=== multi_channel_pulse_counter ===
multi_channel_pulse_counter/m1.png
Scale: 3 px per micron.
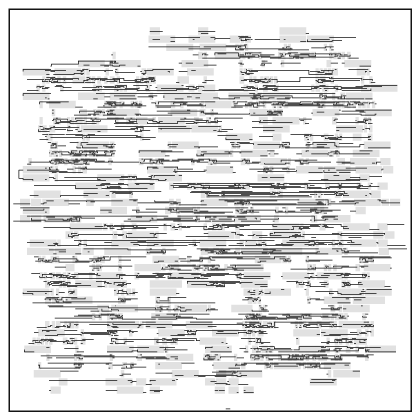

`config.mk`:
```
export PLATFORM = sky130hd
export DESIGN_NAME = multi_channel_pulse_counter
export DESIGN_NICKNAME = d
export VERILOG_FILES = /design/src/rtl/multi_channel_pulse_counter.sv
export SDC_FILE = /design/constraint.sdc
export NUM_CORES = 1
export LEC_CHECK = 0
export ABC_AREA = 1
export CAP_MARGIN = 15
export CELL_PAD_IN_SITES_DETAIL_PLACEMENT = 0
export CELL_PAD_IN_SITES_GLOBAL_PLACEMENT = 2
export CORE_MARGIN = 3
export CORE_UTILIZATION = 37
export DETAILED_ROUTE_END_ITERATION = 8
export PLACE_DENSITY_LB_ADDON = 0.1
export SYNTH_ARGS = -nofsm -noshare
export SYNTH_HDL_FRONTEND = slang
export SYNTH_SLANG_ARGS = --single-unit
export TNS_END_PERCENT = 30
```
`constraint.sdc`:
```
create_clock -name clk -period 4.75 [get_ports clk]
set_input_delay 0.475 -clock clk [delete_from_list [all_inputs] [get_ports clk]]
set_output_delay 0.475 -clock clk [all_outputs]
set_load 0.005 [all_outputs]
```
`src/rtl/multi_channel_pulse_counter.sv`:
```
// Gated N-channel pulse counter with synchronised inputs, snapshot bank and indexed registered readout.
// Optional build macro CHCNT_TOTAL_EN adds a cross-channel total counter and the o_snap_total port.
module multi_channel_pulse_counter #(
  parameter int N_CH     = 4,
  parameter int WIDTH    = 12,
  parameter int SATURATE = 0,
  parameter int SEL_W    = 2
) (
  input  logic              clk,
  input  logic              reset,
  input  logic [N_CH-1:0]   i_impulse,
  input  logic              i_gate,
  input  logic              i_clear,
  output logic [N_CH-1:0]   o_ovf,
  output logic              o_snap_rdy,
  output logic              o_snap_lost,
  input  logic              i_rd_ack,
  input  logic [SEL_W-1:0]  i_rd_sel,
  output logic [WIDTH-1:0]  o_rd_data,
`ifdef CHCNT_TOTAL_EN
  output logic [WIDTH+SEL_W-1:0] o_snap_total,
`endif
  output logic              o_rd_ovf
);

  localparam logic [WIDTH-1:0] CNT_MAX = '1;
  localparam logic [WIDTH-1:0] CNT_ONE = {{(WIDTH-1){1'b0}}, 1'b1};

  logic [N_CH-1:0]  r_s1, r_s2, r_s3;
  logic             r_gate_d;
  logic [WIDTH-1:0] r_cnt  [N_CH];
  logic [WIDTH-1:0] r_bank [N_CH];
  logic [N_CH-1:0]  r_ovf, r_bank_ovf;
  logic             r_snap_rdy, r_snap_lost;
  logic [WIDTH-1:0] r_rd_data;
  logic             r_rd_ovf;

  logic [N_CH-1:0]  w_edge, w_cnt_en;
  logic             w_snap;

  assign w_edge   = r_s2 & ~r_s3;
  assign w_cnt_en = w_edge & {N_CH{i_gate}};
  assign w_snap   = r_gate_d & ~i_gate;

  always_ff @(posedge clk or posedge reset) begin
    if (reset) begin
      r_s1     <= '0;
      r_s2     <= '0;
      r_s3     <= '0;
      r_gate_d <= 1'b0;
    end else begin
      r_s1     <= i_impulse;
      r_s2     <= r_s1;
      r_s3     <= r_s2;
      r_gate_d <= i_gate;
    end
  end

  // Snapshot and clear both zero the live counters; the bank takes pre-clear values.
  always_ff @(posedge clk or posedge reset) begin
    if (reset) begin
      for (int i = 0; i < N_CH; i++) begin
        r_cnt[i]  <= '0;
        r_bank[i] <= '0;
      end
      r_ovf      <= '0;
      r_bank_ovf <= '0;
    end else begin
      if (w_snap) begin
        for (int i = 0; i < N_CH; i++) r_bank[i] <= r_cnt[i];
        r_bank_ovf <= r_ovf;
      end
      for (int i = 0; i < N_CH; i++) begin
        if (w_snap || i_clear) begin
          r_cnt[i] <= '0;
          r_ovf[i] <= 1'b0;
        end else if (w_cnt_en[i]) begin
          if (r_cnt[i] == CNT_MAX) begin
            r_ovf[i] <= 1'b1;
            r_cnt[i] <= (SATURATE != 0) ? CNT_MAX : '0;
          end else begin
            r_cnt[i] <= r_cnt[i] + CNT_ONE;
          end
        end
      end
    end
  end

  // Handshake: o_snap_rdy is the bank's valid, i_rd_ack the consumer's done strobe. The bank is
  // held until acked; a snapshot arriving while valid and not acked overwrites it and flags loss.
  always_ff @(posedge clk or posedge reset) begin
    if (reset) begin
      r_snap_rdy  <= 1'b0;
      r_snap_lost <= 1'b0;
    end else begin
      if (w_snap)        r_snap_rdy <= 1'b1;
      else if (i_rd_ack) r_snap_rdy <= 1'b0;
      if (w_snap && r_snap_rdy && !i_rd_ack) r_snap_lost <= 1'b1;
      else if (i_clear)                      r_snap_lost <= 1'b0;
    end
  end

  always_ff @(posedge clk or posedge reset) begin
    if (reset) begin
      r_rd_data <= '0;
      r_rd_ovf  <= 1'b0;
    end else if (int'(i_rd_sel) < N_CH) begin
      r_rd_data <= r_bank[i_rd_sel];
      r_rd_ovf  <= r_bank_ovf[i_rd_sel];
    end else begin
      r_rd_data <= '0;
      r_rd_ovf  <= 1'b0;
    end
  end

`ifdef CHCNT_TOTAL_EN
  localparam int TW = WIDTH + SEL_W;

  function automatic logic [TW-1:0] popcount(input logic [N_CH-1:0] v);
    logic [TW-1:0] s;
    s = '0;
    for (int i = 0; i < N_CH; i++) s = s + {{(TW-1){1'b0}}, v[i]};
    return s;
  endfunction

  logic [TW-1:0] r_total, r_snap_total;

  always_ff @(posedge clk or posedge reset) begin
    if (reset) begin
      r_total      <= '0;
      r_snap_total <= '0;
    end else begin
      if (w_snap) r_snap_total <= r_total;
      if (w_snap || i_clear) r_total <= '0;
      else                   r_total <= r_total + popcount(w_cnt_en);
    end
  end

  assign o_snap_total = r_snap_total;
`endif

  assign o_ovf       = r_ovf;
  assign o_snap_rdy  = r_snap_rdy;
  assign o_snap_lost = r_snap_lost;
  assign o_rd_data   = r_rd_data;
  assign o_rd_ovf    = r_rd_ovf;

endmodule

```
=== random_lfsr_gen ===
[src/rtl/random_lfsr_gen.sv]
// Pseudo-random source for the 2048 game: free-running Galois LFSR with a
// seed-load path and a req/valid handshake that rejection-samples against a limit.
module random_lfsr_gen #(
    parameter int                LFSR_W       = 16,
    parameter logic [LFSR_W-1:0] TAPS         = 16'hB400,
    parameter logic [LFSR_W-1:0] SEED_DEFAULT = 16'h0001,
    parameter int                NUM_CH       = 2,
    parameter int                OUT_W        = 4,
    parameter int                MAX_TRIES    = 64
) (
    input  logic                    clk,
    input  logic                    reset,
    input  logic                    seed_load,
    input  logic [LFSR_W-1:0]       seed_in,
    input  logic                    req,
    input  logic [OUT_W-1:0]        limit,
    output logic                    busy,
    output logic                    valid,
    output logic                    timeout,
    output logic [NUM_CH*OUT_W-1:0] out_bus,
    output logic [LFSR_W-1:0]       lfsr_state
);

    localparam int BUS_W = NUM_CH * OUT_W;
    localparam int TRY_W = (MAX_TRIES > 1) ? $clog2(MAX_TRIES) : 1;
    localparam logic [TRY_W-1:0] LAST_TRY = TRY_W'(MAX_TRIES - 1);

    typedef enum logic {
        IDLE,
        DRAW
    } fsm_t;

    fsm_t              fsm, fsm_nxt;
    logic [LFSR_W-1:0] lfsr, lfsr_nxt;
    logic [OUT_W-1:0]  limit_q, limit_nxt;
    logic [TRY_W-1:0]  tries, tries_nxt;
    logic [BUS_W-1:0]  out_q, out_nxt;
    logic              valid_q, valid_nxt;
    logic              timeout_q, timeout_nxt;
    logic [BUS_W-1:0]  cand;
    logic [BUS_W-1:0]  forced;
    logic [NUM_CH-1:0] ch_ok;

    // An all-zero state would lock the LFSR, so it is replaced by the default seed.
    always_comb begin
        lfsr_nxt = (lfsr >> 1) ^ (lfsr[0] ? TAPS : '0);
        if (lfsr == '0)
            lfsr_nxt = SEED_DEFAULT;
        if (seed_load)
            lfsr_nxt = (seed_in == '0) ? SEED_DEFAULT : seed_in;
    end

    // Channels take interleaved state bits so neighbouring channels decorrelate.
    always_comb begin
        cand = '0;
        for (int c = 0; c < NUM_CH; c++)
            for (int b = 0; b < OUT_W; b++)
                cand[c*OUT_W + b] = lfsr[b*NUM_CH + c];
    end

    always_comb begin
        ch_ok  = '0;
        forced = '0;
        for (int c = 0; c < NUM_CH; c++) begin
            ch_ok[c] = (limit_q == '0) || (cand[c*OUT_W +: OUT_W] < limit_q);
            forced[c*OUT_W +: OUT_W] = ch_ok[c] ? cand[c*OUT_W +: OUT_W] : '0;
        end
    end

    always_comb begin
        fsm_nxt     = fsm;
        limit_nxt   = limit_q;
        tries_nxt   = tries;
        out_nxt     = out_q;
        valid_nxt   = 1'b0;
        timeout_nxt = 1'b0;
        case (fsm)
            IDLE: begin
                if (req) begin
                    limit_nxt = limit;
                    tries_nxt = '0;
                    fsm_nxt   = DRAW;
                end
            end
            DRAW: begin
                if (&ch_ok) begin
                    out_nxt   = cand;
                    valid_nxt = 1'b1;
                    fsm_nxt   = IDLE;
                end else if (tries == LAST_TRY) begin
                    out_nxt     = forced;
                    valid_nxt   = 1'b1;
                    timeout_nxt = 1'b1;
                    fsm_nxt     = IDLE;
                end else begin
                    tries_nxt = tries + 1'b1;
                end
            end
            default: fsm_nxt = IDLE;
        endcase
    end

    always_ff @(posedge clk) begin
        if (reset) begin
            lfsr      <= SEED_DEFAULT;
            fsm       <= IDLE;
            limit_q   <= '0;
            tries     <= '0;
            out_q     <= '0;
            valid_q   <= 1'b0;
            timeout_q <= 1'b0;
        end else begin
            lfsr      <= lfsr_nxt;
            fsm       <= fsm_nxt;
            limit_q   <= limit_nxt;
            tries     <= tries_nxt;
            out_q     <= out_nxt;
            valid_q   <= valid_nxt;
            timeout_q <= timeout_nxt;
        end
    end

    assign busy       = (fsm == DRAW);
    assign valid      = valid_q;
    assign timeout    = timeout_q;
    assign out_bus    = out_q;
    assign lfsr_state = lfsr;

endmodule

[config.mk]
export PLATFORM = sky130hd
export DESIGN_NAME = random_lfsr_gen
export DESIGN_NICKNAME = d
export VERILOG_FILES = /design/src/rtl/random_lfsr_gen.sv
export SDC_FILE = /design/constraint.sdc
export NUM_CORES = 1
export LEC_CHECK = 0
export ABC_AREA = 1
export CORE_ASPECT_RATIO = 0.6
export CORE_MARGIN = 2
export CORE_UTILIZATION = 43
export CTS_BUF_LIST = sky130_fd_sc_hd__clkbuf_16
export CTS_CLUSTER_DIAMETER = 200
export DETAILED_ROUTE_END_ITERATION = 16
export PLACE_DENSITY = 0.76
export SYNTH_ARGS = -nofsm -noshare
export SYNTH_HDL_FRONTEND = slang
export SYNTH_SLANG_ARGS = --single-unit
[constraint.sdc]
create_clock -name clk -period 1.82 [get_ports clk]
set_clock_uncertainty 0.1 [all_clocks]
set_input_delay 0.455 -clock clk [delete_from_list [all_inputs] [get_ports clk]]
set_output_delay 0.455 -clock clk [all_outputs]
set_load 0.02 [all_outputs]
=== pump_sequencer ===
File: src/rtl/pump_sequencer.sv
// Tank pump controller: debounced level sensors, start/stop thresholds, anti-short-cycle
// timers, dry-run timeout and a sticky FAULT state driving pump, solenoid and LEDs.

module pump_seq_debounce #(
    parameter int LVL_W             = 3,
    parameter int LVL_MAX           = 4,
    parameter int INVERT_LEVEL_CODE = 0,
    parameter int DEB_CYC           = 4
) (
    input  logic             clk,
    input  logic             rst,
    input  logic [LVL_W-1:0] raw,
    output logic [LVL_W-1:0] lvl
);

    localparam int DEB_W = (DEB_CYC > 1) ? $clog2(DEB_CYC) : 1;
    localparam logic [DEB_W-1:0] DEB_LAST = DEB_W'(DEB_CYC - 1);
    localparam logic [LVL_W-1:0] FULL_CODE = LVL_W'(LVL_MAX);

    logic [LVL_W-1:0] corr;
    logic [LVL_W-1:0] cand_d, cand_q;
    logic [LVL_W-1:0] lvl_d, lvl_q;
    logic [DEB_W-1:0] cnt_d, cnt_q;

    // cnt counts identical samples minus one; the filtered value moves on the DEB_CYC-th one.
    always_comb begin
        // NOTE: every combinational output gets a default first so no latch is inferred.
        corr   = (INVERT_LEVEL_CODE != 0) ? (FULL_CODE - raw) : raw;
        cand_d = cand_q;
        cnt_d  = cnt_q;
        lvl_d  = lvl_q;
        if (corr != cand_q) begin
            cand_d = corr;
            cnt_d  = '0;
        end else if (cnt_q != DEB_LAST) begin
            cnt_d = cnt_q + DEB_W'(1);
        end
        if (cnt_d == DEB_LAST) begin
            lvl_d = cand_d;
        end
    end

    always_ff @(posedge clk or posedge rst) begin
        // NOTE: sequential state is written only with non-blocking assignments.
        if (rst) begin
            cand_q <= '0;
            cnt_q  <= '0;
            lvl_q  <= '0;
        end else begin
            cand_q <= cand_d;
            cnt_q  <= cnt_d;
            lvl_q  <= lvl_d;
        end
    end

    assign lvl = lvl_q;

endmodule

module pump_sequencer #(
    parameter int LVL_W             = 3,
    parameter int LVL_MAX           = 4,
    parameter int INVERT_LEVEL_CODE = 0,
    parameter int START_SUP_MAX     = 1,
    parameter int START_INF_MIN     = 3,
    parameter int STOP_SUP_MIN      = 3,
    parameter int STOP_INF_MAX      = 1,
    parameter int DEB_CYC           = 4,
    parameter int MIN_ON_CYC        = 16,
    parameter int MIN_OFF_CYC       = 16,
    parameter int DRY_TO_CYC        = 1024,
    parameter int CNT_W             = 16
) (
    input  logic             clk,
    input  logic             rst,
    input  logic             en,
    input  logic             fault_clr,
    input  logic [LVL_W-1:0] lvl_inf_raw,
    input  logic [LVL_W-1:0] lvl_sup_raw,
    output logic [LVL_W-1:0] lvl_inf,
    output logic [LVL_W-1:0] lvl_sup,
    output logic             pump_on,
    output logic             solenoid_open,
    output logic             led_green,
    output logic             led_red,
    output logic             fault,
    output logic [1:0]       fault_code,
    output logic [1:0]       state_o
);

    localparam logic [1:0] ST_IDLE  = 2'b00;
    localparam logic [1:0] ST_PUMP  = 2'b01;
    localparam logic [1:0] ST_FAULT = 2'b10;

    localparam logic [1:0] FC_NONE   = 2'b00;
    localparam logic [1:0] FC_SENSOR = 2'b01;
    localparam logic [1:0] FC_DRY    = 2'b10;

    localparam logic [LVL_W-1:0] FULL_CODE = LVL_W'(LVL_MAX);
    localparam logic [LVL_W-1:0] START_SUP = LVL_W'(START_SUP_MAX);
    localparam logic [LVL_W-1:0] START_INF = LVL_W'(START_INF_MIN);
    localparam logic [LVL_W-1:0] STOP_SUP  = LVL_W'(STOP_SUP_MIN);
    localparam logic [LVL_W-1:0] STOP_INF  = LVL_W'(STOP_INF_MAX);

    localparam logic [CNT_W-1:0] CNT_MAX  = '1;
    localparam logic [CNT_W-1:0] MIN_ON   = CNT_W'(MIN_ON_CYC);
    localparam logic [CNT_W-1:0] MIN_OFF  = CNT_W'(MIN_OFF_CYC);
    localparam logic [CNT_W-1:0] DRY_LAST = CNT_W'(DRY_TO_CYC - 1);

    logic [LVL_W-1:0] inf_f, sup_f;
    logic [LVL_W-1:0] sup_prev_q;
    logic [1:0]       state_d, state_q;
    logic [1:0]       fault_code_d, fault_code_q;
    logic [CNT_W-1:0] off_cnt_d, off_cnt_q;
    logic [CNT_W-1:0] on_cnt_d, on_cnt_q;
    logic [CNT_W-1:0] dry_cnt_d, dry_cnt_q;

    logic sensor_bad;
    logic start_cond;
    logic stop_cond;
    logic sup_rise;

    pump_seq_debounce #(
        .LVL_W            (LVL_W),
        .LVL_MAX          (LVL_MAX),
        .INVERT_LEVEL_CODE(INVERT_LEVEL_CODE),
        .DEB_CYC          (DEB_CYC)
    ) u_deb_inf (
        .clk(clk),
        .rst(rst),
        .raw(lvl_inf_raw),
        .lvl(inf_f)
    );

    pump_seq_debounce #(
        .LVL_W            (LVL_W),
        .LVL_MAX          (LVL_MAX),
        .INVERT_LEVEL_CODE(INVERT_LEVEL_CODE),
        .DEB_CYC          (DEB_CYC)
    ) u_deb_sup (
        .clk(clk),
        .rst(rst),
        .raw(lvl_sup_raw),
        .lvl(sup_f)
    );

    function automatic logic [CNT_W-1:0] sat_inc(input logic [CNT_W-1:0] v);
        return (v == CNT_MAX) ? v : v + CNT_W'(1);
    endfunction

    always_comb begin
        sensor_bad = (inf_f > FULL_CODE) || (sup_f > FULL_CODE);
        start_cond = (sup_f <= START_SUP) && (inf_f >= START_INF);
        stop_cond  = (sup_f >= STOP_SUP) || (inf_f <= STOP_INF);
        sup_rise   = sup_f > sup_prev_q;
    end

    // Transition priority: sensor fault, dry-run, enable drop, normal stop / start.
    always_comb begin
        state_d      = state_q;
        fault_code_d = fault_code_q;
        case (state_q)
            ST_IDLE: begin
                if (sensor_bad) begin
                    state_d      = ST_FAULT;
                    fault_code_d = FC_SENSOR;
                end else if (en && start_cond && (off_cnt_q >= MIN_OFF)) begin
                    state_d = ST_PUMP;
                end
            end
            ST_PUMP: begin
                if (sensor_bad) begin
                    state_d      = ST_FAULT;
                    fault_code_d = FC_SENSOR;
                end else if (dry_cnt_q == DRY_LAST) begin
                    state_d      = ST_FAULT;
                    fault_code_d = FC_DRY;
                end else if (!en) begin
                    state_d = ST_IDLE;
                end else if (stop_cond && (on_cnt_q >= MIN_ON)) begin
                    state_d = ST_IDLE;
                end
            end
            ST_FAULT: begin
                if (fault_clr && !sensor_bad) begin
                    state_d      = ST_IDLE;
                    fault_code_d = FC_NONE;
                end
            end
            default: begin
                state_d      = ST_IDLE;
                fault_code_d = FC_NONE;
            end
        endcase
    end

    // Each counter restarts from zero on the edge that enters its state.
    always_comb begin
        off_cnt_d = off_cnt_q;
        on_cnt_d  = on_cnt_q;
        dry_cnt_d = dry_cnt_q;

        if ((state_d == ST_IDLE) && (state_q != ST_IDLE)) begin
            off_cnt_d = '0;
        end else if (state_q == ST_IDLE) begin
            off_cnt_d = sat_inc(off_cnt_q);
        end

        if ((state_d == ST_PUMP) && (state_q != ST_PUMP)) begin
            on_cnt_d  = '0;
            dry_cnt_d = '0;
        end else if (state_q == ST_PUMP) begin
            on_cnt_d  = sat_inc(on_cnt_q);
            dry_cnt_d = sup_rise ? '0 : sat_inc(dry_cnt_q);
        end
    end

    always_ff @(posedge clk or posedge rst) begin
        if (rst) begin
            state_q      <= ST_IDLE;
            fault_code_q <= FC_NONE;
            off_cnt_q    <= '0;
            on_cnt_q     <= '0;
            dry_cnt_q    <= '0;
            sup_prev_q   <= '0;
        end else begin
            state_q      <= state_d;
            fault_code_q <= fault_code_d;
            off_cnt_q    <= off_cnt_d;
            on_cnt_q     <= on_cnt_d;
            dry_cnt_q    <= dry_cnt_d;
            sup_prev_q   <= sup_f;
        end
    end

    assign lvl_inf       = inf_f;
    assign lvl_sup       = sup_f;
    assign pump_on       = (state_q == ST_PUMP);
    assign solenoid_open = !((state_q == ST_FAULT) || (inf_f == FULL_CODE));
    assign led_green     = pump_on;
    assign led_red       = solenoid_open;
    assign fault         = (state_q == ST_FAULT);
    assign fault_code    = fault_code_q;
    assign state_o       = state_q;

endmodule

File: config.mk
export PLATFORM = sky130hd
export DESIGN_NAME = pump_sequencer
export DESIGN_NICKNAME = d
export VERILOG_FILES = /design/src/rtl/pump_sequencer.sv
export SDC_FILE = /design/constraint.sdc
export NUM_CORES = 1
export LEC_CHECK = 0
export ABC_AREA = 1
export CORE_UTILIZATION = 35
export DETAILED_ROUTE_END_ITERATION = 7
export PLACE_DENSITY = 0.53
export SKIP_CTS_REPAIR_TIMING = 1
export SKIP_LAST_GASP = 1
export SLEW_MARGIN = 40
export SYNTH_ARGS = -nofsm -noshare
export SYNTH_HDL_FRONTEND = slang
export SYNTH_SLANG_ARGS = --single-unit
File: constraint.sdc
create_clock -name clk -period 2.5 [get_ports clk]
set_input_delay 0.25 -clock clk [delete_from_list [all_inputs] [get_ports clk]]
set_output_delay 0.25 -clock clk [all_outputs]
set_load 0.005 [all_outputs]
=== dm_access_ctrl_flat ===
`src/rtl/dm_access_ctrl_if.sv`:
```
`default_nettype none
// ============================================================================
// Module      : dm_access_ctrl_if
// Description : Bundle between a load/store requester, the dm_access_ctrl
//               sequencer and the data memory.
//               Request side : req, op_st, base, offset, st_data -> ctrl
//                              busy, done, ld_data               <- ctrl
//               Memory side  : dm_read_addr, dm_write_addr,
//                              dm_write_data, dm_we              <- ctrl
//                              dm_read_data                      -> ctrl
//               modport slave  : the sequencer's view
//               modport master : the environment's view (requester + memory)
// Revision    : 1.0 - initial release
// ============================================================================
interface dm_access_ctrl_if;
    logic        req;
    logic        op_st;
    logic [15:0] base;
    logic [15:0] offset;
    logic [31:0] st_data;
    logic        busy;
    logic        done;
    logic [31:0] ld_data;
    logic [15:0] dm_read_addr;
    logic [15:0] dm_write_addr;
    logic [31:0] dm_write_data;
    logic        dm_we;
    logic [31:0] dm_read_data;

    modport slave (
        input  req, op_st, base, offset, st_data, dm_read_data,
        output busy, done, ld_data, dm_read_addr, dm_write_addr,
               dm_write_data, dm_we
    );

    modport master (
        output req, op_st, base, offset, st_data, dm_read_data,
        input  busy, done, ld_data, dm_read_addr, dm_write_addr,
               dm_write_data, dm_we
    );
endinterface
`default_nettype wire

```
`src/rtl/dm_access_ctrl.sv`:
```
`default_nettype none
// ============================================================================
// Module      : dm_access_ctrl
// Description : Load/store sequencer between the SISC control/datapath and
//               data memory. One request at a time; effective address is
//               (base + offset) mod 2^16.
//               Load  : latch read address, wait RD_LAT edges, capture word.
//               Store : latch address/data, one setup cycle, dm_we high for
//                       WE_W cycles; memory commits on the dm_we falling edge.
// Ports       : clk   - system clock, rising edge
//               rst_f - asynchronous active-low reset
//               bus   - dm_access_ctrl_if.slave (request + memory signals)
// Revision    : 1.0 - initial release
// ============================================================================
module dm_access_ctrl #(
    parameter int RD_LAT = 1,   // 1..7
    parameter int WE_W   = 1    // 1..7
) (
    input  wire logic             clk,
    input  wire logic             rst_f,
    dm_access_ctrl_if.slave       bus
);

    localparam logic [2:0] C_IDLE     = 3'd0;
    localparam logic [2:0] C_RD_WAIT  = 3'd1;
    localparam logic [2:0] C_WR_SETUP = 3'd2;
    localparam logic [2:0] C_WR_PULSE = 3'd3;
    localparam logic [2:0] C_FINISH   = 3'd4;

    localparam logic [2:0] C_RD_LAT = 3'(RD_LAT);
    localparam logic [2:0] C_WE_W   = 3'(WE_W);

    logic [2:0]  r_state;
    logic [2:0]  w_next;
    logic [2:0]  r_cnt;
    logic        r_we;
    logic [31:0] r_ld_data;
    logic [15:0] r_rd_addr;
    logic [15:0] r_wr_addr;
    logic [31:0] r_wr_data;
    logic [15:0] w_ea;
    logic        w_accept_ld;
    logic        w_accept_st;
    logic        w_last;

    // 16-bit sum: carry out is dropped by the width of w_ea.
    assign w_ea        = bus.base + bus.offset;
    assign w_accept_ld = (r_state == C_IDLE) &&  bus.req && !bus.op_st;
    assign w_accept_st = (r_state == C_IDLE) &&  bus.req &&  bus.op_st;
    // Counter value 1 before the edge means it reaches 0 on this edge.
    assign w_last      = (r_cnt == 3'd1);

    // ---------------------------------------------------------------- state
    always_ff @(posedge clk or negedge rst_f) begin
        if (!rst_f) begin
            r_state <= C_IDLE;
        end else begin
            r_state <= w_next;
        end
    end

    // ----------------------------------------------------------- next state
    always_comb begin
        w_next = r_state;
        case (r_state)
            C_IDLE: begin
                if (bus.req) begin
                    w_next = bus.op_st ? C_WR_SETUP : C_RD_WAIT;
                end
            end
            C_RD_WAIT: begin
                if (w_last) begin
                    w_next = C_FINISH;
                end
            end
            C_WR_SETUP: begin
                w_next = C_WR_PULSE;
            end
            C_WR_PULSE: begin
                if (w_last) begin
                    w_next = C_FINISH;
                end
            end
            C_FINISH: begin
                w_next = C_IDLE;
            end
            default: begin
                w_next = C_IDLE;
            end
        endcase
    end

    // ------------------------------------------------- counter / datapath
    always_ff @(posedge clk or negedge rst_f) begin
        if (!rst_f) begin
            r_cnt     <= 3'd0;
            r_we      <= 1'b0;
            r_ld_data <= 32'd0;
            r_rd_addr <= 16'd0;
        end else begin
            // dm_we is a dedicated flop so the memory never sees a decode
            // glitch; the only way into WR_PULSE is from WR_SETUP.
            r_we <= (w_next == C_WR_PULSE);

            case (r_state)
                C_IDLE: begin
                    if (w_accept_ld) begin
                        r_cnt     <= C_RD_LAT;
                        r_rd_addr <= w_ea;
                    end
                end
                C_RD_WAIT: begin
                    r_cnt <= r_cnt - 3'd1;
                    if (w_last) begin
                        r_ld_data <= bus.dm_read_data;
                    end
                end
                C_WR_SETUP: begin
                    r_cnt <= C_WE_W;
                end
                C_WR_PULSE: begin
                    r_cnt <= r_cnt - 3'd1;
                end
                default: begin
                    r_cnt <= r_cnt;
                end
            endcase
        end
    end

    // Write address/data are deliberately unreset: a reset during WR_PULSE
    // drops dm_we and the memory must commit the coherent latched values.
    always_ff @(posedge clk) begin
        if (w_accept_st) begin
            r_wr_addr <= w_ea;
            r_wr_data <= bus.st_data;
        end
    end

    // -------------------------------------------------------------- outputs
    always_comb begin
        bus.busy          = (r_state != C_IDLE);
        bus.done          = (r_state == C_FINISH);
        bus.dm_we         = r_we;
        bus.ld_data       = r_ld_data;
        bus.dm_read_addr  = r_rd_addr;
        bus.dm_write_addr = r_wr_addr;
        bus.dm_write_data = r_wr_data;
    end

endmodule
`default_nettype wire

```
`src/flat_wrapper.sv`:
```
// flat-port wrapper written by rule: the top's interface ports become plain ports
module dm_access_ctrl_flat 
#(
    parameter int RD_LAT = 1,          
    parameter int WE_W   = 1           
)
  (clk, rst_f, bus_req, bus_op_st, bus_base, bus_offset, bus_st_data, bus_dm_read_data, bus_busy, bus_done, bus_ld_data, bus_dm_read_addr, bus_dm_write_addr, bus_dm_write_data, bus_dm_we);
  dm_access_ctrl_if bus_i ();
  input  wire logic clk;
  input  wire logic rst_f;
  input wire logic [$bits(bus_i.req)-1:0] bus_req;
  input wire logic [$bits(bus_i.op_st)-1:0] bus_op_st;
  input wire logic [$bits(bus_i.base)-1:0] bus_base;
  input wire logic [$bits(bus_i.offset)-1:0] bus_offset;
  input wire logic [$bits(bus_i.st_data)-1:0] bus_st_data;
  input wire logic [$bits(bus_i.dm_read_data)-1:0] bus_dm_read_data;
  output wire logic [$bits(bus_i.busy)-1:0] bus_busy;
  output wire logic [$bits(bus_i.done)-1:0] bus_done;
  output wire logic [$bits(bus_i.ld_data)-1:0] bus_ld_data;
  output wire logic [$bits(bus_i.dm_read_addr)-1:0] bus_dm_read_addr;
  output wire logic [$bits(bus_i.dm_write_addr)-1:0] bus_dm_write_addr;
  output wire logic [$bits(bus_i.dm_write_data)-1:0] bus_dm_write_data;
  output wire logic [$bits(bus_i.dm_we)-1:0] bus_dm_we;
  assign bus_i.req = bus_req;
  assign bus_i.op_st = bus_op_st;
  assign bus_i.base = bus_base;
  assign bus_i.offset = bus_offset;
  assign bus_i.st_data = bus_st_data;
  assign bus_i.dm_read_data = bus_dm_read_data;
  assign bus_busy = bus_i.busy;
  assign bus_done = bus_i.done;
  assign bus_ld_data = bus_i.ld_data;
  assign bus_dm_read_addr = bus_i.dm_read_addr;
  assign bus_dm_write_addr = bus_i.dm_write_addr;
  assign bus_dm_write_data = bus_i.dm_write_data;
  assign bus_dm_we = bus_i.dm_we;
  dm_access_ctrl #(.RD_LAT(RD_LAT), .WE_W(WE_W)) u_core (.clk(clk), .rst_f(rst_f), .bus(bus_i));
endmodule
```
`config.mk`:
```
export PLATFORM = sky130hd
export DESIGN_NAME = dm_access_ctrl_flat
export DESIGN_NICKNAME = d
export VERILOG_FILES = /design/src/rtl/dm_access_ctrl_if.sv /design/src/rtl/dm_access_ctrl.sv /design/src/flat_wrapper.sv
export SDC_FILE = /design/constraint.sdc
export NUM_CORES = 1
export LEC_CHECK = 0
export ABC_AREA = 1
export CAP_MARGIN = 10
export CORE_MARGIN = 10
export CORE_UTILIZATION = 35
export CTS_CLUSTER_DIAMETER = 200
export DETAILED_ROUTE_END_ITERATION = 10
export MAX_ROUTING_LAYER = met4
export PLACE_DENSITY_LB_ADDON = 0.3
export SKIP_LAST_GASP = 1
export SYNTH_ARGS = -nofsm -noshare
export SYNTH_HDL_FRONTEND = slang
export SYNTH_SLANG_ARGS = --single-unit
```
`constraint.sdc`:
```
create_clock -name clk -period 7 [get_ports clk]
set_input_delay 1.4 -clock clk [delete_from_list [all_inputs] [get_ports clk]]
set_output_delay 1.4 -clock clk [all_outputs]
set_load 0.01 [all_outputs]
```
multi_channel_pulse_counter/congestion_map.png
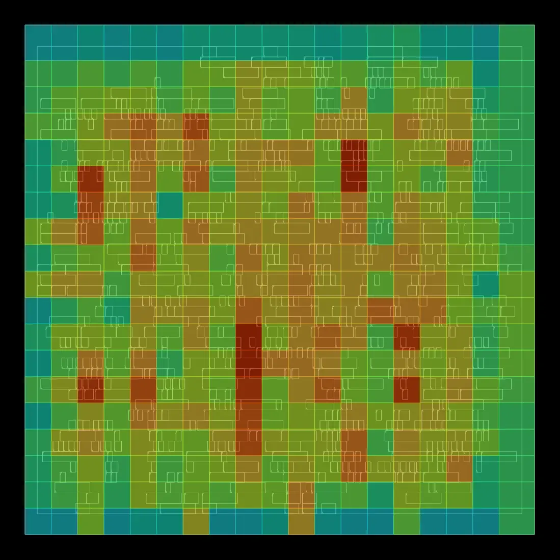
final core utilization: 45.70%
met1 Track Usage GR: 26.09%
met2 GRT Util: 28.98%
grt peak-use layer: met2

## Picture notes: multi_channel_pulse_counter/m1.png
- nets with wire on the layer: 714
- longest straight run: 66.7 microns
- main direction: horizontal

==> impl_metrics.py, multi_channel_pulse_counter <==
# Auto-generated metrics
metrics = {
    "setup_path": {
        "worstPathRequired_ns": 5.10,
        "worstSetupEndpointType": "flip-flop",
        "critical_path_class": "input port to flip-flop",
        "cp_slowest_cell": "nand2_2",
        "crit_cells": 7,
    },
    "yosys": {
        "top_area_cell": "dfrtp_1",
    },
    "pwr": {
        "p_sw_share_pct": 23.37,
        "power.net_switching_uw": 652.5,
        "powerDensity_mw_per_mm2": 393.2,
        "comb_power_share_pct": 6.0,
    },
    "sta": {
        "fin_ws_ns": 2.345,
        "fin_hold_ws_ns": 0.3452,
    },
    "layout": {
        "fin_area_sq_mm": 0.007102,
        "clock_tree_area_fraction_pct": 9.214,
    },
    "run_status": {
        "status": "finished, final reports clean",
    },
}
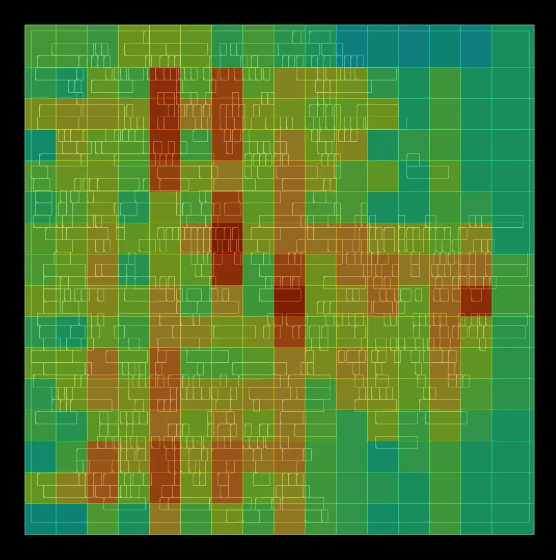
pump_sequencer/congestion_map.png
drt wl/cell: 12.41 microns
met1 Track Usage GR: 21.09%
met2 GRT Util: 27.33%

==> impl_metrics.py, pump_sequencer <==
# Auto-generated metrics
metrics = {
    "yosys": {
        "synth_adder_area_share_pct": 2.328,
        "synth-warning-count": 0,
        "yosysCellCount": 612,
        "topCombFamilyByArea": "simple AND/OR/NAND/NOR gates",
        "syn_avg_cell_area_sq_um": 7.027,
    },
    "pwr": {
        "p_clk_uw": 1220,
        "power.clock.fraction_pct": 41.4,
        "powerDensity_mw_per_mm2": 590.4,
    },
    "sta": {
        "period_needed_ns": 2.077,
        "max_freq_mhz": 481.4,
        "maxSlewHeadroom_pct": 64.54,
    },
    "drt": {
        "drc": 0,
        "firstDrtPassIters": 5,
        "vias": 3746,
        "route.met2.wl_microns": 4517,
        "ant_nets": 0,
    },
    "setup_path": {
        "crit_cells": 11,
        "startpoint": "dry_cnt_q[0]$_DFFE_PP0P_",
    },
    "layout": {
        "nClkBuffers": 11,
        "comb_area_share_pct": 41.59,
        "top_regs": "dry_cnt_q x16, off_cnt_q x16, on_cnt_q x16",
        "final_util_pct": 41.50,
    },
    "placed_design": {
        "dpl.hpwl_microns": 7079,
    },
    "floorplanning": {
        "rows": 40,
    },
    "run_status": {
        "status": "finished, final reports clean",
    },
    "clocking": {
        "clock-root-buffer": "clkbuf_16",
    },
}
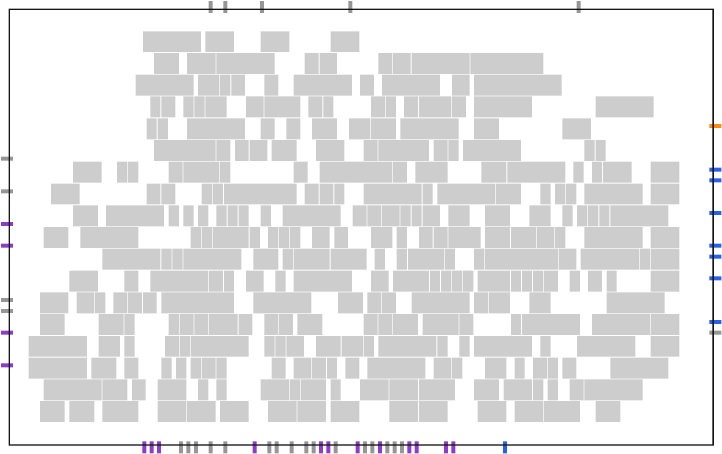
random_lfsr_gen/pinout.png
Scale: 8 px per micron. Pins as bars across the die edge, other pins in grey.
- lfsr_state: purple (pins 16; direction output; edge 12 bottom, 4 left)
- out_bus: blue (pins 8; direction output; edge 7 right, 1 bottom)
- timeout: orange (pins 1; direction output; edge right)
- all pins by edge: 29 bottom, 9 right, 8 left, 5 top

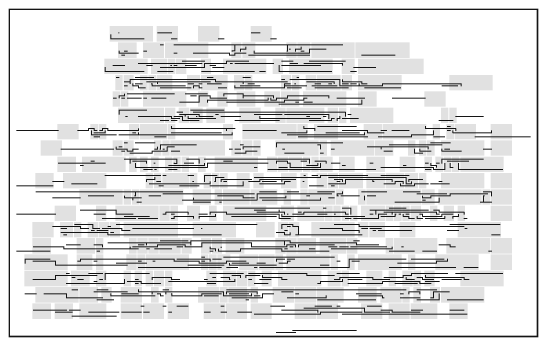
random_lfsr_gen/m1.png
Scale: 6 px per micron.
- nets with wire on the layer: 295
- longest straight run: 29.9 microns
- main direction: horizontal
- wire length on this layer: 2,410 microns
routed wire length: 4507 microns
met1 Track Usage GR: 32.53%

==> impl_metrics.py, random_lfsr_gen <==
# Auto-generated metrics
metrics = {
    "run_status": {
        "status": "finished, final reports clean",
    },
    "yosys": {
        "synth_top_area_share_pct": 40.88,
        "netlist_instances": 234,
    },
    "layout": {
        "seq_cell_count": 37,
        "num-nonclk-buffers": 62,
        "fin_cells": 355,
        "final_nets": 325,
        "nClkBuffers": 5,
    },
    "worst_hold_path": {
        "hold_start": "out_bus[6]$_SDFFE_PP0P_",
    },
    "sta": {
        "maxSlewHeadroom_pct": 71.39,
        "fin_ws_ns": 0.05015,
        "setup_viol": 0,
    },
    "setup_path": {
        "cpPeakStageDelay_ns": 0.60,
        "crit_buf_inv": 1,
        "crit_end": "out_bus[7]",
    },
    "pwr": {
        "leakagePower_uw": 0.001230,
    },
    "floorplanning": {
        "tap_cells": 60,
    },
    "drt": {
        "drc": 0,
        "wl_met3_microns": 311,
    },
    "clocking": {
        "cts_setup_buffers": 0,
    },
}
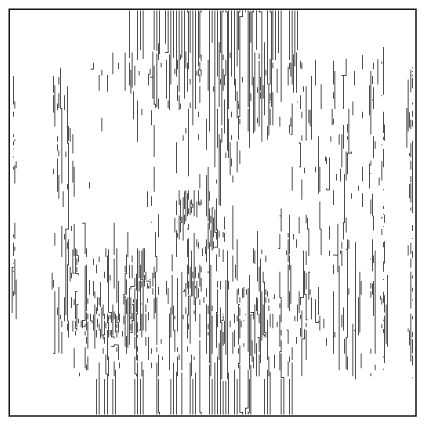
dm_access_ctrl_flat/m2.png
Scale: 3 px per micron.
- share of all routed wire: 49%
- wire length on this layer: 6,480 microns
- longest straight run: 52.1 microns
- nets with wire on the layer: 626
- main direction: vertical
met2 GRT Util: 24.42%
routed wire length: 13,320 microns
Vias: 3,519

==> impl_metrics.py, dm_access_ctrl_flat <==
# Auto-generated metrics
metrics = {
    "floorplanning": {
        "die_h_microns": 135.1,
        "io_pins": 199,
    },
    "sta": {
        "hold_viol_final": 0,
        "fin_hold_ws_ns": 0.4823,
    },
    "layout": {
        "num-nonclk-buffers": 200,
        "final_nets": 723,
        "n_all_inverters": 44,
        "seqCellArea_sq_mm": 0.002818,
    },
    "pwr": {
        "power.net_switching_uw": 774.8,
        "comb_power_share_pct": 40.7,
        "seq_power_share_pct": 37.3,
    },
    "drt": {
        "wl_met1_microns": 5688,
        "ant_nets": 0,
        "routed.top_layer": "met4",
    },
    "yosys": {
        "top_cells_by_count": "nand2_1 (119), dfrtp_1 (55), edfxtp_1 (48)",
        "fp_nets": 517,
        "synth-warning-count": 0,
        "synth-edff-count": 48,
        "ys_chip_area_sq_mm": 0.004638,
    },
    "placed_design": {
        "io_buffers": 198,
    },
    "clocking": {
        "clk_pin_slew_ns": 0.07,
        "clk_latency_ns": 0.35,
    },
    "setup_path": {
        "path_max_fanout": 6,
    },
    "run_status": {
        "status": "finished, final reports clean",
    },
}

## Gallery

The metal 3 layer.
image #1
Scale: 2 px per micron.
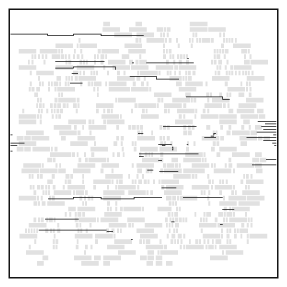
image #2
Scale: 4 px per micron.
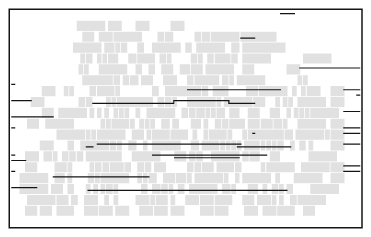
image #3
Scale: 2 px per micron.
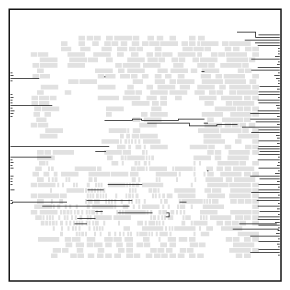
image #4
Scale: 2 px per micron.
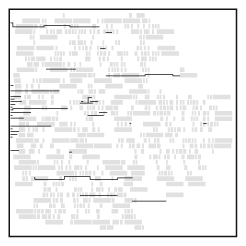
| from | picture |
|---|---|
| random_lfsr_gen | image #2 |
| dm_access_ctrl_flat | image #3 |
| multi_channel_pulse_counter | image #1 |
| pump_sequencer | image #4 |
- smallest die: image #2

Key to image #1:
- share of all routed wire: 3.4%
- main direction: horizontal
- wire length on this layer: 525 microns


=== csa42_pipe_stage ===
csa42_pipe_stage/m3.png
Scale: 2 px per micron.
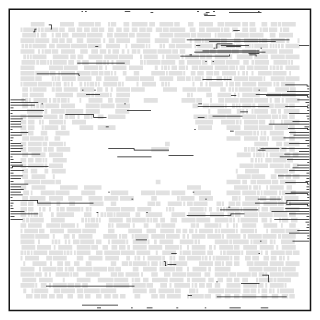

$ cat src/rtl/csa42_pkg.sv
// Shared constants and a reference row-total function for 4:2 carry-save stages.
// Latency: n/a (package only).
// Backpressure: n/a.
package csa42_pkg;

    localparam int CSA42_DEFAULT_WIDTH = 64;

    // Modular total of the four partial-product rows; sum_o + carry_o of a
    // correct stage must equal this, truncated to the stage width.
    function automatic logic [CSA42_DEFAULT_WIDTH-1:0] csa42_ref(
        input logic [CSA42_DEFAULT_WIDTH-1:0] row0,
        input logic [CSA42_DEFAULT_WIDTH-1:0] row1,
        input logic [CSA42_DEFAULT_WIDTH-1:0] row2,
        input logic [CSA42_DEFAULT_WIDTH-1:0] row3
    );
        return row0 + row1 + row2 + row3;
    endfunction

endpackage

$ cat src/rtl/csa42_cell.sv
// One-bit 4:2 compressor: a,b,c,d plus horizontal cin reduced to s, k and cout.
// Latency: purely combinational.
// Backpressure: none.
module csa42_cell (
    input  logic a,
    input  logic b,
    input  logic c,
    input  logic d,
    input  logic cin,
    output logic s,
    output logic k,
    output logic cout
);

    logic s1;

    // First full adder over a,b,c; its carry feeds the next bit, not this one,
    // so the chain never ripples more than one cell.
    assign s1   = a ^ b ^ c;
    assign cout = (a & b) | (a & c) | (b & c);

    // Second full adder folds in d and the neighbour's cout.
    assign s = s1 ^ d ^ cin;
    assign k = (s1 & d) | (s1 & cin) | (d & cin);

endmodule

$ cat src/rtl/csa42_pipe_stage.sv
// Registered 4:2 carry-save stage: four WIDTH-bit rows in, sum row + pre-shifted carry row out.
// Latency: 1 cycle from input transfer to valid_o; 1 result/cycle sustained.
// Backpressure: valid/ready; CSA42_SKID_EN adds a skid slot with registered ready_o, else ready_o = ready_i || !valid_o.
module csa42_pipe_stage
    import csa42_pkg::*;
#(
    parameter int WIDTH = CSA42_DEFAULT_WIDTH
) (
    input  logic             clk_i,
    input  logic             rst_i,
    input  logic             valid_i,
    output logic             ready_o,
    input  logic [WIDTH-1:0] row0_i,
    input  logic [WIDTH-1:0] row1_i,
    input  logic [WIDTH-1:0] row2_i,
    input  logic [WIDTH-1:0] row3_i,
    output logic             valid_o,
    input  logic             ready_i,
    output logic [WIDTH-1:0] sum_o,
    output logic [WIDTH-1:0] carry_o
);

    logic [WIDTH-1:0] s_w;
    logic [WIDTH-1:0] k_w;
    logic [WIDTH-1:0] cout_w;
    logic [WIDTH-1:0] cin_w;
    logic [WIDTH-1:0] nxt_sum;
    logic [WIDTH-1:0] nxt_carry;
    logic             unused_msb;

    logic             out_vld;
    logic [WIDTH-1:0] out_sum;
    logic [WIDTH-1:0] out_carry;
    logic             in_xfer;

    // Horizontal chain: each cell's first-adder carry becomes the next cell's cin.
    assign cin_w = {cout_w[WIDTH-2:0], 1'b0};

    genvar i;
    generate
        for (i = 0; i < WIDTH; i++) begin : g_cell
            csa42_cell u_cell (
                .a    (row0_i[i]),
                .b    (row1_i[i]),
                .c    (row2_i[i]),
                .d    (row3_i[i]),
                .cin  (cin_w[i]),
                .s    (s_w[i]),
                .k    (k_w[i]),
                .cout (cout_w[i])
            );
        end
    endgenerate

    // Weight 2^WIDTH falls off the end of a modulo-2^WIDTH result.
    assign unused_msb = cout_w[WIDTH-1] ^ k_w[WIDTH-1];

    assign nxt_sum   = s_w;
    assign nxt_carry = {k_w[WIDTH-2:0], 1'b0};

    assign valid_o = out_vld;
    assign sum_o   = out_sum;
    assign carry_o = out_carry;

`ifdef CSA42_SKID_EN
    logic             skid_vld;
    logic [WIDTH-1:0] skid_sum;
    logic [WIDTH-1:0] skid_carry;
    logic             out_load;

    // ready_o comes straight from a flop so ready_i never reaches it combinationally.
    assign ready_o  = !skid_vld;
    assign in_xfer  = valid_i && !skid_vld;
    assign out_load = !out_vld || ready_i;

    // Output slot refills from the skid first (older), then from the input;
    // an input arriving while the output is held parks in the skid.
    always_ff @(posedge clk_i) begin
        if (rst_i) begin
            out_vld    <= 1'b0;
            out_sum    <= '0;
            out_carry  <= '0;
            skid_vld   <= 1'b0;
            skid_sum   <= '0;
            skid_carry <= '0;
        end else if (out_load) begin
            if (skid_vld) begin
                out_vld   <= 1'b1;
                out_sum   <= skid_sum;
                out_carry <= skid_carry;
                skid_vld  <= 1'b0;
            end else if (in_xfer) begin
                out_vld   <= 1'b1;
                out_sum   <= nxt_sum;
                out_carry <= nxt_carry;
            end else begin
                out_vld <= 1'b0;
            end
        end else if (in_xfer) begin
            skid_vld   <= 1'b1;
            skid_sum   <= nxt_sum;
            skid_carry <= nxt_carry;
        end
    end
`else
    // Accept whenever the single slot is empty or is being drained this cycle.
    assign ready_o = ready_i || !out_vld;
    assign in_xfer = valid_i && ready_o;

    // New result replaces the departing one; otherwise a drained slot empties.
    always_ff @(posedge clk_i) begin
        if (rst_i) begin
            out_vld   <= 1'b0;
            out_sum   <= '0;
            out_carry <= '0;
        end else if (in_xfer) begin
            out_vld   <= 1'b1;
            out_sum   <= nxt_sum;
            out_carry <= nxt_carry;
        end else if (ready_i) begin
            out_vld <= 1'b0;
        end
    end
`endif

endmodule

$ cat config.mk
export PLATFORM = sky130hd
export DESIGN_NAME = csa42_pipe_stage
export DESIGN_NICKNAME = d
export VERILOG_FILES = /design/src/rtl/csa42_pkg.sv /design/src/rtl/csa42_cell.sv /design/src/rtl/csa42_pipe_stage.sv
export SDC_FILE = /design/constraint.sdc
export NUM_CORES = 1
export LEC_CHECK = 0
export CAP_MARGIN = 20
export CORE_MARGIN = 5
export CORE_UTILIZATION = 36
export CTS_BUF_LIST = sky130_fd_sc_hd__clkbuf_4 sky130_fd_sc_hd__clkbuf_8 sky130_fd_sc_hd__clkbuf_16
export DETAILED_ROUTE_END_ITERATION = 12
export PLACE_DENSITY = 0.79
export SYNTH_ARGS = -nofsm -noshare
export SYNTH_HDL_FRONTEND = slang
export SYNTH_SLANG_ARGS = --single-unit
$ cat constraint.sdc
create_clock -name clk_i -period 1.43 [get_ports clk_i]
set_input_delay 0.286 -clock clk_i [delete_from_list [all_inputs] [get_ports clk_i]]
set_output_delay 0.286 -clock clk_i [all_outputs]
set_load 0.05 [all_outputs]
=== simon_host_bridge ===
===== config.mk =====
export PLATFORM = sky130hd
export DESIGN_NAME = simon_host_bridge
export DESIGN_NICKNAME = d
export VERILOG_FILES = /design/src/rtl/simon_host_bridge.sv
export SDC_FILE = /design/constraint.sdc
export NUM_CORES = 1
export LEC_CHECK = 0
export ABC_AREA = 1
export CORE_MARGIN = 2
export CORE_UTILIZATION = 60
export DETAILED_ROUTE_END_ITERATION = 10
export PLACE_DENSITY = 0.86
export SYNTH_ARGS = -nofsm -noshare
export SYNTH_HDL_FRONTEND = slang
export SYNTH_SLANG_ARGS = --single-unit

===== constraint.sdc =====
create_clock -name clk -period 4.15 [get_ports clk]
set_input_delay 0.83 -clock clk [delete_from_list [all_inputs] [get_ports clk]]
set_output_delay 0.83 -clock clk [all_outputs]
set_load 0.02 [all_outputs]

===== src/rtl/simon_host_bridge.sv =====
// Purpose: byte-parallel host bridge for the bit-serial SIMON 128/128 core (collect, load, run, capture, drain).
// Latency: last input byte to first out_valid = BLOCK_BITS + KEY_BITS + R + BLOCK_BITS + 1 cycles (R = RUN cycles incl. first core_valid).
// Backpressure: in_valid/in_ready only in COLLECT; out_valid/out_ready in DRAIN holds out_data stable while stalled.
//
// Ports:
//   clk, rst_n                        clock, asynchronous active-low reset
//   in_data/in_valid/in_ready         host plaintext byte stream
//   out_data/out_valid/out_ready      host ciphertext byte stream
//   busy                              high in any state other than COLLECT
//   err                               one-cycle pulse when the RUN watchdog aborts
//   core_data_in, core_data_rdy       serial bit and command to the core (00 idle, 01 pt, 10 key, 11 run)
//   core_cipher_out, core_valid       serial ciphertext bit and valid from the core

module simon_host_bridge #(
    parameter int BLOCK_BITS = 128,
    parameter int KEY_BITS   = 128,
    parameter int TIMEOUT    = 16384
) (
    input  logic       clk,
    input  logic       rst_n,
    input  logic [7:0] in_data,
    input  logic       in_valid,
    output logic       in_ready,
    output logic [7:0] out_data,
    output logic       out_valid,
    input  logic       out_ready,
    output logic       busy,
    output logic       err,
    output logic       core_data_in,
    output logic [1:0] core_data_rdy,
    input  logic       core_cipher_out,
    input  logic       core_valid
);

    localparam int NB   = BLOCK_BITS / 8;
    localparam int MAXB = (BLOCK_BITS > KEY_BITS) ? BLOCK_BITS : KEY_BITS;
    localparam int CW   = $clog2(MAXB) + 1;
    localparam int WW   = (TIMEOUT > 2) ? $clog2(TIMEOUT) : 1;

    localparam logic [1:0] CMD_IDLE = 2'b00;
    localparam logic [1:0] CMD_PT   = 2'b01;
    localparam logic [1:0] CMD_KEY  = 2'b10;
    localparam logic [1:0] CMD_RUN  = 2'b11;

    typedef enum logic [2:0] {
        ST_COLLECT,
        ST_LOAD_PT,
        ST_LOAD_KEY,
        ST_RUN,
        ST_CAPTURE,
        ST_DRAIN
    } state_t;

    state_t                  state;
    logic [BLOCK_BITS-1:0]   blk;
    logic [BLOCK_BITS-1:0]   ct;
    logic [CW-1:0]           bit_cnt;
    logic [4:0]              byte_cnt;
    logic [WW-1:0]           wdog;

    // Plaintext enters at the top and shifts down a byte per accept, so after
    // the last byte, byte n sits at blk[8n+7:8n]. During LOAD_PT the block
    // shifts down one bit per cycle and bit 0 is always the one being sent.
    logic [BLOCK_BITS-1:0]   blk_shift;
    assign blk_shift = {in_data, blk[BLOCK_BITS-1:8]};

    always_ff @(posedge clk or negedge rst_n) begin
        if (!rst_n) begin
            state         <= ST_COLLECT;
            blk           <= '0;
            ct            <= '0;
            bit_cnt       <= '0;
            byte_cnt      <= '0;
            wdog          <= '0;
            in_ready      <= 1'b0;
            out_data      <= 8'h00;
            out_valid     <= 1'b0;
            busy          <= 1'b0;
            err           <= 1'b0;
            core_data_in  <= 1'b0;
            core_data_rdy <= CMD_IDLE;
        end else begin
            err <= 1'b0;
            case (state)
                ST_COLLECT: begin
                    in_ready      <= 1'b1;
                    busy          <= 1'b0;
                    out_valid     <= 1'b0;
                    core_data_in  <= 1'b0;
                    core_data_rdy <= CMD_IDLE;
                    if (in_valid && in_ready) begin
                        blk <= blk_shift;
                        if (byte_cnt == 5'(NB - 1)) begin
                            state         <= ST_LOAD_PT;
                            byte_cnt      <= '0;
                            bit_cnt       <= '0;
                            in_ready      <= 1'b0;
                            busy          <= 1'b1;
                            core_data_rdy <= CMD_PT;
                            // Bit 0 must be on the wire in the first LOAD_PT cycle.
                            core_data_in  <= blk_shift[0];
                        end else begin
                            byte_cnt <= byte_cnt + 5'd1;
                        end
                    end
                end

                ST_LOAD_PT: begin
                    if (bit_cnt == CW'(BLOCK_BITS - 1)) begin
                        state         <= ST_LOAD_KEY;
                        bit_cnt       <= '0;
                        byte_cnt      <= '0;
                        core_data_rdy <= CMD_KEY;
                        core_data_in  <= 1'b0;
                    end else begin
                        bit_cnt      <= bit_cnt + CW'(1);
                        blk          <= blk >> 1;
                        core_data_in <= blk[1];
                    end
                end

                ST_LOAD_KEY: begin
                    // Fixed all-zero key.
                    core_data_in <= 1'b0;
                    if (bit_cnt == CW'(KEY_BITS - 1)) begin
                        state         <= ST_RUN;
                        bit_cnt       <= '0;
                        byte_cnt      <= '0;
                        wdog          <= '0;
                        core_data_rdy <= CMD_RUN;
                    end else begin
                        bit_cnt <= bit_cnt + CW'(1);
                    end
                end

                ST_RUN: begin
                    core_data_in <= 1'b0;
                    // core_valid is tested first so a valid arriving on the
                    // watchdog's last cycle still captures rather than aborts.
                    if (core_valid) begin
                        state    <= ST_CAPTURE;
                        ct       <= {core_cipher_out, ct[BLOCK_BITS-1:1]};
                        bit_cnt  <= '0;
                        byte_cnt <= '0;
                    end else if (wdog == WW'(TIMEOUT - 1)) begin
                        state         <= ST_COLLECT;
                        err           <= 1'b1;
                        bit_cnt       <= '0;
                        byte_cnt      <= '0;
                        in_ready      <= 1'b1;
                        busy          <= 1'b0;
                        core_data_rdy <= CMD_IDLE;
                    end else begin
                        wdog <= wdog + WW'(1);
                    end
                end

                ST_CAPTURE: begin
                    // Bits enter at the MSB; after BLOCK_BITS shifts the first
                    // captured bit has reached ct[0]. Neither core_valid nor
                    // the host can stall this.
                    ct <= {core_cipher_out, ct[BLOCK_BITS-1:1]};
                    if (bit_cnt == CW'(BLOCK_BITS - 2)) begin
                        state         <= ST_DRAIN;
                        bit_cnt       <= '0;
                        byte_cnt      <= '0;
                        core_data_rdy <= CMD_IDLE;
                    end else begin
                        bit_cnt <= bit_cnt + CW'(1);
                    end
                end

                ST_DRAIN: begin
                    // First DRAIN cycle only registers byte 0 into out_data;
                    // out_valid rises the cycle after.
                    if (!out_valid) begin
                        out_valid <= 1'b1;
                        out_data  <= ct[7:0];
                    end else if (out_ready) begin
                        if (byte_cnt == 5'(NB - 1)) begin
                            state     <= ST_COLLECT;
                            byte_cnt  <= '0;
                            bit_cnt   <= '0;
                            out_valid <= 1'b0;
                            out_data  <= 8'h00;
                            busy      <= 1'b0;
                            in_ready  <= 1'b1;
                        end else begin
                            byte_cnt <= byte_cnt + 5'd1;
                            ct       <= ct >> 8;
                            out_data <= ct[15:8];
                        end
                    end
                end

                default: begin
                    state         <= ST_COLLECT;
                    bit_cnt       <= '0;
                    byte_cnt      <= '0;
                    out_valid     <= 1'b0;
                    busy          <= 1'b0;
                    core_data_rdy <= CMD_IDLE;
                end
            endcase
        end
    end

endmodule


=== pc_unit_ras ===
**config.mk**
```make
export PLATFORM = sky130hd
export DESIGN_NAME = pc_unit_ras
export DESIGN_NICKNAME = d
export VERILOG_FILES = /design/src/rtl/pc_pkg.sv /design/src/rtl/ras_stack.sv /design/src/rtl/pc_unit_ras.sv
export SDC_FILE = /design/constraint.sdc
export NUM_CORES = 1
export LEC_CHECK = 0
export CAP_MARGIN = 20
export CORE_ASPECT_RATIO = 2
export CORE_MARGIN = 2
export CORE_UTILIZATION = 50
export CTS_CLUSTER_SIZE = 25
export DETAILED_ROUTE_END_ITERATION = 6
export PLACE_DENSITY_LB_ADDON = 0.15
export SLEW_MARGIN = 15
export SYNTH_ARGS = -nofsm -noshare
export SYNTH_HDL_FRONTEND = slang
export SYNTH_SLANG_ARGS = --single-unit
```
**constraint.sdc**
```tcl
create_clock -name clock -period 6.5 [get_ports clock]
set_input_delay 1.3 -clock clock [delete_from_list [all_inputs] [get_ports clock]]
set_output_delay 1.3 -clock clock [all_outputs]
set_load 0.05 [all_outputs]
```
**src/rtl/pc_pkg.sv**
```systemverilog
// rtl/pc_pkg.sv - shared next-PC select encoding and default vectors for the fetch PC unit
package pc_pkg;

  typedef enum logic [2:0] {
    SEL_HOLD,
    SEL_SEQ,
    SEL_RAS,
    SEL_REDIR,
    SEL_EXC
  } pc_sel_e;

  localparam logic [31:0] PC_RESET_VECTOR = 32'h0000_0000;
  localparam logic [31:0] PC_EXC_VECTOR   = 32'h0000_0080;

endpackage

```
**src/rtl/ras_stack.sv**
```systemverilog
// rtl/ras_stack.sv - circular return-address stack with saturating count and silent overwrite
module ras_stack #(
  parameter int ADDR_W    = 32,
  parameter int RAS_DEPTH = 4
) (
  input  logic              clock,
  input  logic              reset,
  input  logic              flush,
  input  logic              push,
  input  logic              pop,
  input  logic [ADDR_W-1:0] push_addr,
  output logic [ADDR_W-1:0] top,
  output logic              empty
);

  localparam int PTR_W = $clog2(RAS_DEPTH);
  localparam int CNT_W = $clog2(RAS_DEPTH + 1);
  localparam logic [CNT_W-1:0] CNT_FULL = CNT_W'(RAS_DEPTH);

  logic [ADDR_W-1:0] mem [RAS_DEPTH];
  logic [PTR_W-1:0]  ptr;
  logic [PTR_W-1:0]  ptr_dec;
  logic [CNT_W-1:0]  count;

  // ptr always points at the next free slot; the top lives one below it
  assign ptr_dec = ptr - PTR_W'(1);
  assign empty   = (count == '0);
  assign top     = empty ? '0 : mem[ptr_dec];

  always_ff @(posedge clock) begin
    if (reset) begin
      ptr   <= '0;
      count <= '0;
    end else if (flush) begin
      ptr   <= '0;
      count <= '0;
    end else if (push && pop && !empty) begin
      mem[ptr_dec] <= push_addr;
    end else if (push) begin
      // full stack: the oldest entry is overwritten and count stays saturated
      mem[ptr] <= push_addr;
      ptr      <= ptr + PTR_W'(1);
      if (count != CNT_FULL) begin
        count <= count + CNT_W'(1);
      end
    end else if (pop && !empty) begin
      ptr   <= ptr_dec;
      count <= count - CNT_W'(1);
    end
  end

endmodule

```
**src/rtl/pc_unit_ras.sv**
```systemverilog
// rtl/pc_unit_ras.sv - fetch-stage PC register with prioritised next-PC select, RAS and EPC
module pc_unit_ras
  import pc_pkg::*;
#(
  parameter int                ADDR_W       = 32,
  parameter logic [ADDR_W-1:0] RESET_VECTOR = ADDR_W'(PC_RESET_VECTOR),
  parameter logic [ADDR_W-1:0] EXC_VECTOR   = ADDR_W'(PC_EXC_VECTOR),
  parameter int                RAS_DEPTH    = 4
) (
  input  logic              clock,
  input  logic              reset,
  input  logic              enable,
  input  logic              exc_req,
  input  logic              redirect_valid,
  input  logic [ADDR_W-1:0] redirect_target,
  input  logic              ras_push,
  input  logic [ADDR_W-1:0] ras_push_addr,
  input  logic              ras_pop,
  output logic [ADDR_W-1:0] pc_current,
  output logic [ADDR_W-1:0] pc_plus4,
  output logic [ADDR_W-1:0] ras_top,
  output logic              ras_empty,
  output logic [ADDR_W-1:0] epc
);

  pc_sel_e sel;
  logic    op_en;

  assign pc_plus4 = pc_current + ADDR_W'(4);

  // stack ops only on a genuine advance; flushes and stalls leave it untouched
  assign op_en = enable & ~exc_req & ~redirect_valid;

  ras_stack #(
    .ADDR_W    (ADDR_W),
    .RAS_DEPTH (RAS_DEPTH)
  ) u_ras (
    .clock     (clock),
    .reset     (reset),
    .flush     (exc_req),
    .push      (op_en & ras_push),
    .pop       (op_en & ras_pop),
    .push_addr (ras_push_addr),
    .top       (ras_top),
    .empty     (ras_empty)
  );

  always_comb begin
    sel = SEL_HOLD;
    if (exc_req) begin
      sel = SEL_EXC;
    end else if (redirect_valid) begin
      sel = SEL_REDIR;
    end else if (enable && ras_pop && !ras_empty) begin
      sel = SEL_RAS;
    end else if (enable) begin
      sel = SEL_SEQ;
    end
  end

  always_ff @(posedge clock) begin
    if (reset) begin
      pc_current <= RESET_VECTOR;
      epc        <= '0;
    end else begin
      case (sel)
        SEL_EXC: begin
          pc_current <= EXC_VECTOR;
          epc        <= pc_current;
        end
        SEL_REDIR: pc_current <= redirect_target;
        SEL_RAS:   pc_current <= ras_top;
        SEL_SEQ:   pc_current <= pc_plus4;
        default:   pc_current <= pc_current;
      endcase
    end
  end

endmodule

```
=== uart_tx_fifo_flat ===
`src/rtl/uart_tx_fifo_if.sv`:
```
// Purpose: groups the producer-side and transmitter-side signals of
// uart_tx_fifo into one bundle.
//   slave  modport: used by uart_tx_fifo (receives pushes, drives tx_start/tx_byte)
//   master modport: used by the environment (producer + uart_tx side)
// Signals:
//   wr_en, wr_data   push request and byte
//   full, empty      FIFO occupancy flags
//   count            bytes stored (excludes the byte in flight)
//   overflow/ovf_clr sticky dropped-push flag and its clear
//   tx_busy          transmitter busy, from uart_tx
//   tx_start/tx_byte one-cycle launch pulse and the byte to send
//   all_sent         FIFO empty, FSM idle and transmitter idle
interface uart_tx_fifo_if #(
    parameter int DATA_WIDTH = 8,
    parameter int ADDR_W     = 4
);
    logic                  wr_en;
    logic [DATA_WIDTH-1:0] wr_data;
    logic                  full;
    logic                  empty;
    logic [ADDR_W:0]       count;
    logic                  overflow;
    logic                  ovf_clr;
    logic                  tx_busy;
    logic                  tx_start;
    logic [DATA_WIDTH-1:0] tx_byte;
    logic                  all_sent;

    modport slave (
        input  wr_en, wr_data, ovf_clr, tx_busy,
        output full, empty, count, overflow, tx_start, tx_byte, all_sent
    );

    modport master (
        output wr_en, wr_data, ovf_clr, tx_busy,
        input  full, empty, count, overflow, tx_start, tx_byte, all_sent
    );
endinterface

```
`src/rtl/uart_tx_fifo.sv`:
```
// Purpose: byte FIFO feeding uart_tx. Bytes are pushed at clock rate and
// launched one at a time: a one-cycle tx_start pulse, then the block waits for
// tx_busy to rise and fall again before the next byte may be popped.
// Ports:
//   clk   in  system clock, rising edge
//   rst   in  asynchronous reset, active-high
//   bus   slave modport of uart_tx_fifo_if (push side, flags, uart_tx handshake)
module uart_tx_fifo #(
    parameter int DATA_WIDTH = 8,
    parameter int DEPTH      = 16,
    parameter int ADDR_W     = 4
) (
    input  logic           clk,
    input  logic           rst,
    uart_tx_fifo_if.slave  bus
);

    typedef enum logic [1:0] {
        IDLE      = 2'd0,
        LAUNCH    = 2'd1,
        WAIT_BUSY = 2'd2,
        WAIT_DONE = 2'd3
    } state_t;

    localparam logic [ADDR_W-1:0] PTR_ONE  = ADDR_W'(1);
    localparam logic [ADDR_W:0]   CNT_ONE  = (ADDR_W+1)'(1);
    localparam logic [ADDR_W:0]   CNT_FULL = (ADDR_W+1)'(DEPTH);

    logic [DATA_WIDTH-1:0] mem_q [DEPTH];

    state_t                state_q;
    logic [ADDR_W-1:0]     wr_ptr_q, wr_ptr_d;
    logic [ADDR_W-1:0]     rd_ptr_q, rd_ptr_d;
    logic [ADDR_W:0]       count_q,  count_d;
    logic                  ovf_q,    ovf_d;
    logic                  tx_start_q;
    logic [DATA_WIDTH-1:0] tx_byte_q;

    logic full, empty, push_ok, push_drop, pop;

    // Flags come from the registered count, so a pop on the same edge never
    // makes room for a push that arrives while full.
    assign full      = (count_q == CNT_FULL);
    assign empty     = (count_q == '0);
    assign push_ok   = bus.wr_en && !full;
    assign push_drop = bus.wr_en && full;
    assign pop       = (state_q == IDLE) && !empty && !bus.tx_busy;

    always_comb begin
        wr_ptr_d = wr_ptr_q;
        rd_ptr_d = rd_ptr_q;
        count_d  = count_q;
        ovf_d    = ovf_q;
        if (push_ok) wr_ptr_d = wr_ptr_q + PTR_ONE;
        if (pop)     rd_ptr_d = rd_ptr_q + PTR_ONE;
        case ({push_ok, pop})
            2'b10:   count_d = count_q + CNT_ONE;
            2'b01:   count_d = count_q - CNT_ONE;
            default: count_d = count_q;
        endcase
        // A dropped push on the same edge as a clear keeps the flag set.
        if (bus.ovf_clr) ovf_d = 1'b0;
        if (push_drop)   ovf_d = 1'b1;
    end

    // Storage array carries no reset; only pointers/count define validity.
    always_ff @(posedge clk) begin
        if (push_ok) mem_q[wr_ptr_q] <= bus.wr_data;
    end

    always_ff @(posedge clk or posedge rst) begin
        if (rst) begin
            state_q    <= IDLE;
            wr_ptr_q   <= '0;
            rd_ptr_q   <= '0;
            count_q    <= '0;
            ovf_q      <= 1'b0;
            tx_start_q <= 1'b0;
            tx_byte_q  <= '0;
        end else begin
            wr_ptr_q   <= wr_ptr_d;
            rd_ptr_q   <= rd_ptr_d;
            count_q    <= count_d;
            ovf_q      <= ovf_d;
            tx_start_q <= 1'b0;
            case (state_q)
                IDLE: begin
                    if (pop) begin
                        tx_byte_q  <= mem_q[rd_ptr_q];
                        tx_start_q <= 1'b1;
                        state_q    <= LAUNCH;
                    end
                end
                LAUNCH:    state_q <= WAIT_BUSY;
                // No timeout: a transmitter that never raises busy stalls here.
                WAIT_BUSY: if (bus.tx_busy)  state_q <= WAIT_DONE;
                WAIT_DONE: if (!bus.tx_busy) state_q <= IDLE;
                default:   state_q <= IDLE;
            endcase
        end
    end

    assign bus.full     = full;
    assign bus.empty    = empty;
    assign bus.count    = count_q;
    assign bus.overflow = ovf_q;
    assign bus.tx_start = tx_start_q;
    assign bus.tx_byte  = tx_byte_q;
    assign bus.all_sent = empty && (state_q == IDLE) && !bus.tx_busy;

endmodule

```
`src/flat_wrapper.sv`:
```
// flat-port wrapper written by rule: the top's interface ports become plain ports
module uart_tx_fifo_flat 
#(
    parameter int DATA_WIDTH = 8,
    parameter int DEPTH      = 16,
    parameter int ADDR_W     = 4
)
  (clk, rst, bus_wr_en, bus_wr_data, bus_ovf_clr, bus_tx_busy, bus_full, bus_empty, bus_count, bus_overflow, bus_tx_start, bus_tx_byte, bus_all_sent);
  uart_tx_fifo_if #(.DATA_WIDTH(DATA_WIDTH), .ADDR_W(ADDR_W)) bus_i ();
  input  logic clk;
  input  logic rst;
  input wire logic [$bits(bus_i.wr_en)-1:0] bus_wr_en;
  input wire logic [$bits(bus_i.wr_data)-1:0] bus_wr_data;
  input wire logic [$bits(bus_i.ovf_clr)-1:0] bus_ovf_clr;
  input wire logic [$bits(bus_i.tx_busy)-1:0] bus_tx_busy;
  output wire logic [$bits(bus_i.full)-1:0] bus_full;
  output wire logic [$bits(bus_i.empty)-1:0] bus_empty;
  output wire logic [$bits(bus_i.count)-1:0] bus_count;
  output wire logic [$bits(bus_i.overflow)-1:0] bus_overflow;
  output wire logic [$bits(bus_i.tx_start)-1:0] bus_tx_start;
  output wire logic [$bits(bus_i.tx_byte)-1:0] bus_tx_byte;
  output wire logic [$bits(bus_i.all_sent)-1:0] bus_all_sent;
  assign bus_i.wr_en = bus_wr_en;
  assign bus_i.wr_data = bus_wr_data;
  assign bus_i.ovf_clr = bus_ovf_clr;
  assign bus_i.tx_busy = bus_tx_busy;
  assign bus_full = bus_i.full;
  assign bus_empty = bus_i.empty;
  assign bus_count = bus_i.count;
  assign bus_overflow = bus_i.overflow;
  assign bus_tx_start = bus_i.tx_start;
  assign bus_tx_byte = bus_i.tx_byte;
  assign bus_all_sent = bus_i.all_sent;
  uart_tx_fifo #(.DATA_WIDTH(DATA_WIDTH), .DEPTH(DEPTH), .ADDR_W(ADDR_W)) u_core (.clk(clk), .rst(rst), .bus(bus_i));
endmodule
```
`config.mk`:
```
export PLATFORM = sky130hd
export DESIGN_NAME = uart_tx_fifo_flat
export DESIGN_NICKNAME = d
export VERILOG_FILES = /design/src/rtl/uart_tx_fifo_if.sv /design/src/rtl/uart_tx_fifo.sv /design/src/flat_wrapper.sv
export SDC_FILE = /design/constraint.sdc
export NUM_CORES = 1
export LEC_CHECK = 0
export ABC_AREA = 1
export CORE_MARGIN = 3
export CORE_UTILIZATION = 57
export DETAILED_ROUTE_END_ITERATION = 6
export GPL_TIMING_DRIVEN = 1
export PLACE_DENSITY_LB_ADDON = 0.2
export SLEW_MARGIN = 5
export SYNTH_ARGS = -nofsm -noshare
export SYNTH_HDL_FRONTEND = slang
export SYNTH_SLANG_ARGS = --single-unit
```
`constraint.sdc`:
```
create_clock -name clk -period 2.8 [get_ports clk]
set_input_delay 0.84 -clock clk [delete_from_list [all_inputs] [get_ports clk]]
set_output_delay 0.84 -clock clk [all_outputs]
set_load 0.1 [all_outputs]
```

==> notes/layouts.md <==
Pictures saved along the way, in no particular order.

Congestion heat map.
panel A
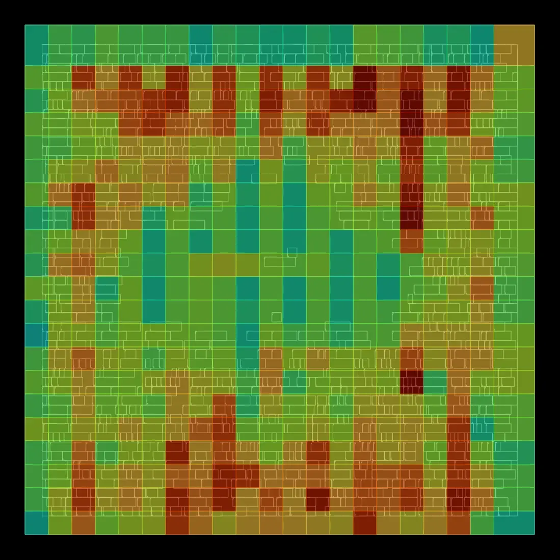
panel B
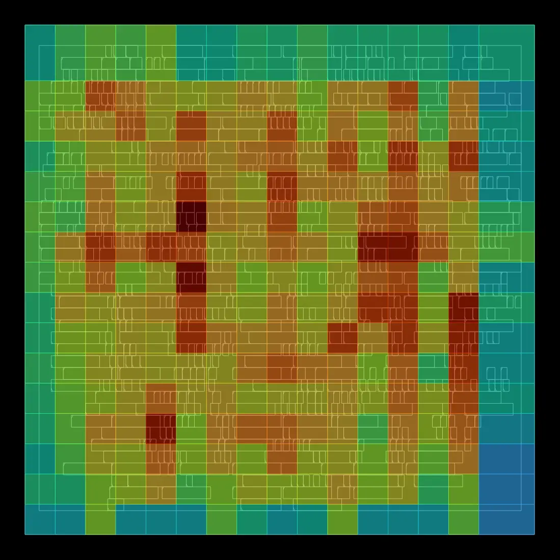
panel C
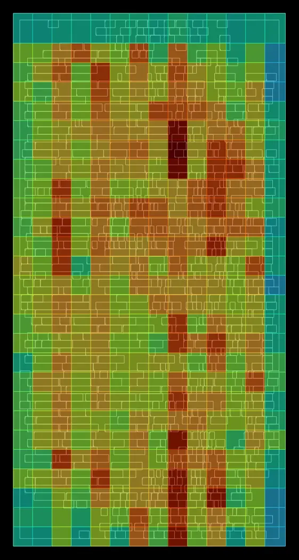
panel D
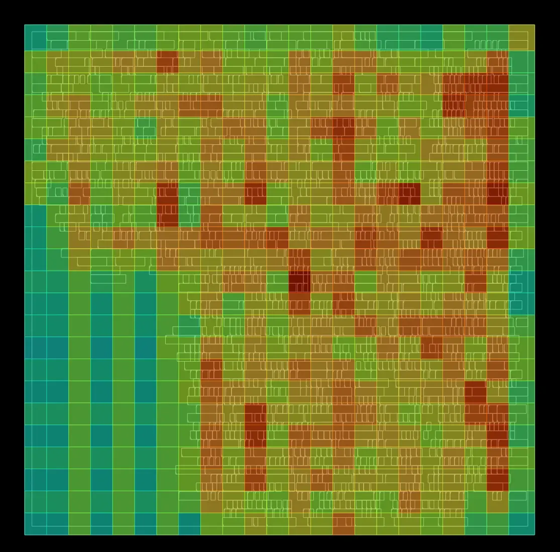
Of these, least wire per cell: panel D
Panel C is pc_unit_ras.
Panel D is simon_host_bridge.
Panel B is uart_tx_fifo_flat.
Panel A is csa42_pipe_stage.

simon_host_bridge/m4.png
Scale: 1.5 px per micron.
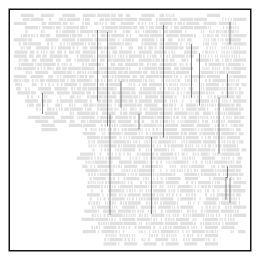
- nets with wire on the layer: 10
- longest straight run: 74.8 microns
- wire length on this layer: 520 microns
routed wire length: 27,860 microns
Vias: 11,240

==> impl_metrics.py, simon_host_bridge <==
# Auto-generated metrics
metrics = {
    "clocking": {
        "cts_buffers": 31,
        "cts_hold_buf": 0,
    },
    "sta": {
        "maxSlewHeadroom_pct": 36.62,
        "slew_viol_final": 0,
        "fin_ws_ns": 1.300,
    },
    "yosys": {
        "topCombFamilyByArea": "simple AND/OR/NAND/NOR gates",
        "ys.flops": 300,
        "ys_chip_area_sq_mm": 0.01459,
    },
    "floorplanning": {
        "die_x_microns": 159.9,
        "tap_cells": 324,
    },
    "run_status": {
        "status": "finished, final reports clean",
    },
    "setup_path": {
        "crit_arrival_ns": 3.29,
        "cp_common_cell": "nand2_1",
        "path_max_fanout": 189,
    },
    "placed_design": {
        "dpl.hpwl_microns": 16860,
    },
    "grt": {
        "use_met2_pct": 37.82,
    },
    "pwr": {
        "power.internal_uw": 7512,
        "p_sw_share_pct": 40.20,
    },
}
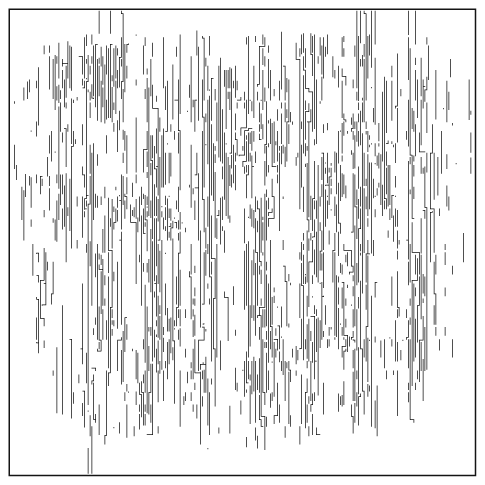
uart_tx_fifo_flat/m2.png
Scale: 4 px per micron.
- main direction: vertical
- wire length on this layer: 7,280 microns
- longest straight run: 50.1 microns

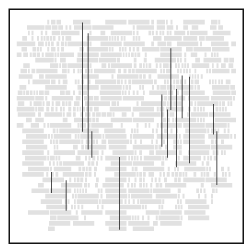
uart_tx_fifo_flat/m4.png
Scale: 2 px per micron.
- nets with wire on the layer: 9
- main direction: vertical
- longest straight run: 57.8 microns
- share of all routed wire: 2.7%

==> impl_metrics.py, uart_tx_fifo_flat <==
# Auto-generated metrics
metrics = {
    "run_status": {
        "status": "finished, final reports clean",
    },
    "pwr": {
        "powerDensity_mw_per_mm2": 1108,
        "pg_seq_uw": 3030,
    },
    "floorplanning": {
        "die-area_sq_mm": 0.01350,
    },
    "setup_path": {
        "path_max_fanout": 5,
        "cpPeakStageDelay_ns": 0.44,
        "worstSetupEndpointType": "output port",
        "r2r_start": "u_core.bus.count[0]$_DFFE_PP0P_",
    },
    "layout": {
        "final_nets": 775,
        "comb_cells": 387,
        "largest_class": "flip-flops and latches",
        "num-nonclk-buffers": 66,
        "comb_area_share_pct": 22.13,
    },
    "drt": {
        "avgViaCountPerCell": 5.373,
        "firstDrtPassIters": 7,
    },
    "yosys": {
        "ys_chip_area_sq_mm": 0.006922,
        "seq_area_frac_synth_pct": 64.57,
        "top_area_cell": "edfxtp_1",
        "synth-warning-count": 0,
        "synth_adder_area_share_pct": 2.169,
    },
    "sta": {
        "setup_viol": 0,
    },
    "placed_design": {
        "place.gp.congestion": 0.8497,
    },
    "grt": {
        "grt_pass1_wl_microns": 24450,
        "gr-usage-all-layers_pct": 24.73,
    },
}
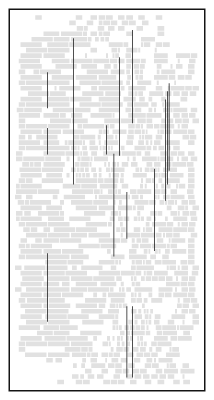
pc_unit_ras/m4.png
Scale: 2 px per micron.
- wire length on this layer: 573 microns
- main direction: vertical
- longest straight run: 72.8 microns
- nets with wire on the layer: 11

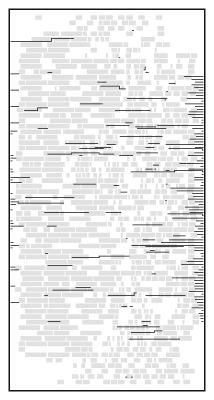
pc_unit_ras/m3.png
Scale: 2 px per micron.
- main direction: horizontal
- share of all routed wire: 5.9%
- nets with wire on the layer: 167
- longest straight run: 35.7 microns
routed wire length: 22,150 microns
global routing usage on met3: 3.968%
Vias: 6,033

==> impl_metrics.py, pc_unit_ras <==
# Auto-generated metrics
metrics = {
    "run_status": {
        "status": "finished, final reports clean",
    },
    "yosys": {
        "ys_chip_area_sq_mm": 0.008655,
        "yosysCellCount": 649,
        "topCombFamilyByArea": "simple AND/OR/NAND/NOR gates",
        "synth-edff-count": 128,
    },
    "grt": {
        "antenna_found_initial": 0,
        "grt_overflow": 0,
        "grt_max_degree": 51,
        "use_met2_pct": 40.71,
    },
    "pwr": {
        "power.net_switching_uw": 682.1,
        "p_comb_uw": 266,
        "pg_seq_uw": 1360,
        "power.clock.fraction_pct": 39.2,
    },
    "layout": {
        "comb_cells": 397,
        "area_growth_pct": 31.47,
        "final_util_pct": 66.54,
    },
    "sta": {
        "period_needed_ns": 4.569,
        "period_used_pct": 70.30,
        "worst_pin_slew_ns": 0.9053,
        "slew_viol_final": 0,
    },
    "setup_path": {
        "path_cells": "ha_1, nand4_4, nor4_4, nand3_1, xnor2_1, clkdlybuf4s50_1",
        "startpoint": "pc_current[2]$_SDFFE_PP0P_",
        "worstSetupEndpointType": "output port",
    },
    "clocking": {
        "cts_buffers": 17,
    },
}
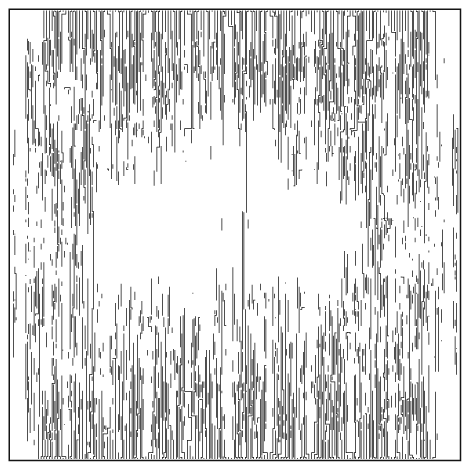
csa42_pipe_stage/m2.png
Scale: 3 px per micron.
- nets with wire on the layer: 1,308
- main direction: vertical
- longest straight run: 56.8 microns
- wire length on this layer: 14,500 microns
- share of all routed wire: 56%
Vias: 6,429
met2 GRT Util: 42.13%
routed wire length: 25,940 microns

## Picture notes: csa42_pipe_stage/m3.png
- main direction: horizontal
- nets with wire on the layer: 154
- share of all routed wire: 5.6%
- wire length on this layer: 1,460 microns
- longest straight run: 51.1 microns

==> impl_metrics.py, csa42_pipe_stage <==
# Auto-generated metrics
metrics = {
    "yosys": {
        "yosys.area_share.aoi_pct": 9.620,
        "syn-cell-area_sq_mm": 0.007049,
        "netlist_instances": 687,
        "ys_types": 21,
        "synth_top_area_share_pct": 36.35,
        "synth.most_common_cell": "nand2_1",
    },
    "setup_path": {
        "worstSetupEndpointType": "flip-flop",
        "r2r_start": "valid_o$_SDFFE_PP0P_",
        "crit_buf_inv": 1,
        "crit_arrival_ns": 1.78,
    },
    "layout": {
        "fin_cells": 1369,
        "clock_tree_area_fraction_pct": 4.139,
        "n_all_inverters": 1,
        "final-comb-area_sq_mm": 0.004409,
        "nClkBuffers": 18,
        "drive_gt1_share_pct": 25.61,
    },
    "clocking": {
        "clk_pin_slew_ns": 0.06,
        "clock_path_buffers": 2,
    },
    "grt": {
        "gr-usage-all-layers_pct": 22.92,
    },
    "sta": {
        "finClkSkew_ns": 0.007778,
        "fin_ws_ns": -0.007771,
        "setup_viol": 1,
        "max_freq_mhz": 695.5,
    },
    "drt": {
        "wl_per_cell_microns": 18.95,
        "routed.top_layer": "met4",
    },
    "run_status": {
        "status": "finished, violations left",
        "failed_checks": "setup timing",
    },
    "placed_design": {
        "place.gp.congestion": 0.9976,
    },
    "pwr": {
        "leakagePower_uw": 0.005375,
    },
}

=== mux_rr_arbiter_flat ===
### config.mk
export PLATFORM = sky130hd
export DESIGN_NAME = mux_rr_arbiter_flat
export DESIGN_NICKNAME = d
export VERILOG_FILES = /design/src/rtl/mux_rr_arbiter_if.sv /design/src/rtl/mux_rr_arbiter.sv /design/src/flat_wrapper.sv
export SDC_FILE = /design/constraint.sdc
export NUM_CORES = 1
export LEC_CHECK = 0
export CAP_MARGIN = 20
export CORE_MARGIN = 5
export CORE_UTILIZATION = 49
export CTS_BUF_LIST = sky130_fd_sc_hd__clkbuf_16
export DETAILED_ROUTE_END_ITERATION = 6
export GPL_ROUTABILITY_DRIVEN = 0
export GPL_TIMING_DRIVEN = 0
export PLACE_DENSITY_LB_ADDON = 0.05
export RECOVER_POWER = 50
export SLEW_MARGIN = 5
export SYNTH_ARGS = -nofsm -noshare
export SYNTH_HDL_FRONTEND = slang
export SYNTH_SLANG_ARGS = --single-unit
### constraint.sdc
create_clock -name CLK -period 3.05 [get_ports CLK]
set_clock_uncertainty 0.2 [all_clocks]
set_input_delay 0.4575 -clock CLK [delete_from_list [all_inputs] [get_ports CLK]]
set_output_delay 0.4575 -clock CLK [all_outputs]
set_load 0.02 [all_outputs]
### src/rtl/mux_rr_arbiter_if.sv
// Bundles the request/data/grant signals that connect mux_rr_arbiter to its requesters.
// Ports: REQ[3:0], A..D (sources), LOCK (only with MUX_ARB_LOCK_EN) toward the arbiter;
//        GNT[3:0], S0, S1, OUT, BUSY back from it. No clock inside: CLK/RST stay plain ports.
interface mux_rr_arbiter_if;
  logic [3:0] REQ;
  logic       A;
  logic       B;
  logic       C;
  logic       D;
  logic [3:0] GNT;
  logic       S0;
  logic       S1;
  logic       OUT;
  logic       BUSY;
`ifdef MUX_ARB_LOCK_EN
  logic       LOCK;

  // Requester side: drives requests, data and lock, observes grant.
  modport master (
    output REQ, A, B, C, D, LOCK,
    input  GNT, S0, S1, OUT, BUSY
  );

  // Arbiter side.
  modport slave (
    input  REQ, A, B, C, D, LOCK,
    output GNT, S0, S1, OUT, BUSY
  );
`else
  // Requester side: drives requests and data, observes grant.
  modport master (
    output REQ, A, B, C, D,
    input  GNT, S0, S1, OUT, BUSY
  );

  // Arbiter side.
  modport slave (
    input  REQ, A, B, C, D,
    output GNT, S0, S1, OUT, BUSY
  );
`endif
endinterface

### src/rtl/mux_rr_arbiter.sv
// Purpose: round-robin arbiter owning the select lines of a 4:1 one-bit mux, bursts capped at HOLD_MAX.
// Latency: REQ sampled high -> registered GNT/S0/S1/BUSY one cycle later; OUT is combinational from A..D.
// Backpressure: none; a requester waits for its turn (bounded by 3*HOLD_MAX+1 cycles) while REQ stays high.
//
// Ports:
//   CLK        rising-edge clock
//   RST        synchronous, active-high reset
//   bus.REQ    request vector, bit i = source i (A..D)
//   bus.A..D   data sources forwarded through the mux
//   bus.GNT    registered one-hot grant, zero when idle
//   bus.S0/S1  registered mux selects, index i -> S0=i[1], S1=i[0]
//   bus.OUT    granted source bit, 0 whenever BUSY is low
//   bus.BUSY   registered, high while a grant is active
//   bus.LOCK   present only when MUX_ARB_LOCK_EN is defined: suppresses burst preemption
//
// Optional feature macro: MUX_ARB_LOCK_EN.
module mux_rr_arbiter #(
  parameter int unsigned HOLD_MAX = 4
) (
  input  logic           CLK,
  input  logic           RST,
  mux_rr_arbiter_if.slave bus
);

  localparam int unsigned CW = $clog2(HOLD_MAX + 1);
  localparam logic [CW-1:0] CNT_TOP = CW'(HOLD_MAX - 1);

  typedef enum logic {
    IDLE  = 1'b0,
    GRANT = 1'b1
  } state_t;

  state_t        state_q, state_d;
  logic [3:0]    gnt_q,   gnt_d;
  logic [1:0]    sel_q,   sel_d;
  logic          busy_q,  busy_d;
  logic [1:0]    ptr_q,   ptr_d;
  logic [CW-1:0] cnt_q,   cnt_d;

  logic [3:0]    others;
  logic          own_req;
  logic [1:0]    win;
  logic          lock_w;
  logic          mux_bit;

`ifdef MUX_ARB_LOCK_EN
  assign lock_w = bus.LOCK;
`else
  assign lock_w = 1'b0;
`endif

  // First set bit of req, searching upward from ptr+1 and wrapping.
  function automatic logic [1:0] rr_pick(input logic [3:0] req, input logic [1:0] ptr);
    logic [1:0] idx;
    logic       found;
    rr_pick = ptr;
    found   = 1'b0;
    for (int k = 1; k <= 4; k++) begin
      idx = ptr + 2'(k);
      if (!found && req[idx]) begin
        rr_pick = idx;
        found   = 1'b1;
      end
    end
  endfunction

  // In GRANT gnt_q is the one-hot of the current owner, so masking with it
  // both excludes the owner on preemption and leaves REQ untouched in IDLE.
  assign others  = bus.REQ & ~gnt_q;
  assign own_req = |(bus.REQ & gnt_q);
  // PTR always equals the current owner, so the search start is PTR+1 in every case.
  assign win     = rr_pick(others, ptr_q);

  always_comb begin
    state_d = state_q;
    gnt_d   = gnt_q;
    sel_d   = sel_q;
    busy_d  = busy_q;
    ptr_d   = ptr_q;
    cnt_d   = cnt_q;

    case (state_q)
      IDLE: begin
        if (|bus.REQ) begin
          state_d = GRANT;
          gnt_d   = 4'b0001 << win;
          sel_d   = win;
          busy_d  = 1'b1;
          ptr_d   = win;
          cnt_d   = '0;
        end
      end

      GRANT: begin
        if (!own_req) begin
          if (|others) begin
            // Owner released while others wait: hand off on this same edge.
            gnt_d  = 4'b0001 << win;
            sel_d  = win;
            ptr_d  = win;
            cnt_d  = '0;
          end else begin
            // Selects keep their last value so the mux input does not move.
            state_d = IDLE;
            gnt_d   = 4'b0000;
            busy_d  = 1'b0;
            cnt_d   = '0;
          end
        end else if (cnt_q == CNT_TOP) begin
          if (lock_w) begin
            // Locked burst: park the counter at the limit so release rotates at once.
            cnt_d = CNT_TOP;
          end else if (|others) begin
            gnt_d  = 4'b0001 << win;
            sel_d  = win;
            ptr_d  = win;
            cnt_d  = '0;
          end else begin
            // Nobody else waiting: restart the burst window, grant unchanged.
            cnt_d = '0;
          end
        end else begin
          cnt_d = cnt_q + 1'b1;
        end
      end

      default: begin
        state_d = IDLE;
        gnt_d   = 4'b0000;
        busy_d  = 1'b0;
        cnt_d   = '0;
      end
    endcase
  end

  always_ff @(posedge CLK) begin
    if (RST) begin
      state_q <= IDLE;
      gnt_q   <= 4'b0000;
      sel_q   <= 2'b00;
      busy_q  <= 1'b0;
      ptr_q   <= 2'd3;
      cnt_q   <= '0;
    end else begin
      state_q <= state_d;
      gnt_q   <= gnt_d;
      sel_q   <= sel_d;
      busy_q  <= busy_d;
      ptr_q   <= ptr_d;
      cnt_q   <= cnt_d;
    end
  end

  // The mux itself: {S0,S1} = 00 A, 01 B, 10 C, 11 D.
  always_comb begin
    case (sel_q)
      2'b00:   mux_bit = bus.A;
      2'b01:   mux_bit = bus.B;
      2'b10:   mux_bit = bus.C;
      default: mux_bit = bus.D;
    endcase
  end

  assign bus.GNT  = gnt_q;
  assign bus.S0   = sel_q[1];
  assign bus.S1   = sel_q[0];
  assign bus.BUSY = busy_q;
  assign bus.OUT  = busy_q & mux_bit;

  // Structural invariants: grant is one-hot or zero, BUSY mirrors it, and the
  // selects always point at the granted source.
  a_gnt_onehot: assert property (@(posedge CLK) disable iff (RST) $onehot0(gnt_q));
  a_busy_match: assert property (@(posedge CLK) disable iff (RST) busy_q == (|gnt_q));
  a_sel_match:  assert property (@(posedge CLK) disable iff (RST)
                                 busy_q |-> (gnt_q == (4'b0001 << sel_q)));

endmodule

### src/flat_wrapper.sv
// flat-port wrapper written by rule: the top's interface ports become plain ports
module mux_rr_arbiter_flat 
#(
  parameter int unsigned HOLD_MAX = 4
)
  (CLK, RST, bus_REQ, bus_A, bus_B, bus_C, bus_D, bus_GNT, bus_S0, bus_S1, bus_OUT, bus_BUSY);
  mux_rr_arbiter_if bus_i ();
  input  logic CLK;
  input  logic RST;
  input wire logic [$bits(bus_i.REQ)-1:0] bus_REQ;
  input wire logic [$bits(bus_i.A)-1:0] bus_A;
  input wire logic [$bits(bus_i.B)-1:0] bus_B;
  input wire logic [$bits(bus_i.C)-1:0] bus_C;
  input wire logic [$bits(bus_i.D)-1:0] bus_D;
  output wire logic [$bits(bus_i.GNT)-1:0] bus_GNT;
  output wire logic [$bits(bus_i.S0)-1:0] bus_S0;
  output wire logic [$bits(bus_i.S1)-1:0] bus_S1;
  output wire logic [$bits(bus_i.OUT)-1:0] bus_OUT;
  output wire logic [$bits(bus_i.BUSY)-1:0] bus_BUSY;
  assign bus_i.REQ = bus_REQ;
  assign bus_i.A = bus_A;
  assign bus_i.B = bus_B;
  assign bus_i.C = bus_C;
  assign bus_i.D = bus_D;
  assign bus_GNT = bus_i.GNT;
  assign bus_S0 = bus_i.S0;
  assign bus_S1 = bus_i.S1;
  assign bus_OUT = bus_i.OUT;
  assign bus_BUSY = bus_i.BUSY;
  mux_rr_arbiter #(.HOLD_MAX(HOLD_MAX)) u_core (.CLK(CLK), .RST(RST), .bus(bus_i));
endmodule
=== risc15_mem_arbiter ===
`src/rtl/risc15_mem_arbiter.sv`:
```
// Two-port round-robin arbiter giving the core and a host loader shared access
// to the single unified memory, with bounded bursts under contention.
module risc15_mem_arbiter #(
  parameter int ADDR_W    = 5,
  parameter int DATA_W    = 16,
  parameter int MAX_BURST = 8
) (
  input  logic              clk,
  input  logic              proc_rst,
  input  logic              c_req,
  input  logic              h_req,
  input  logic              c_we,
  input  logic              h_we,
  input  logic [ADDR_W-1:0] c_addr,
  input  logic [ADDR_W-1:0] h_addr,
  input  logic [DATA_W-1:0] c_wdata,
  input  logic [DATA_W-1:0] h_wdata,
  output logic              c_gnt,
  output logic              h_gnt,
  output logic [DATA_W-1:0] c_rdata,
  output logic [DATA_W-1:0] h_rdata,
  output logic              core_stall,
  output logic [ADDR_W-1:0] mem_addr,
  output logic [DATA_W-1:0] mem_wdata,
  output logic              mem_we,
  output logic              mem_re,
  input  logic [DATA_W-1:0] mem_rdata
);

  localparam int CNT_W = $clog2(MAX_BURST + 1);
  localparam logic [CNT_W-1:0] BURST_MAX = CNT_W'(MAX_BURST);
  localparam logic [CNT_W-1:0] BURST_ONE = CNT_W'(1);
  localparam logic [CNT_W-1:0] BURST_ZERO = CNT_W'(0);

  typedef enum logic [1:0] {
    IDLE = 2'd0,
    CORE = 2'd1,
    HOST = 2'd2
  } owner_t;

  owner_t            owner_r, owner_nxt_s;
  owner_t            last_r, last_nxt_s;
  logic [CNT_W-1:0]  burst_cnt_r, burst_nxt_s;
  logic [DATA_W-1:0] c_rdata_r, h_rdata_r;
  logic              xfer_c_s, xfer_h_s;

  function automatic logic [CNT_W-1:0] sat_inc(input logic [CNT_W-1:0] cnt);
    if (cnt >= BURST_MAX) begin
      sat_inc = BURST_MAX;
    end else begin
      sat_inc = cnt + BURST_ONE;
    end
  endfunction

  assign c_gnt      = (owner_r == CORE);
  assign h_gnt      = (owner_r == HOST);
  assign xfer_c_s   = c_req & c_gnt;
  assign xfer_h_s   = h_req & h_gnt;
  assign core_stall = c_req & ~c_gnt;
  assign c_rdata    = c_rdata_r;
  assign h_rdata    = h_rdata_r;

  // Memory pin mux: the core port drives address/data whenever the host does not own the memory.
  always_comb begin
    mem_addr  = c_addr;
    mem_wdata = c_wdata;
    if (owner_r == HOST) begin
      mem_addr  = h_addr;
      mem_wdata = h_wdata;
    end else begin
      mem_addr  = c_addr;
      mem_wdata = c_wdata;
    end
    mem_we = (xfer_c_s & c_we) | (xfer_h_s & h_we);
    mem_re = (xfer_c_s & ~c_we) | (xfer_h_s & ~h_we);
  end

  // Next owner, burst count and round-robin pointer.
  always_comb begin
    owner_nxt_s = owner_r;
    if (!c_req && !h_req) begin
      owner_nxt_s = IDLE;
    end else if (c_req && !h_req) begin
      owner_nxt_s = CORE;
    end else if (!c_req && h_req) begin
      owner_nxt_s = HOST;
    end else begin
      case (owner_r)
        CORE:    owner_nxt_s = (burst_cnt_r == BURST_MAX) ? HOST : CORE;
        HOST:    owner_nxt_s = (burst_cnt_r == BURST_MAX) ? CORE : HOST;
        IDLE:    owner_nxt_s = (last_r == CORE) ? HOST : CORE;
        default: owner_nxt_s = IDLE;
      endcase
    end

    burst_nxt_s = burst_cnt_r;
    if (owner_nxt_s == IDLE) begin
      burst_nxt_s = BURST_ZERO;
    end else if (owner_nxt_s == owner_r) begin
      burst_nxt_s = sat_inc(burst_cnt_r);
    end else begin
      burst_nxt_s = BURST_ONE;
    end

    last_nxt_s = last_r;
    if (owner_nxt_s != IDLE) begin
      last_nxt_s = owner_nxt_s;
    end else begin
      last_nxt_s = last_r;
    end
  end

  // Arbitration state registers.
  always_ff @(posedge clk or posedge proc_rst) begin
    if (proc_rst) begin
      owner_r     <= IDLE;
      last_r      <= HOST;
      burst_cnt_r <= BURST_ZERO;
    end else begin
      owner_r     <= owner_nxt_s;
      last_r      <= last_nxt_s;
      burst_cnt_r <= burst_nxt_s;
    end
  end

  // Read data capture; a wasted grant cycle or a write leaves the port's data untouched.
  always_ff @(posedge clk or posedge proc_rst) begin
    if (proc_rst) begin
      c_rdata_r <= {DATA_W{1'b0}};
      h_rdata_r <= {DATA_W{1'b0}};
    end else begin
      if (xfer_c_s && !c_we) begin
        c_rdata_r <= mem_rdata;
      end
      if (xfer_h_s && !h_we) begin
        h_rdata_r <= mem_rdata;
      end
    end
  end

endmodule

```
`config.mk`:
```
export PLATFORM = sky130hd
export DESIGN_NAME = risc15_mem_arbiter
export DESIGN_NICKNAME = d
export VERILOG_FILES = /design/src/rtl/risc15_mem_arbiter.sv
export SDC_FILE = /design/constraint.sdc
export NUM_CORES = 1
export LEC_CHECK = 0
export CAP_MARGIN = 40
export CORE_ASPECT_RATIO = 0.7
export CORE_MARGIN = 5
export CORE_UTILIZATION = 37
export DETAILED_ROUTE_END_ITERATION = 16
export PLACE_DENSITY_LB_ADDON = 0.12
export SLEW_MARGIN = 0
export SYNTH_ARGS = -nofsm -noshare
export SYNTH_HDL_FRONTEND = slang
export SYNTH_SLANG_ARGS = --single-unit
```
`constraint.sdc`:
```
create_clock -name clk -period 2 [get_ports clk]
set_clock_uncertainty 0.1 [all_clocks]
set_input_delay 0.4 -clock clk [delete_from_list [all_inputs] [get_ports clk]]
set_output_delay 0.4 -clock clk [all_outputs]
set_load 0.01 [all_outputs]
```
=== dram_port_arbiter ===
`src/rtl/dram_port_arbiter.sv`:
```
// Two-port round-robin arbiter in front of the single-port 24-bit data DRAM.
// It also sequences the memory-clear strobe and is the only driver of the DRAM pins.
module dram_port_arbiter #(
  parameter int AW         = 24,
  parameter int DW         = 24,
  parameter int MAX_ADDR   = 270000,
  parameter int CLR_CYCLES = 1
) (
  input  logic          clk,
  input  logic          reset,
  input  logic          p0_req,
  input  logic          p0_we,
  input  logic [AW-1:0] p0_addr,
  input  logic [DW-1:0] p0_wdata,
  output logic          p0_ack,
  output logic [DW-1:0] p0_rdata,
  output logic          p0_err,
  input  logic          p1_req,
  input  logic          p1_we,
  input  logic [AW-1:0] p1_addr,
  input  logic [DW-1:0] p1_wdata,
  output logic          p1_ack,
  output logic [DW-1:0] p1_rdata,
  output logic          p1_err,
  input  logic          clr_req,
  output logic          clr_busy,
  output logic          mem_write,
  output logic          mem_read,
  output logic          mem_reset,
  output logic [AW-1:0] mem_addr,
  output logic [DW-1:0] mem_wdata,
  input  logic [DW-1:0] mem_rdata
);

  typedef enum logic [1:0] {
    IDLE   = 2'd0,
    ACCESS = 2'd1,
    RESP   = 2'd2,
    CLEAR  = 2'd3
  } state_t;

  localparam int            CW       = 16;
  localparam logic [AW-1:0] MAX_A    = AW'(MAX_ADDR);
  localparam logic [CW-1:0] CLR_LOAD = CW'(CLR_CYCLES - 1);

  state_t        state_r, state_s;
  logic          grant_r, grant_s;
  logic          last_grant_r, last_grant_s;
  logic          acc_we_r, acc_we_s;
  logic          acc_oor_r, acc_oor_s;
  logic          clr_pend_r, clr_pend_s;
  logic [CW-1:0] clr_cnt_r, clr_cnt_s;

  logic          mem_write_s, mem_read_s, mem_reset_s, clr_busy_s;
  logic [AW-1:0] mem_addr_s;
  logic [DW-1:0] mem_wdata_s;
  logic          p0_ack_s, p1_ack_s, p0_err_s, p1_err_s;
  logic [DW-1:0] p0_rdata_s, p1_rdata_s;

  logic          win_s;
  logic          sel_we_s;
  logic [AW-1:0] sel_addr_s;
  logic [DW-1:0] sel_wdata_s;
  logic          sel_oor_s;

  // Winner selection: the lone requester, otherwise the port not granted last.
  always_comb begin
    if (p0_req && p1_req) begin
      win_s = ~last_grant_r;
    end else begin
      win_s = p1_req;
    end
    sel_we_s    = win_s ? p1_we    : p0_we;
    sel_addr_s  = win_s ? p1_addr  : p0_addr;
    sel_wdata_s = win_s ? p1_wdata : p0_wdata;
    sel_oor_s   = (sel_addr_s > MAX_A);
  end

  // Next-state and next-output logic; every output is registered below.
  always_comb begin
    state_s      = state_r;
    grant_s      = grant_r;
    last_grant_s = last_grant_r;
    acc_we_s     = acc_we_r;
    acc_oor_s    = acc_oor_r;
    clr_cnt_s    = clr_cnt_r;
    clr_pend_s   = clr_pend_r | clr_req;
    mem_write_s  = 1'b0;
    mem_read_s   = 1'b0;
    mem_reset_s  = 1'b0;
    mem_addr_s   = mem_addr;
    mem_wdata_s  = mem_wdata;
    p0_ack_s     = 1'b0;
    p1_ack_s     = 1'b0;
    p0_err_s     = 1'b0;
    p1_err_s     = 1'b0;
    p0_rdata_s   = p0_rdata;
    p1_rdata_s   = p1_rdata;

    case (state_r)
      IDLE: begin
        if (clr_pend_r || clr_req) begin
          state_s     = CLEAR;
          mem_reset_s = 1'b1;
          clr_cnt_s   = CLR_LOAD;
        end else if (p0_req || p1_req) begin
          state_s      = ACCESS;
          grant_s      = win_s;
          last_grant_s = win_s;
          acc_we_s     = sel_we_s;
          acc_oor_s    = sel_oor_s;
          mem_addr_s   = sel_addr_s;
          mem_wdata_s  = sel_wdata_s;
          mem_read_s   = ~sel_we_s & ~sel_oor_s;
          mem_write_s  = sel_we_s & ~sel_oor_s;
        end else begin
          state_s = IDLE;
        end
      end
      ACCESS: begin
        state_s = RESP;
        if (grant_r) begin
          p1_ack_s = 1'b1;
          p1_err_s = acc_oor_r;
          if (acc_oor_r) begin
            p1_rdata_s = '0;
          end else if (!acc_we_r) begin
            p1_rdata_s = mem_rdata;
          end else begin
            p1_rdata_s = p1_rdata;
          end
        end else begin
          p0_ack_s = 1'b1;
          p0_err_s = acc_oor_r;
          if (acc_oor_r) begin
            p0_rdata_s = '0;
          end else if (!acc_we_r) begin
            p0_rdata_s = mem_rdata;
          end else begin
            p0_rdata_s = p0_rdata;
          end
        end
      end
      RESP: begin
        state_s = IDLE;
      end
      CLEAR: begin
        // Pulses arriving during the clear merge into it.
        if (clr_cnt_r == '0) begin
          state_s    = IDLE;
          clr_pend_s = 1'b0;
        end else begin
          clr_cnt_s   = clr_cnt_r - 1'b1;
          mem_reset_s = 1'b1;
        end
      end
      default: begin
        state_s = IDLE;
      end
    endcase

    clr_busy_s = clr_pend_s | (state_s == CLEAR);
  end

  // State and registered-output update with synchronous active-low reset.
  always_ff @(posedge clk) begin
    if (!reset) begin
      state_r      <= IDLE;
      grant_r      <= 1'b0;
      last_grant_r <= 1'b1;
      acc_we_r     <= 1'b0;
      acc_oor_r    <= 1'b0;
      clr_pend_r   <= 1'b0;
      clr_cnt_r    <= '0;
      mem_write    <= 1'b0;
      mem_read     <= 1'b0;
      mem_reset    <= 1'b0;
      mem_addr     <= '0;
      mem_wdata    <= '0;
      clr_busy     <= 1'b0;
      p0_ack       <= 1'b0;
      p1_ack       <= 1'b0;
      p0_err       <= 1'b0;
      p1_err       <= 1'b0;
      p0_rdata     <= '0;
      p1_rdata     <= '0;
    end else begin
      state_r      <= state_s;
      grant_r      <= grant_s;
      last_grant_r <= last_grant_s;
      acc_we_r     <= acc_we_s;
      acc_oor_r    <= acc_oor_s;
      clr_pend_r   <= clr_pend_s;
      clr_cnt_r    <= clr_cnt_s;
      mem_write    <= mem_write_s;
      mem_read     <= mem_read_s;
      mem_reset    <= mem_reset_s;
      mem_addr     <= mem_addr_s;
      mem_wdata    <= mem_wdata_s;
      clr_busy     <= clr_busy_s;
      p0_ack       <= p0_ack_s;
      p1_ack       <= p1_ack_s;
      p0_err       <= p0_err_s;
      p1_err       <= p1_err_s;
      p0_rdata     <= p0_rdata_s;
      p1_rdata     <= p1_rdata_s;
    end
  end

endmodule

```
`config.mk`:
```
export PLATFORM = sky130hd
export DESIGN_NAME = dram_port_arbiter
export DESIGN_NICKNAME = d
export VERILOG_FILES = /design/src/rtl/dram_port_arbiter.sv
export SDC_FILE = /design/constraint.sdc
export NUM_CORES = 1
export LEC_CHECK = 0
export CAP_MARGIN = 20
export CORE_MARGIN = 8
export CORE_UTILIZATION = 43
export CTS_CLUSTER_SIZE = 16
export DETAILED_ROUTE_END_ITERATION = 8
export PLACE_DENSITY = 0.89
export SYNTH_ARGS = -nofsm -noshare
export SYNTH_HDL_FRONTEND = slang
export SYNTH_SLANG_ARGS = --single-unit
```
`constraint.sdc`:
```
create_clock -name clk -period 2.6 [get_ports clk]
set_clock_uncertainty 0.2 [all_clocks]
set_input_delay 0.52 -clock clk [delete_from_list [all_inputs] [get_ports clk]]
set_output_delay 0.52 -clock clk [all_outputs]
set_load 0.02 [all_outputs]
```
mux_rr_arbiter_flat/m1.png
Scale: 8 px per micron.
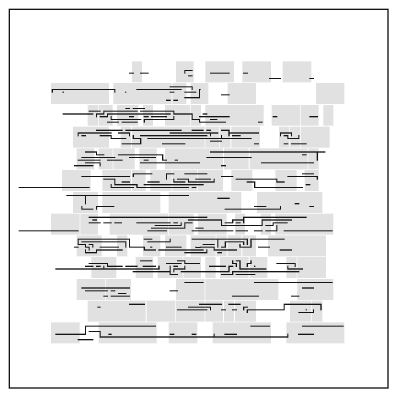
- nets with wire on the layer: 94
- share of all routed wire: 41%
- longest straight run: 23.5 microns
- wire length on this layer: 671 microns
Vias: 649
met1 Track Usage GR: 22.25%
routed wire length: 1650 microns

==> impl_metrics.py, mux_rr_arbiter_flat <==
# Auto-generated metrics
metrics = {
    "yosys": {
        "ys_types": 32,
        "fp_nets": 86,
        "synth-main-ff-cell": "dfxtp_1",
    },
    "layout": {
        "fin_area_sq_um": 934.6,
        "seq_cell_count": 13,
    },
    "sta": {
        "grt_setup_unrepaired": "false",
        "hold_viol_final": 0,
    },
    "setup_path": {
        "critical_path_class": "input port to output port",
        "startpoint": "bus_D",
        "cp_slowest_cell": "clkdlybuf4s50_1",
    },
    "clocking": {
        "clk_latency_ns": 0.24,
    },
    "drt": {
        "routed.top_layer": "met4",
        "drtIter0Drc": 9,
    },
    "placed_design": {
        "dpl.hpwl_microns": 1279,
    },
    "pwr": {
        "power.clock.fraction_pct": 29.2,
    },
    "run_status": {
        "status": "finished, final reports clean",
    },
}
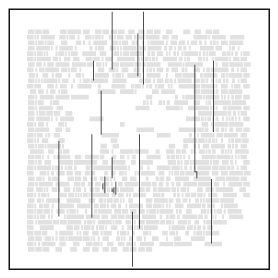
dram_port_arbiter/m4.png
Scale: 2 px per micron.
- nets with wire on the layer: 14
- main direction: vertical
Vias: 5,841
routed wire length: 18,420 microns

==> impl_metrics.py, dram_port_arbiter <==
# Auto-generated metrics
metrics = {
    "yosys": {
        "synth_adder_area_share_pct": 0.9076,
        "synthArstFlopShare_pct": 0,
        "synth_top_area_share_pct": 46.11,
        "ys.flops": 127,
    },
    "pwr": {
        "power.internal_uw": 4594,
        "powerDensity_mw_per_mm2": 776.5,
        "pg_seq_uw": 2390,
    },
    "setup_path": {
        "cpPeakStageDelay_ns": 0.43,
        "path_max_fanout": 2,
        "crit_cells": 6,
        "crit_family": "AND-OR/OR-AND gates",
    },
    "clocking": {
        "clk_pin_slew_ns": 0.05,
        "clock_path_buffers": 2,
        "clock-sinks": 127,
    },
    "sta": {
        "setup_viol": 0,
    },
    "worst_hold_path": {
        "holdCritPathClass": "flip-flop to flip-flop",
    },
    "drt": {
        "ant_nets": 0,
        "drc": 0,
    },
    "layout": {
        "final_nets": 1058,
        "largest_class": "combinational gates",
    },
    "floorplanning": {
        "die_x_microns": 129.2,
    },
    "run_status": {
        "status": "finished, final reports clean",
    },
    "grt": {
        "grt_pass1_wl_microns": 28150,
    },
    "placed_design": {
        "dpl.hpwl_microns": 13660,
    },
}
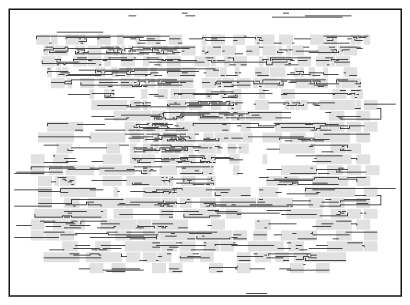
risc15_mem_arbiter/m1.png
Scale: 4 px per micron.
- longest straight run: 33.1 microns
- main direction: horizontal
- wire length on this layer: 2,780 microns
- nets with wire on the layer: 355

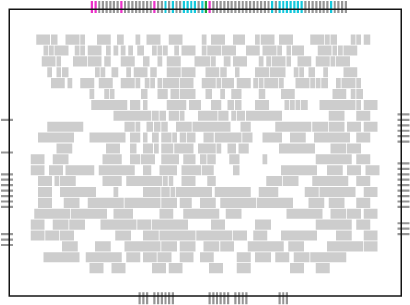
risc15_mem_arbiter/pinout.png
Scale: 4 px per micron. Pins as bars across the die edge, other pins in grey.
- c_addr: magenta (pins 5; direction input; edge top)
- c_gnt: green (pins 1; direction output; edge top)
- h_wdata: cyan (pins 16; direction input; edge top)
- all pins by edge: 70 top, 22 bottom, 18 right, 12 left

==> impl_metrics.py, risc15_mem_arbiter <==
# Auto-generated metrics
metrics = {
    "setup_path": {
        "crit_end": "mem_wdata[12]",
        "path_max_fanout": 8,
    },
    "drt": {
        "avgViaCountPerCell": 4.485,
        "drtIter0Drc": 43,
    },
    "grt": {
        "grt_pass1_wl_microns": 9735,
        "busiest_layer": "met2",
        "grt_pass1_vias": 1924,
        "use_met3_pct": 4.864,
    },
    "pwr": {
        "leakagePower_uw": 0.001565,
        "comb_power_share_pct": 39.6,
        "p_sw_share_pct": 27.96,
        "power-top-group": "sequential cells",
    },
    "layout": {
        "seqCellArea_sq_mm": 0.001003,
        "nClkBuffers": 8,
        "area_growth_pct": 70.74,
        "seq_area_share_pct": 29.56,
        "n_all_inverters": 6,
    },
    "yosys": {
        "topCombFamilyByArea": "simple AND/OR/NAND/NOR gates",
    },
    "clocking": {
        "clock-root-buffer": "clkbuf_8",
    },
    "sta": {
        "fin_tns_setup_ns": 0,
    },
    "run_status": {
        "status": "finished, final reports clean",
    },
    "floorplanning": {
        "initial_core_util_pct": 38.01,
    },
}

==> screenshots <==
The metal 3 layer.
Plate I
Scale: 3 px per micron.
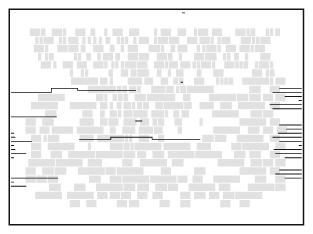
Plate II
Scale: 2 px per micron.
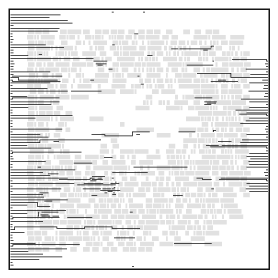
Plate III
Scale: 6 px per micron.
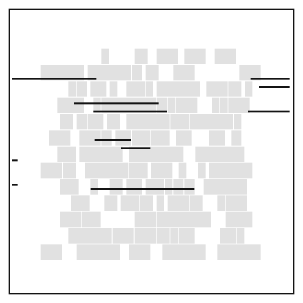
Of these, smallest die: Plate III
- mux_rr_arbiter_flat = Plate III
- risc15_mem_arbiter = Plate I
- dram_port_arbiter = Plate II


=== uart_tx_buf_flat ===
--- src/rtl/uart_pkg.sv ---
// Shared UART definitions: FSM state encoding and framing constants.
// Imported by both the transmit and receive paths.
package uart_pkg;

  typedef enum logic [1:0] {
    IDLE,
    START,
    DATA,
    STOP
  } uart_state_t;

  localparam int DATA_BITS = 8;
  localparam int CLK_PER_BIT_DEFAULT = 271;

endpackage

--- src/rtl/uart_tx_buf_if.sv ---
// Byte push handshake from the core into the UART transmit buffer.
// The producer holds in_valid/in_data until in_ready is seen high.
interface uart_tx_buf_if;
  import uart_pkg::*;

  logic [DATA_BITS-1:0] in_data;
  logic                 in_valid;
  logic                 in_ready;

  modport master (
    output in_data,
    output in_valid,
    input  in_ready
  );

  modport slave (
    input  in_data,
    input  in_valid,
    output in_ready
  );

endinterface

--- src/rtl/uart_tx_buf_fifo.sv ---
// Single-clock FIFO with first-word-fall-through head output.
// Writes while full and reads while empty are ignored.
module sync_fifo #(
  parameter int WIDTH = 8,
  parameter int DEPTH = 16
) (
  input  logic                   clk,
  input  logic                   rst,
  input  logic                   wr_en,
  input  logic [WIDTH-1:0]       wr_data,
  input  logic                   rd_en,
  output logic [WIDTH-1:0]       rd_data,
  output logic                   full,
  output logic                   empty,
  output logic [$clog2(DEPTH):0] count
);

  localparam int AW = $clog2(DEPTH);
  localparam logic [AW:0] FULL_CNT = DEPTH[AW:0];

  logic [WIDTH-1:0] mem [DEPTH];
  logic [AW-1:0]    wr_ptr;
  logic [AW-1:0]    rd_ptr;
  logic             wr_ok;
  logic             rd_ok;

  assign full    = count == FULL_CNT;
  assign empty   = count == '0;
  assign wr_ok   = wr_en && !full;
  assign rd_ok   = rd_en && !empty;
  assign rd_data = mem[rd_ptr];

  always_ff @(posedge clk) begin
    if (wr_ok) mem[wr_ptr] <= wr_data;
  end

  always_ff @(posedge clk or posedge rst) begin
    if (rst) begin
      wr_ptr <= '0;
      rd_ptr <= '0;
      count  <= '0;
    end else begin
      if (wr_ok) wr_ptr <= wr_ptr + 1'b1;
      if (rd_ok) rd_ptr <= rd_ptr + 1'b1;
      if (wr_ok && !rd_ok) count <= count + 1'b1;
      else if (rd_ok && !wr_ok) count <= count - 1'b1;
    end
  end

  pop_not_empty: assert property (
    @(posedge clk) disable iff (rst) rd_en |-> !empty
  );

endmodule

--- src/rtl/uart_tx_buf.sv ---
// Buffered 8N1 UART transmitter, LSB first, frames sent back-to-back.
// Line output is registered; reset forces the line high at once.
module uart_tx_buf
  import uart_pkg::*;
#(
  parameter int CLK_PER_BIT = CLK_PER_BIT_DEFAULT,
  parameter int FIFO_DEPTH  = 16
) (
  input  logic                        CLK,
  input  logic                        RST,
  uart_tx_buf_if.slave                in_if,
  output logic                        UART_TX,
  output logic                        busy,
  output logic [$clog2(FIFO_DEPTH):0] fifo_count
);

  localparam int BW = $clog2(CLK_PER_BIT);
  localparam int IW = $clog2(DATA_BITS);
  localparam logic [BW-1:0] BAUD_LAST = BW'(CLK_PER_BIT - 1);
  localparam logic [IW-1:0] IDX_LAST  = IW'(DATA_BITS - 1);

  uart_state_t          state, state_d;
  logic [BW-1:0]        baud, baud_d;
  logic [IW-1:0]        idx, idx_d;
  logic [DATA_BITS-1:0] shift, shift_d;
  logic                 tx_d;
  logic                 bit_end;
  logic                 push;
  logic                 pop;
  logic                 fifo_full;
  logic                 fifo_empty;
  logic [DATA_BITS-1:0] fifo_head;

  assign in_if.in_ready = !fifo_full;
  assign push    = in_if.in_valid && !fifo_full;
  assign bit_end = baud == BAUD_LAST;
  assign busy    = (state != IDLE) || (fifo_count != '0);

  sync_fifo #(
    .WIDTH (DATA_BITS),
    .DEPTH (FIFO_DEPTH)
  ) u_fifo (
    .clk     (CLK),
    .rst     (RST),
    .wr_en   (push),
    .wr_data (in_if.in_data),
    .rd_en   (pop),
    .rd_data (fifo_head),
    .full    (fifo_full),
    .empty   (fifo_empty),
    .count   (fifo_count)
  );

  always_comb begin
    state_d = state;
    baud_d  = bit_end ? '0 : baud + 1'b1;
    idx_d   = idx;
    shift_d = shift;
    pop     = 1'b0;
    unique case (state)
      IDLE: begin
        baud_d = '0;
        if (!fifo_empty) begin
          pop     = 1'b1;
          shift_d = fifo_head;
          idx_d   = '0;
          state_d = START;
        end
      end
      START: begin
        if (bit_end) begin
          idx_d   = '0;
          state_d = DATA;
        end
      end
      DATA: begin
        if (bit_end) begin
          shift_d = shift >> 1;
          idx_d   = idx + 1'b1;
          if (idx == IDX_LAST) state_d = STOP;
        end
      end
      STOP: begin
        // Chain straight into the next start bit to keep frames gapless
        if (bit_end) begin
          if (!fifo_empty) begin
            pop     = 1'b1;
            shift_d = fifo_head;
            idx_d   = '0;
            state_d = START;
          end else begin
            state_d = IDLE;
          end
        end
      end
      default: state_d = IDLE;
    endcase
  end

  always_comb begin
    tx_d = 1'b1;
    unique case (state)
      START:   tx_d = 1'b0;
      DATA:    tx_d = shift[0];
      default: tx_d = 1'b1;
    endcase
  end

  always_ff @(posedge CLK or posedge RST) begin
    if (RST) begin
      state   <= IDLE;
      baud    <= '0;
      idx     <= '0;
      shift   <= '0;
      UART_TX <= 1'b1;
    end else begin
      state   <= state_d;
      baud    <= baud_d;
      idx     <= idx_d;
      shift   <= shift_d;
      UART_TX <= tx_d;
    end
  end

endmodule

--- src/flat_wrapper.sv ---
// flat-port wrapper written by rule: the top's interface ports become plain ports
module uart_tx_buf_flat import uart_pkg::*;
#(
  parameter int CLK_PER_BIT = CLK_PER_BIT_DEFAULT,
  parameter int FIFO_DEPTH  = 16
)
  (CLK, RST, UART_TX, busy, fifo_count, in_if_in_data, in_if_in_valid, in_if_in_ready);
  uart_tx_buf_if in_if_i ();
  input  logic CLK;
  input  logic RST;
  output logic UART_TX;
  output logic busy;
  output logic [$clog2(FIFO_DEPTH):0] fifo_count;
  input wire logic [$bits(in_if_i.in_data)-1:0] in_if_in_data;
  input wire logic [$bits(in_if_i.in_valid)-1:0] in_if_in_valid;
  output wire logic [$bits(in_if_i.in_ready)-1:0] in_if_in_ready;
  assign in_if_i.in_data = in_if_in_data;
  assign in_if_i.in_valid = in_if_in_valid;
  assign in_if_in_ready = in_if_i.in_ready;
  uart_tx_buf #(.CLK_PER_BIT(CLK_PER_BIT), .FIFO_DEPTH(FIFO_DEPTH)) u_core (.CLK(CLK), .RST(RST), .in_if(in_if_i), .UART_TX(UART_TX), .busy(busy), .fifo_count(fifo_count));
endmodule
--- config.mk ---
export PLATFORM = sky130hd
export DESIGN_NAME = uart_tx_buf_flat
export DESIGN_NICKNAME = d
export VERILOG_FILES = /design/src/rtl/uart_pkg.sv /design/src/rtl/uart_tx_buf_if.sv /design/src/rtl/uart_tx_buf_fifo.sv /design/src/rtl/uart_tx_buf.sv /design/src/flat_wrapper.sv
export SDC_FILE = /design/constraint.sdc
export NUM_CORES = 1
export LEC_CHECK = 0
export CAP_MARGIN = 20
export CORE_ASPECT_RATIO = 1.5
export CORE_MARGIN = 2
export CORE_UTILIZATION = 60
export CTS_BUF_LIST = sky130_fd_sc_hd__clkbuf_16
export DETAILED_ROUTE_END_ITERATION = 10
export PLACE_DENSITY = 0.78
export SYNTH_ARGS = -nofsm -noshare
export SYNTH_HDL_FRONTEND = slang
export SYNTH_HIERARCHICAL = 1
export SYNTH_SLANG_ARGS = --single-unit
--- constraint.sdc ---
create_clock -name CLK -period 6.72 [get_ports CLK]
set_clock_uncertainty 0.1 [all_clocks]
set_input_delay 1.344 -clock CLK [delete_from_list [all_inputs] [get_ports CLK]]
set_output_delay 1.344 -clock CLK [all_outputs]
set_load 0.1 [all_outputs]
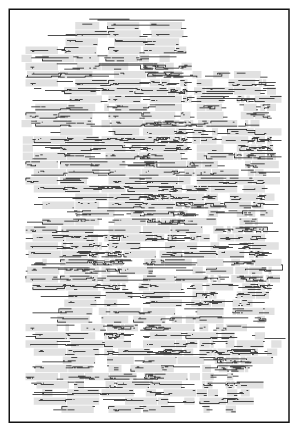
uart_tx_buf_flat/m1.png
Scale: 3 px per micron.
- share of all routed wire: 35%
- wire length on this layer: 4,790 microns
- nets with wire on the layer: 451
- main direction: horizontal
- longest straight run: 31.3 microns
met1 Track Usage GR: 25.46%
Vias: 3,739
routed wire length: 13,500 microns

==> impl_metrics.py <==
# Auto-generated metrics
metrics = {
    "layout": {
        "fin_cells": 618,
        "area_growth_pct": 11.68,
        "comb_area_share_pct": 27.17,
        "final-comb-area_sq_mm": 0.002152,
    },
    "clocking": {
        "clock-root-buffer": "clkbuf_16",
        "cts_tree": "yes",
        "cts_hold_buf": 0,
        "cts_setup_buffers": 0,
    },
    "grt": {
        "busiest_layer": "met2",
        "grt_overflow": 0,
    },
    "setup_path": {
        "worstSetupEndpointType": "output port",
        "path_max_fanout": 7,
        "r2r-end": "u_core/u_fifo/count[4]$_DFFE_PP0P_",
    },
    "drt": {
        "wl_per_cell_microns": 21.85,
        "ant_nets": 0,
        "drtIter0Drc": 301,
    },
    "yosys": {
        "seq_area_frac_synth_pct": 66.91,
        "synthArstFlopShare_pct": 21.95,
        "yosys.area_share.aoi_pct": 6.103,
        "synth_adder_area_share_pct": 3.634,
        "ys_sh_xor_pct": 2.099,
    },
    "run_status": {
        "status": "finished, final reports clean",
    },
    "pwr": {
        "comb_power_share_pct": 35.8,
        "leakagePower_uw": 0.002940,
    },
    "sta": {
        "fin_hold_ws_ns": 0.3945,
        "maxSlewHeadroom_pct": 28.30,
    },
    "floorplanning": {
        "die_h_microns": 137.2,
    },
    "placed_design": {
        "post_dp_cell_area_sq_mm": 0.007335,
    },
}
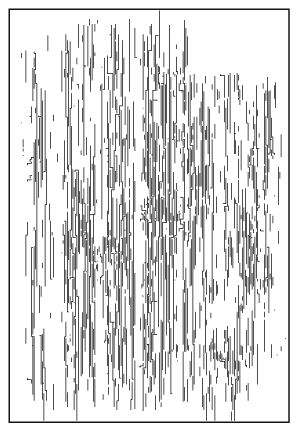
uart_tx_buf_flat/m2.png
Scale: 3 px per micron.
- longest straight run: 67.7 microns
- wire length on this layer: 7,460 microns
- main direction: vertical
- share of all routed wire: 55%
- nets with wire on the layer: 422



## Gallery

The metal 2 layer.
picture 1
Scale: 4 px per micron.
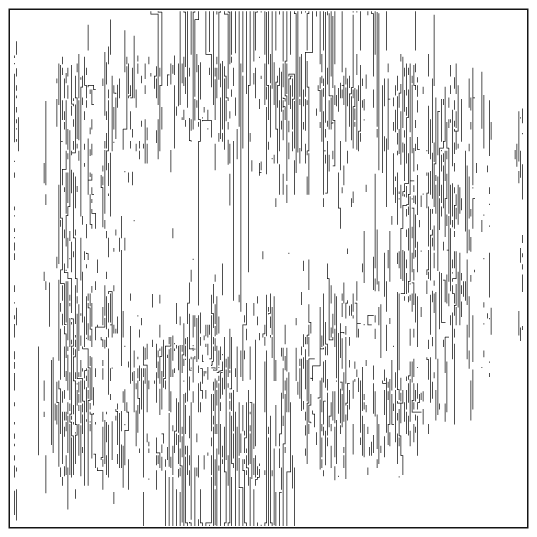
picture 2
Scale: 4 px per micron.
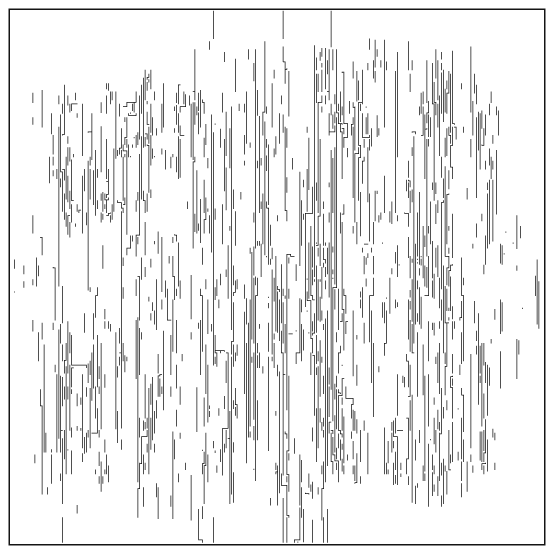
picture 3
Scale: 8 px per micron.
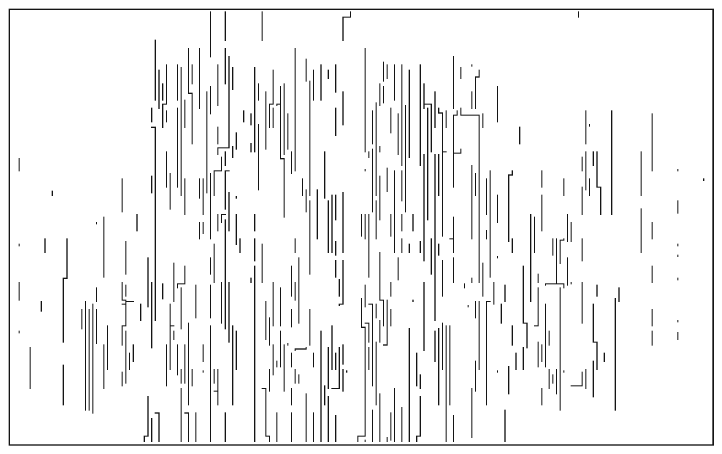
picture 4
Scale: 4 px per micron.
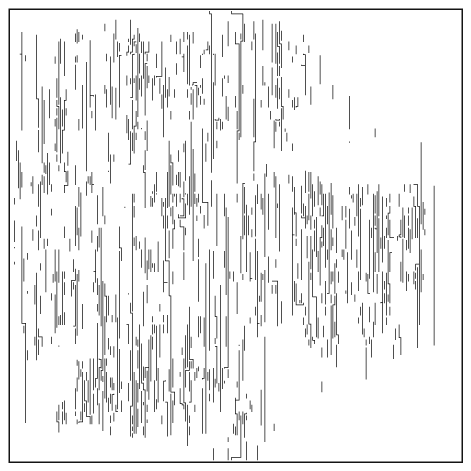
picture 5
Scale: 3 px per micron.
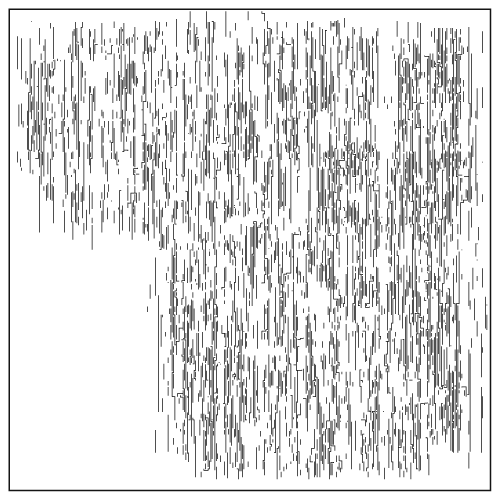
picture 6
Scale: 10 px per micron.
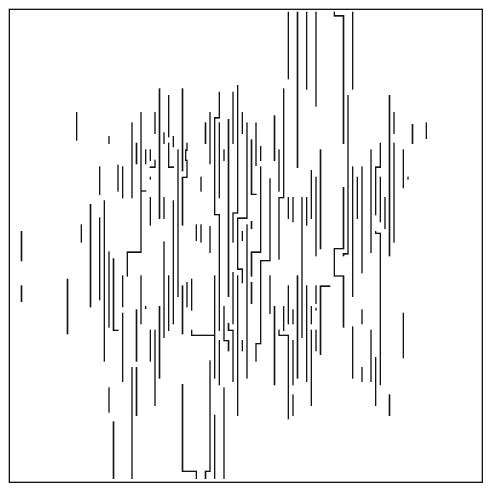
For mux_rr_arbiter_flat, see picture 6.
For multi_channel_pulse_counter, see picture 2.
For dram_port_arbiter, see picture 1.
For pump_sequencer, see picture 4.
For simon_host_bridge, see picture 5.
For random_lfsr_gen, see picture 3.
- smallest die: picture 6
- largest die: picture 5

Key to picture 1:
- longest straight run: 61.9 microns
- wire length on this layer: 8,710 microns


## Gallery

Congestion heat map.
shot_01.png
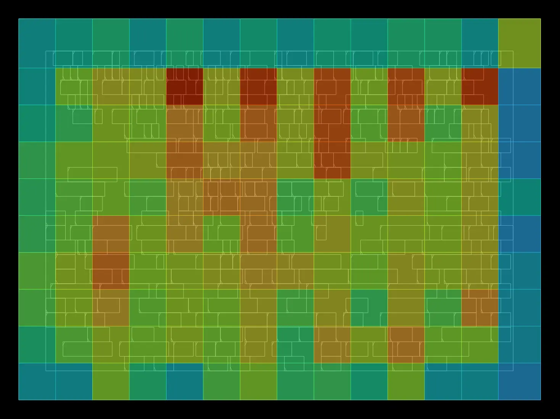
shot_02.png
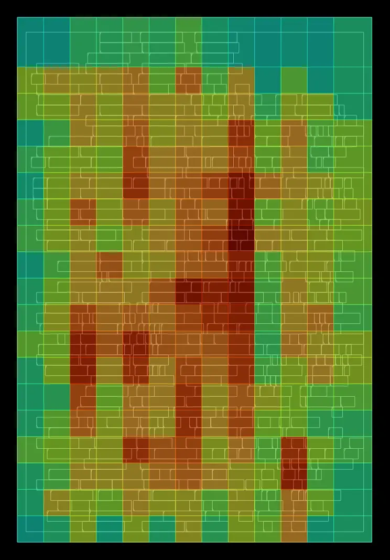
shot_03.png
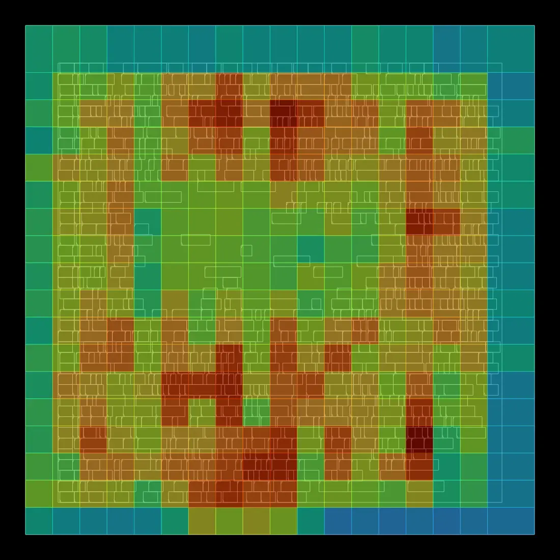
shot_04.png
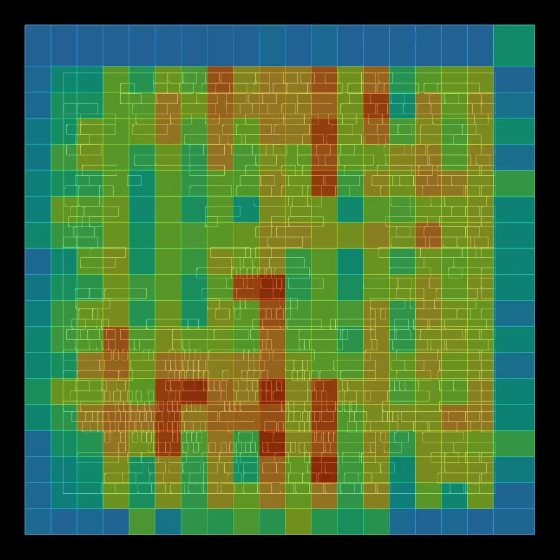
shot_05.png
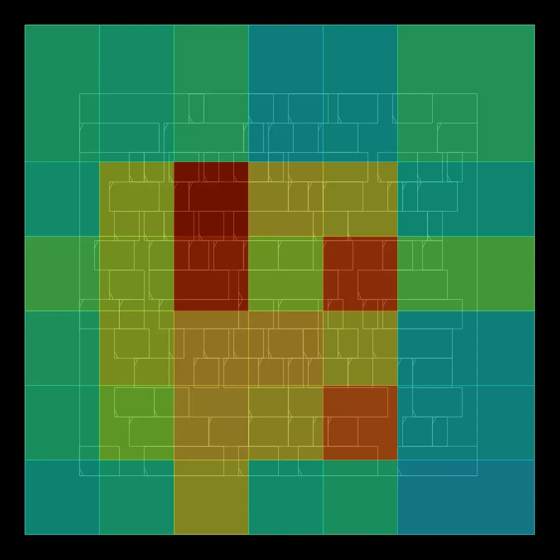
shot_06.png
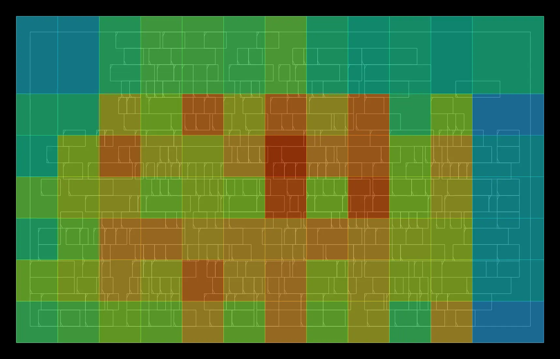
shot_02.png comes from uart_tx_buf_flat.
shot_06.png comes from random_lfsr_gen.
shot_01.png comes from risc15_mem_arbiter.
shot_04.png comes from dm_access_ctrl_flat.
shot_03.png comes from dram_port_arbiter.
shot_05.png comes from mux_rr_arbiter_flat.
Of these, most wire per cell: shot_02.png
Of these, lowest track usage: shot_04.png

Power is estimated from default activity; no workload was simulated.
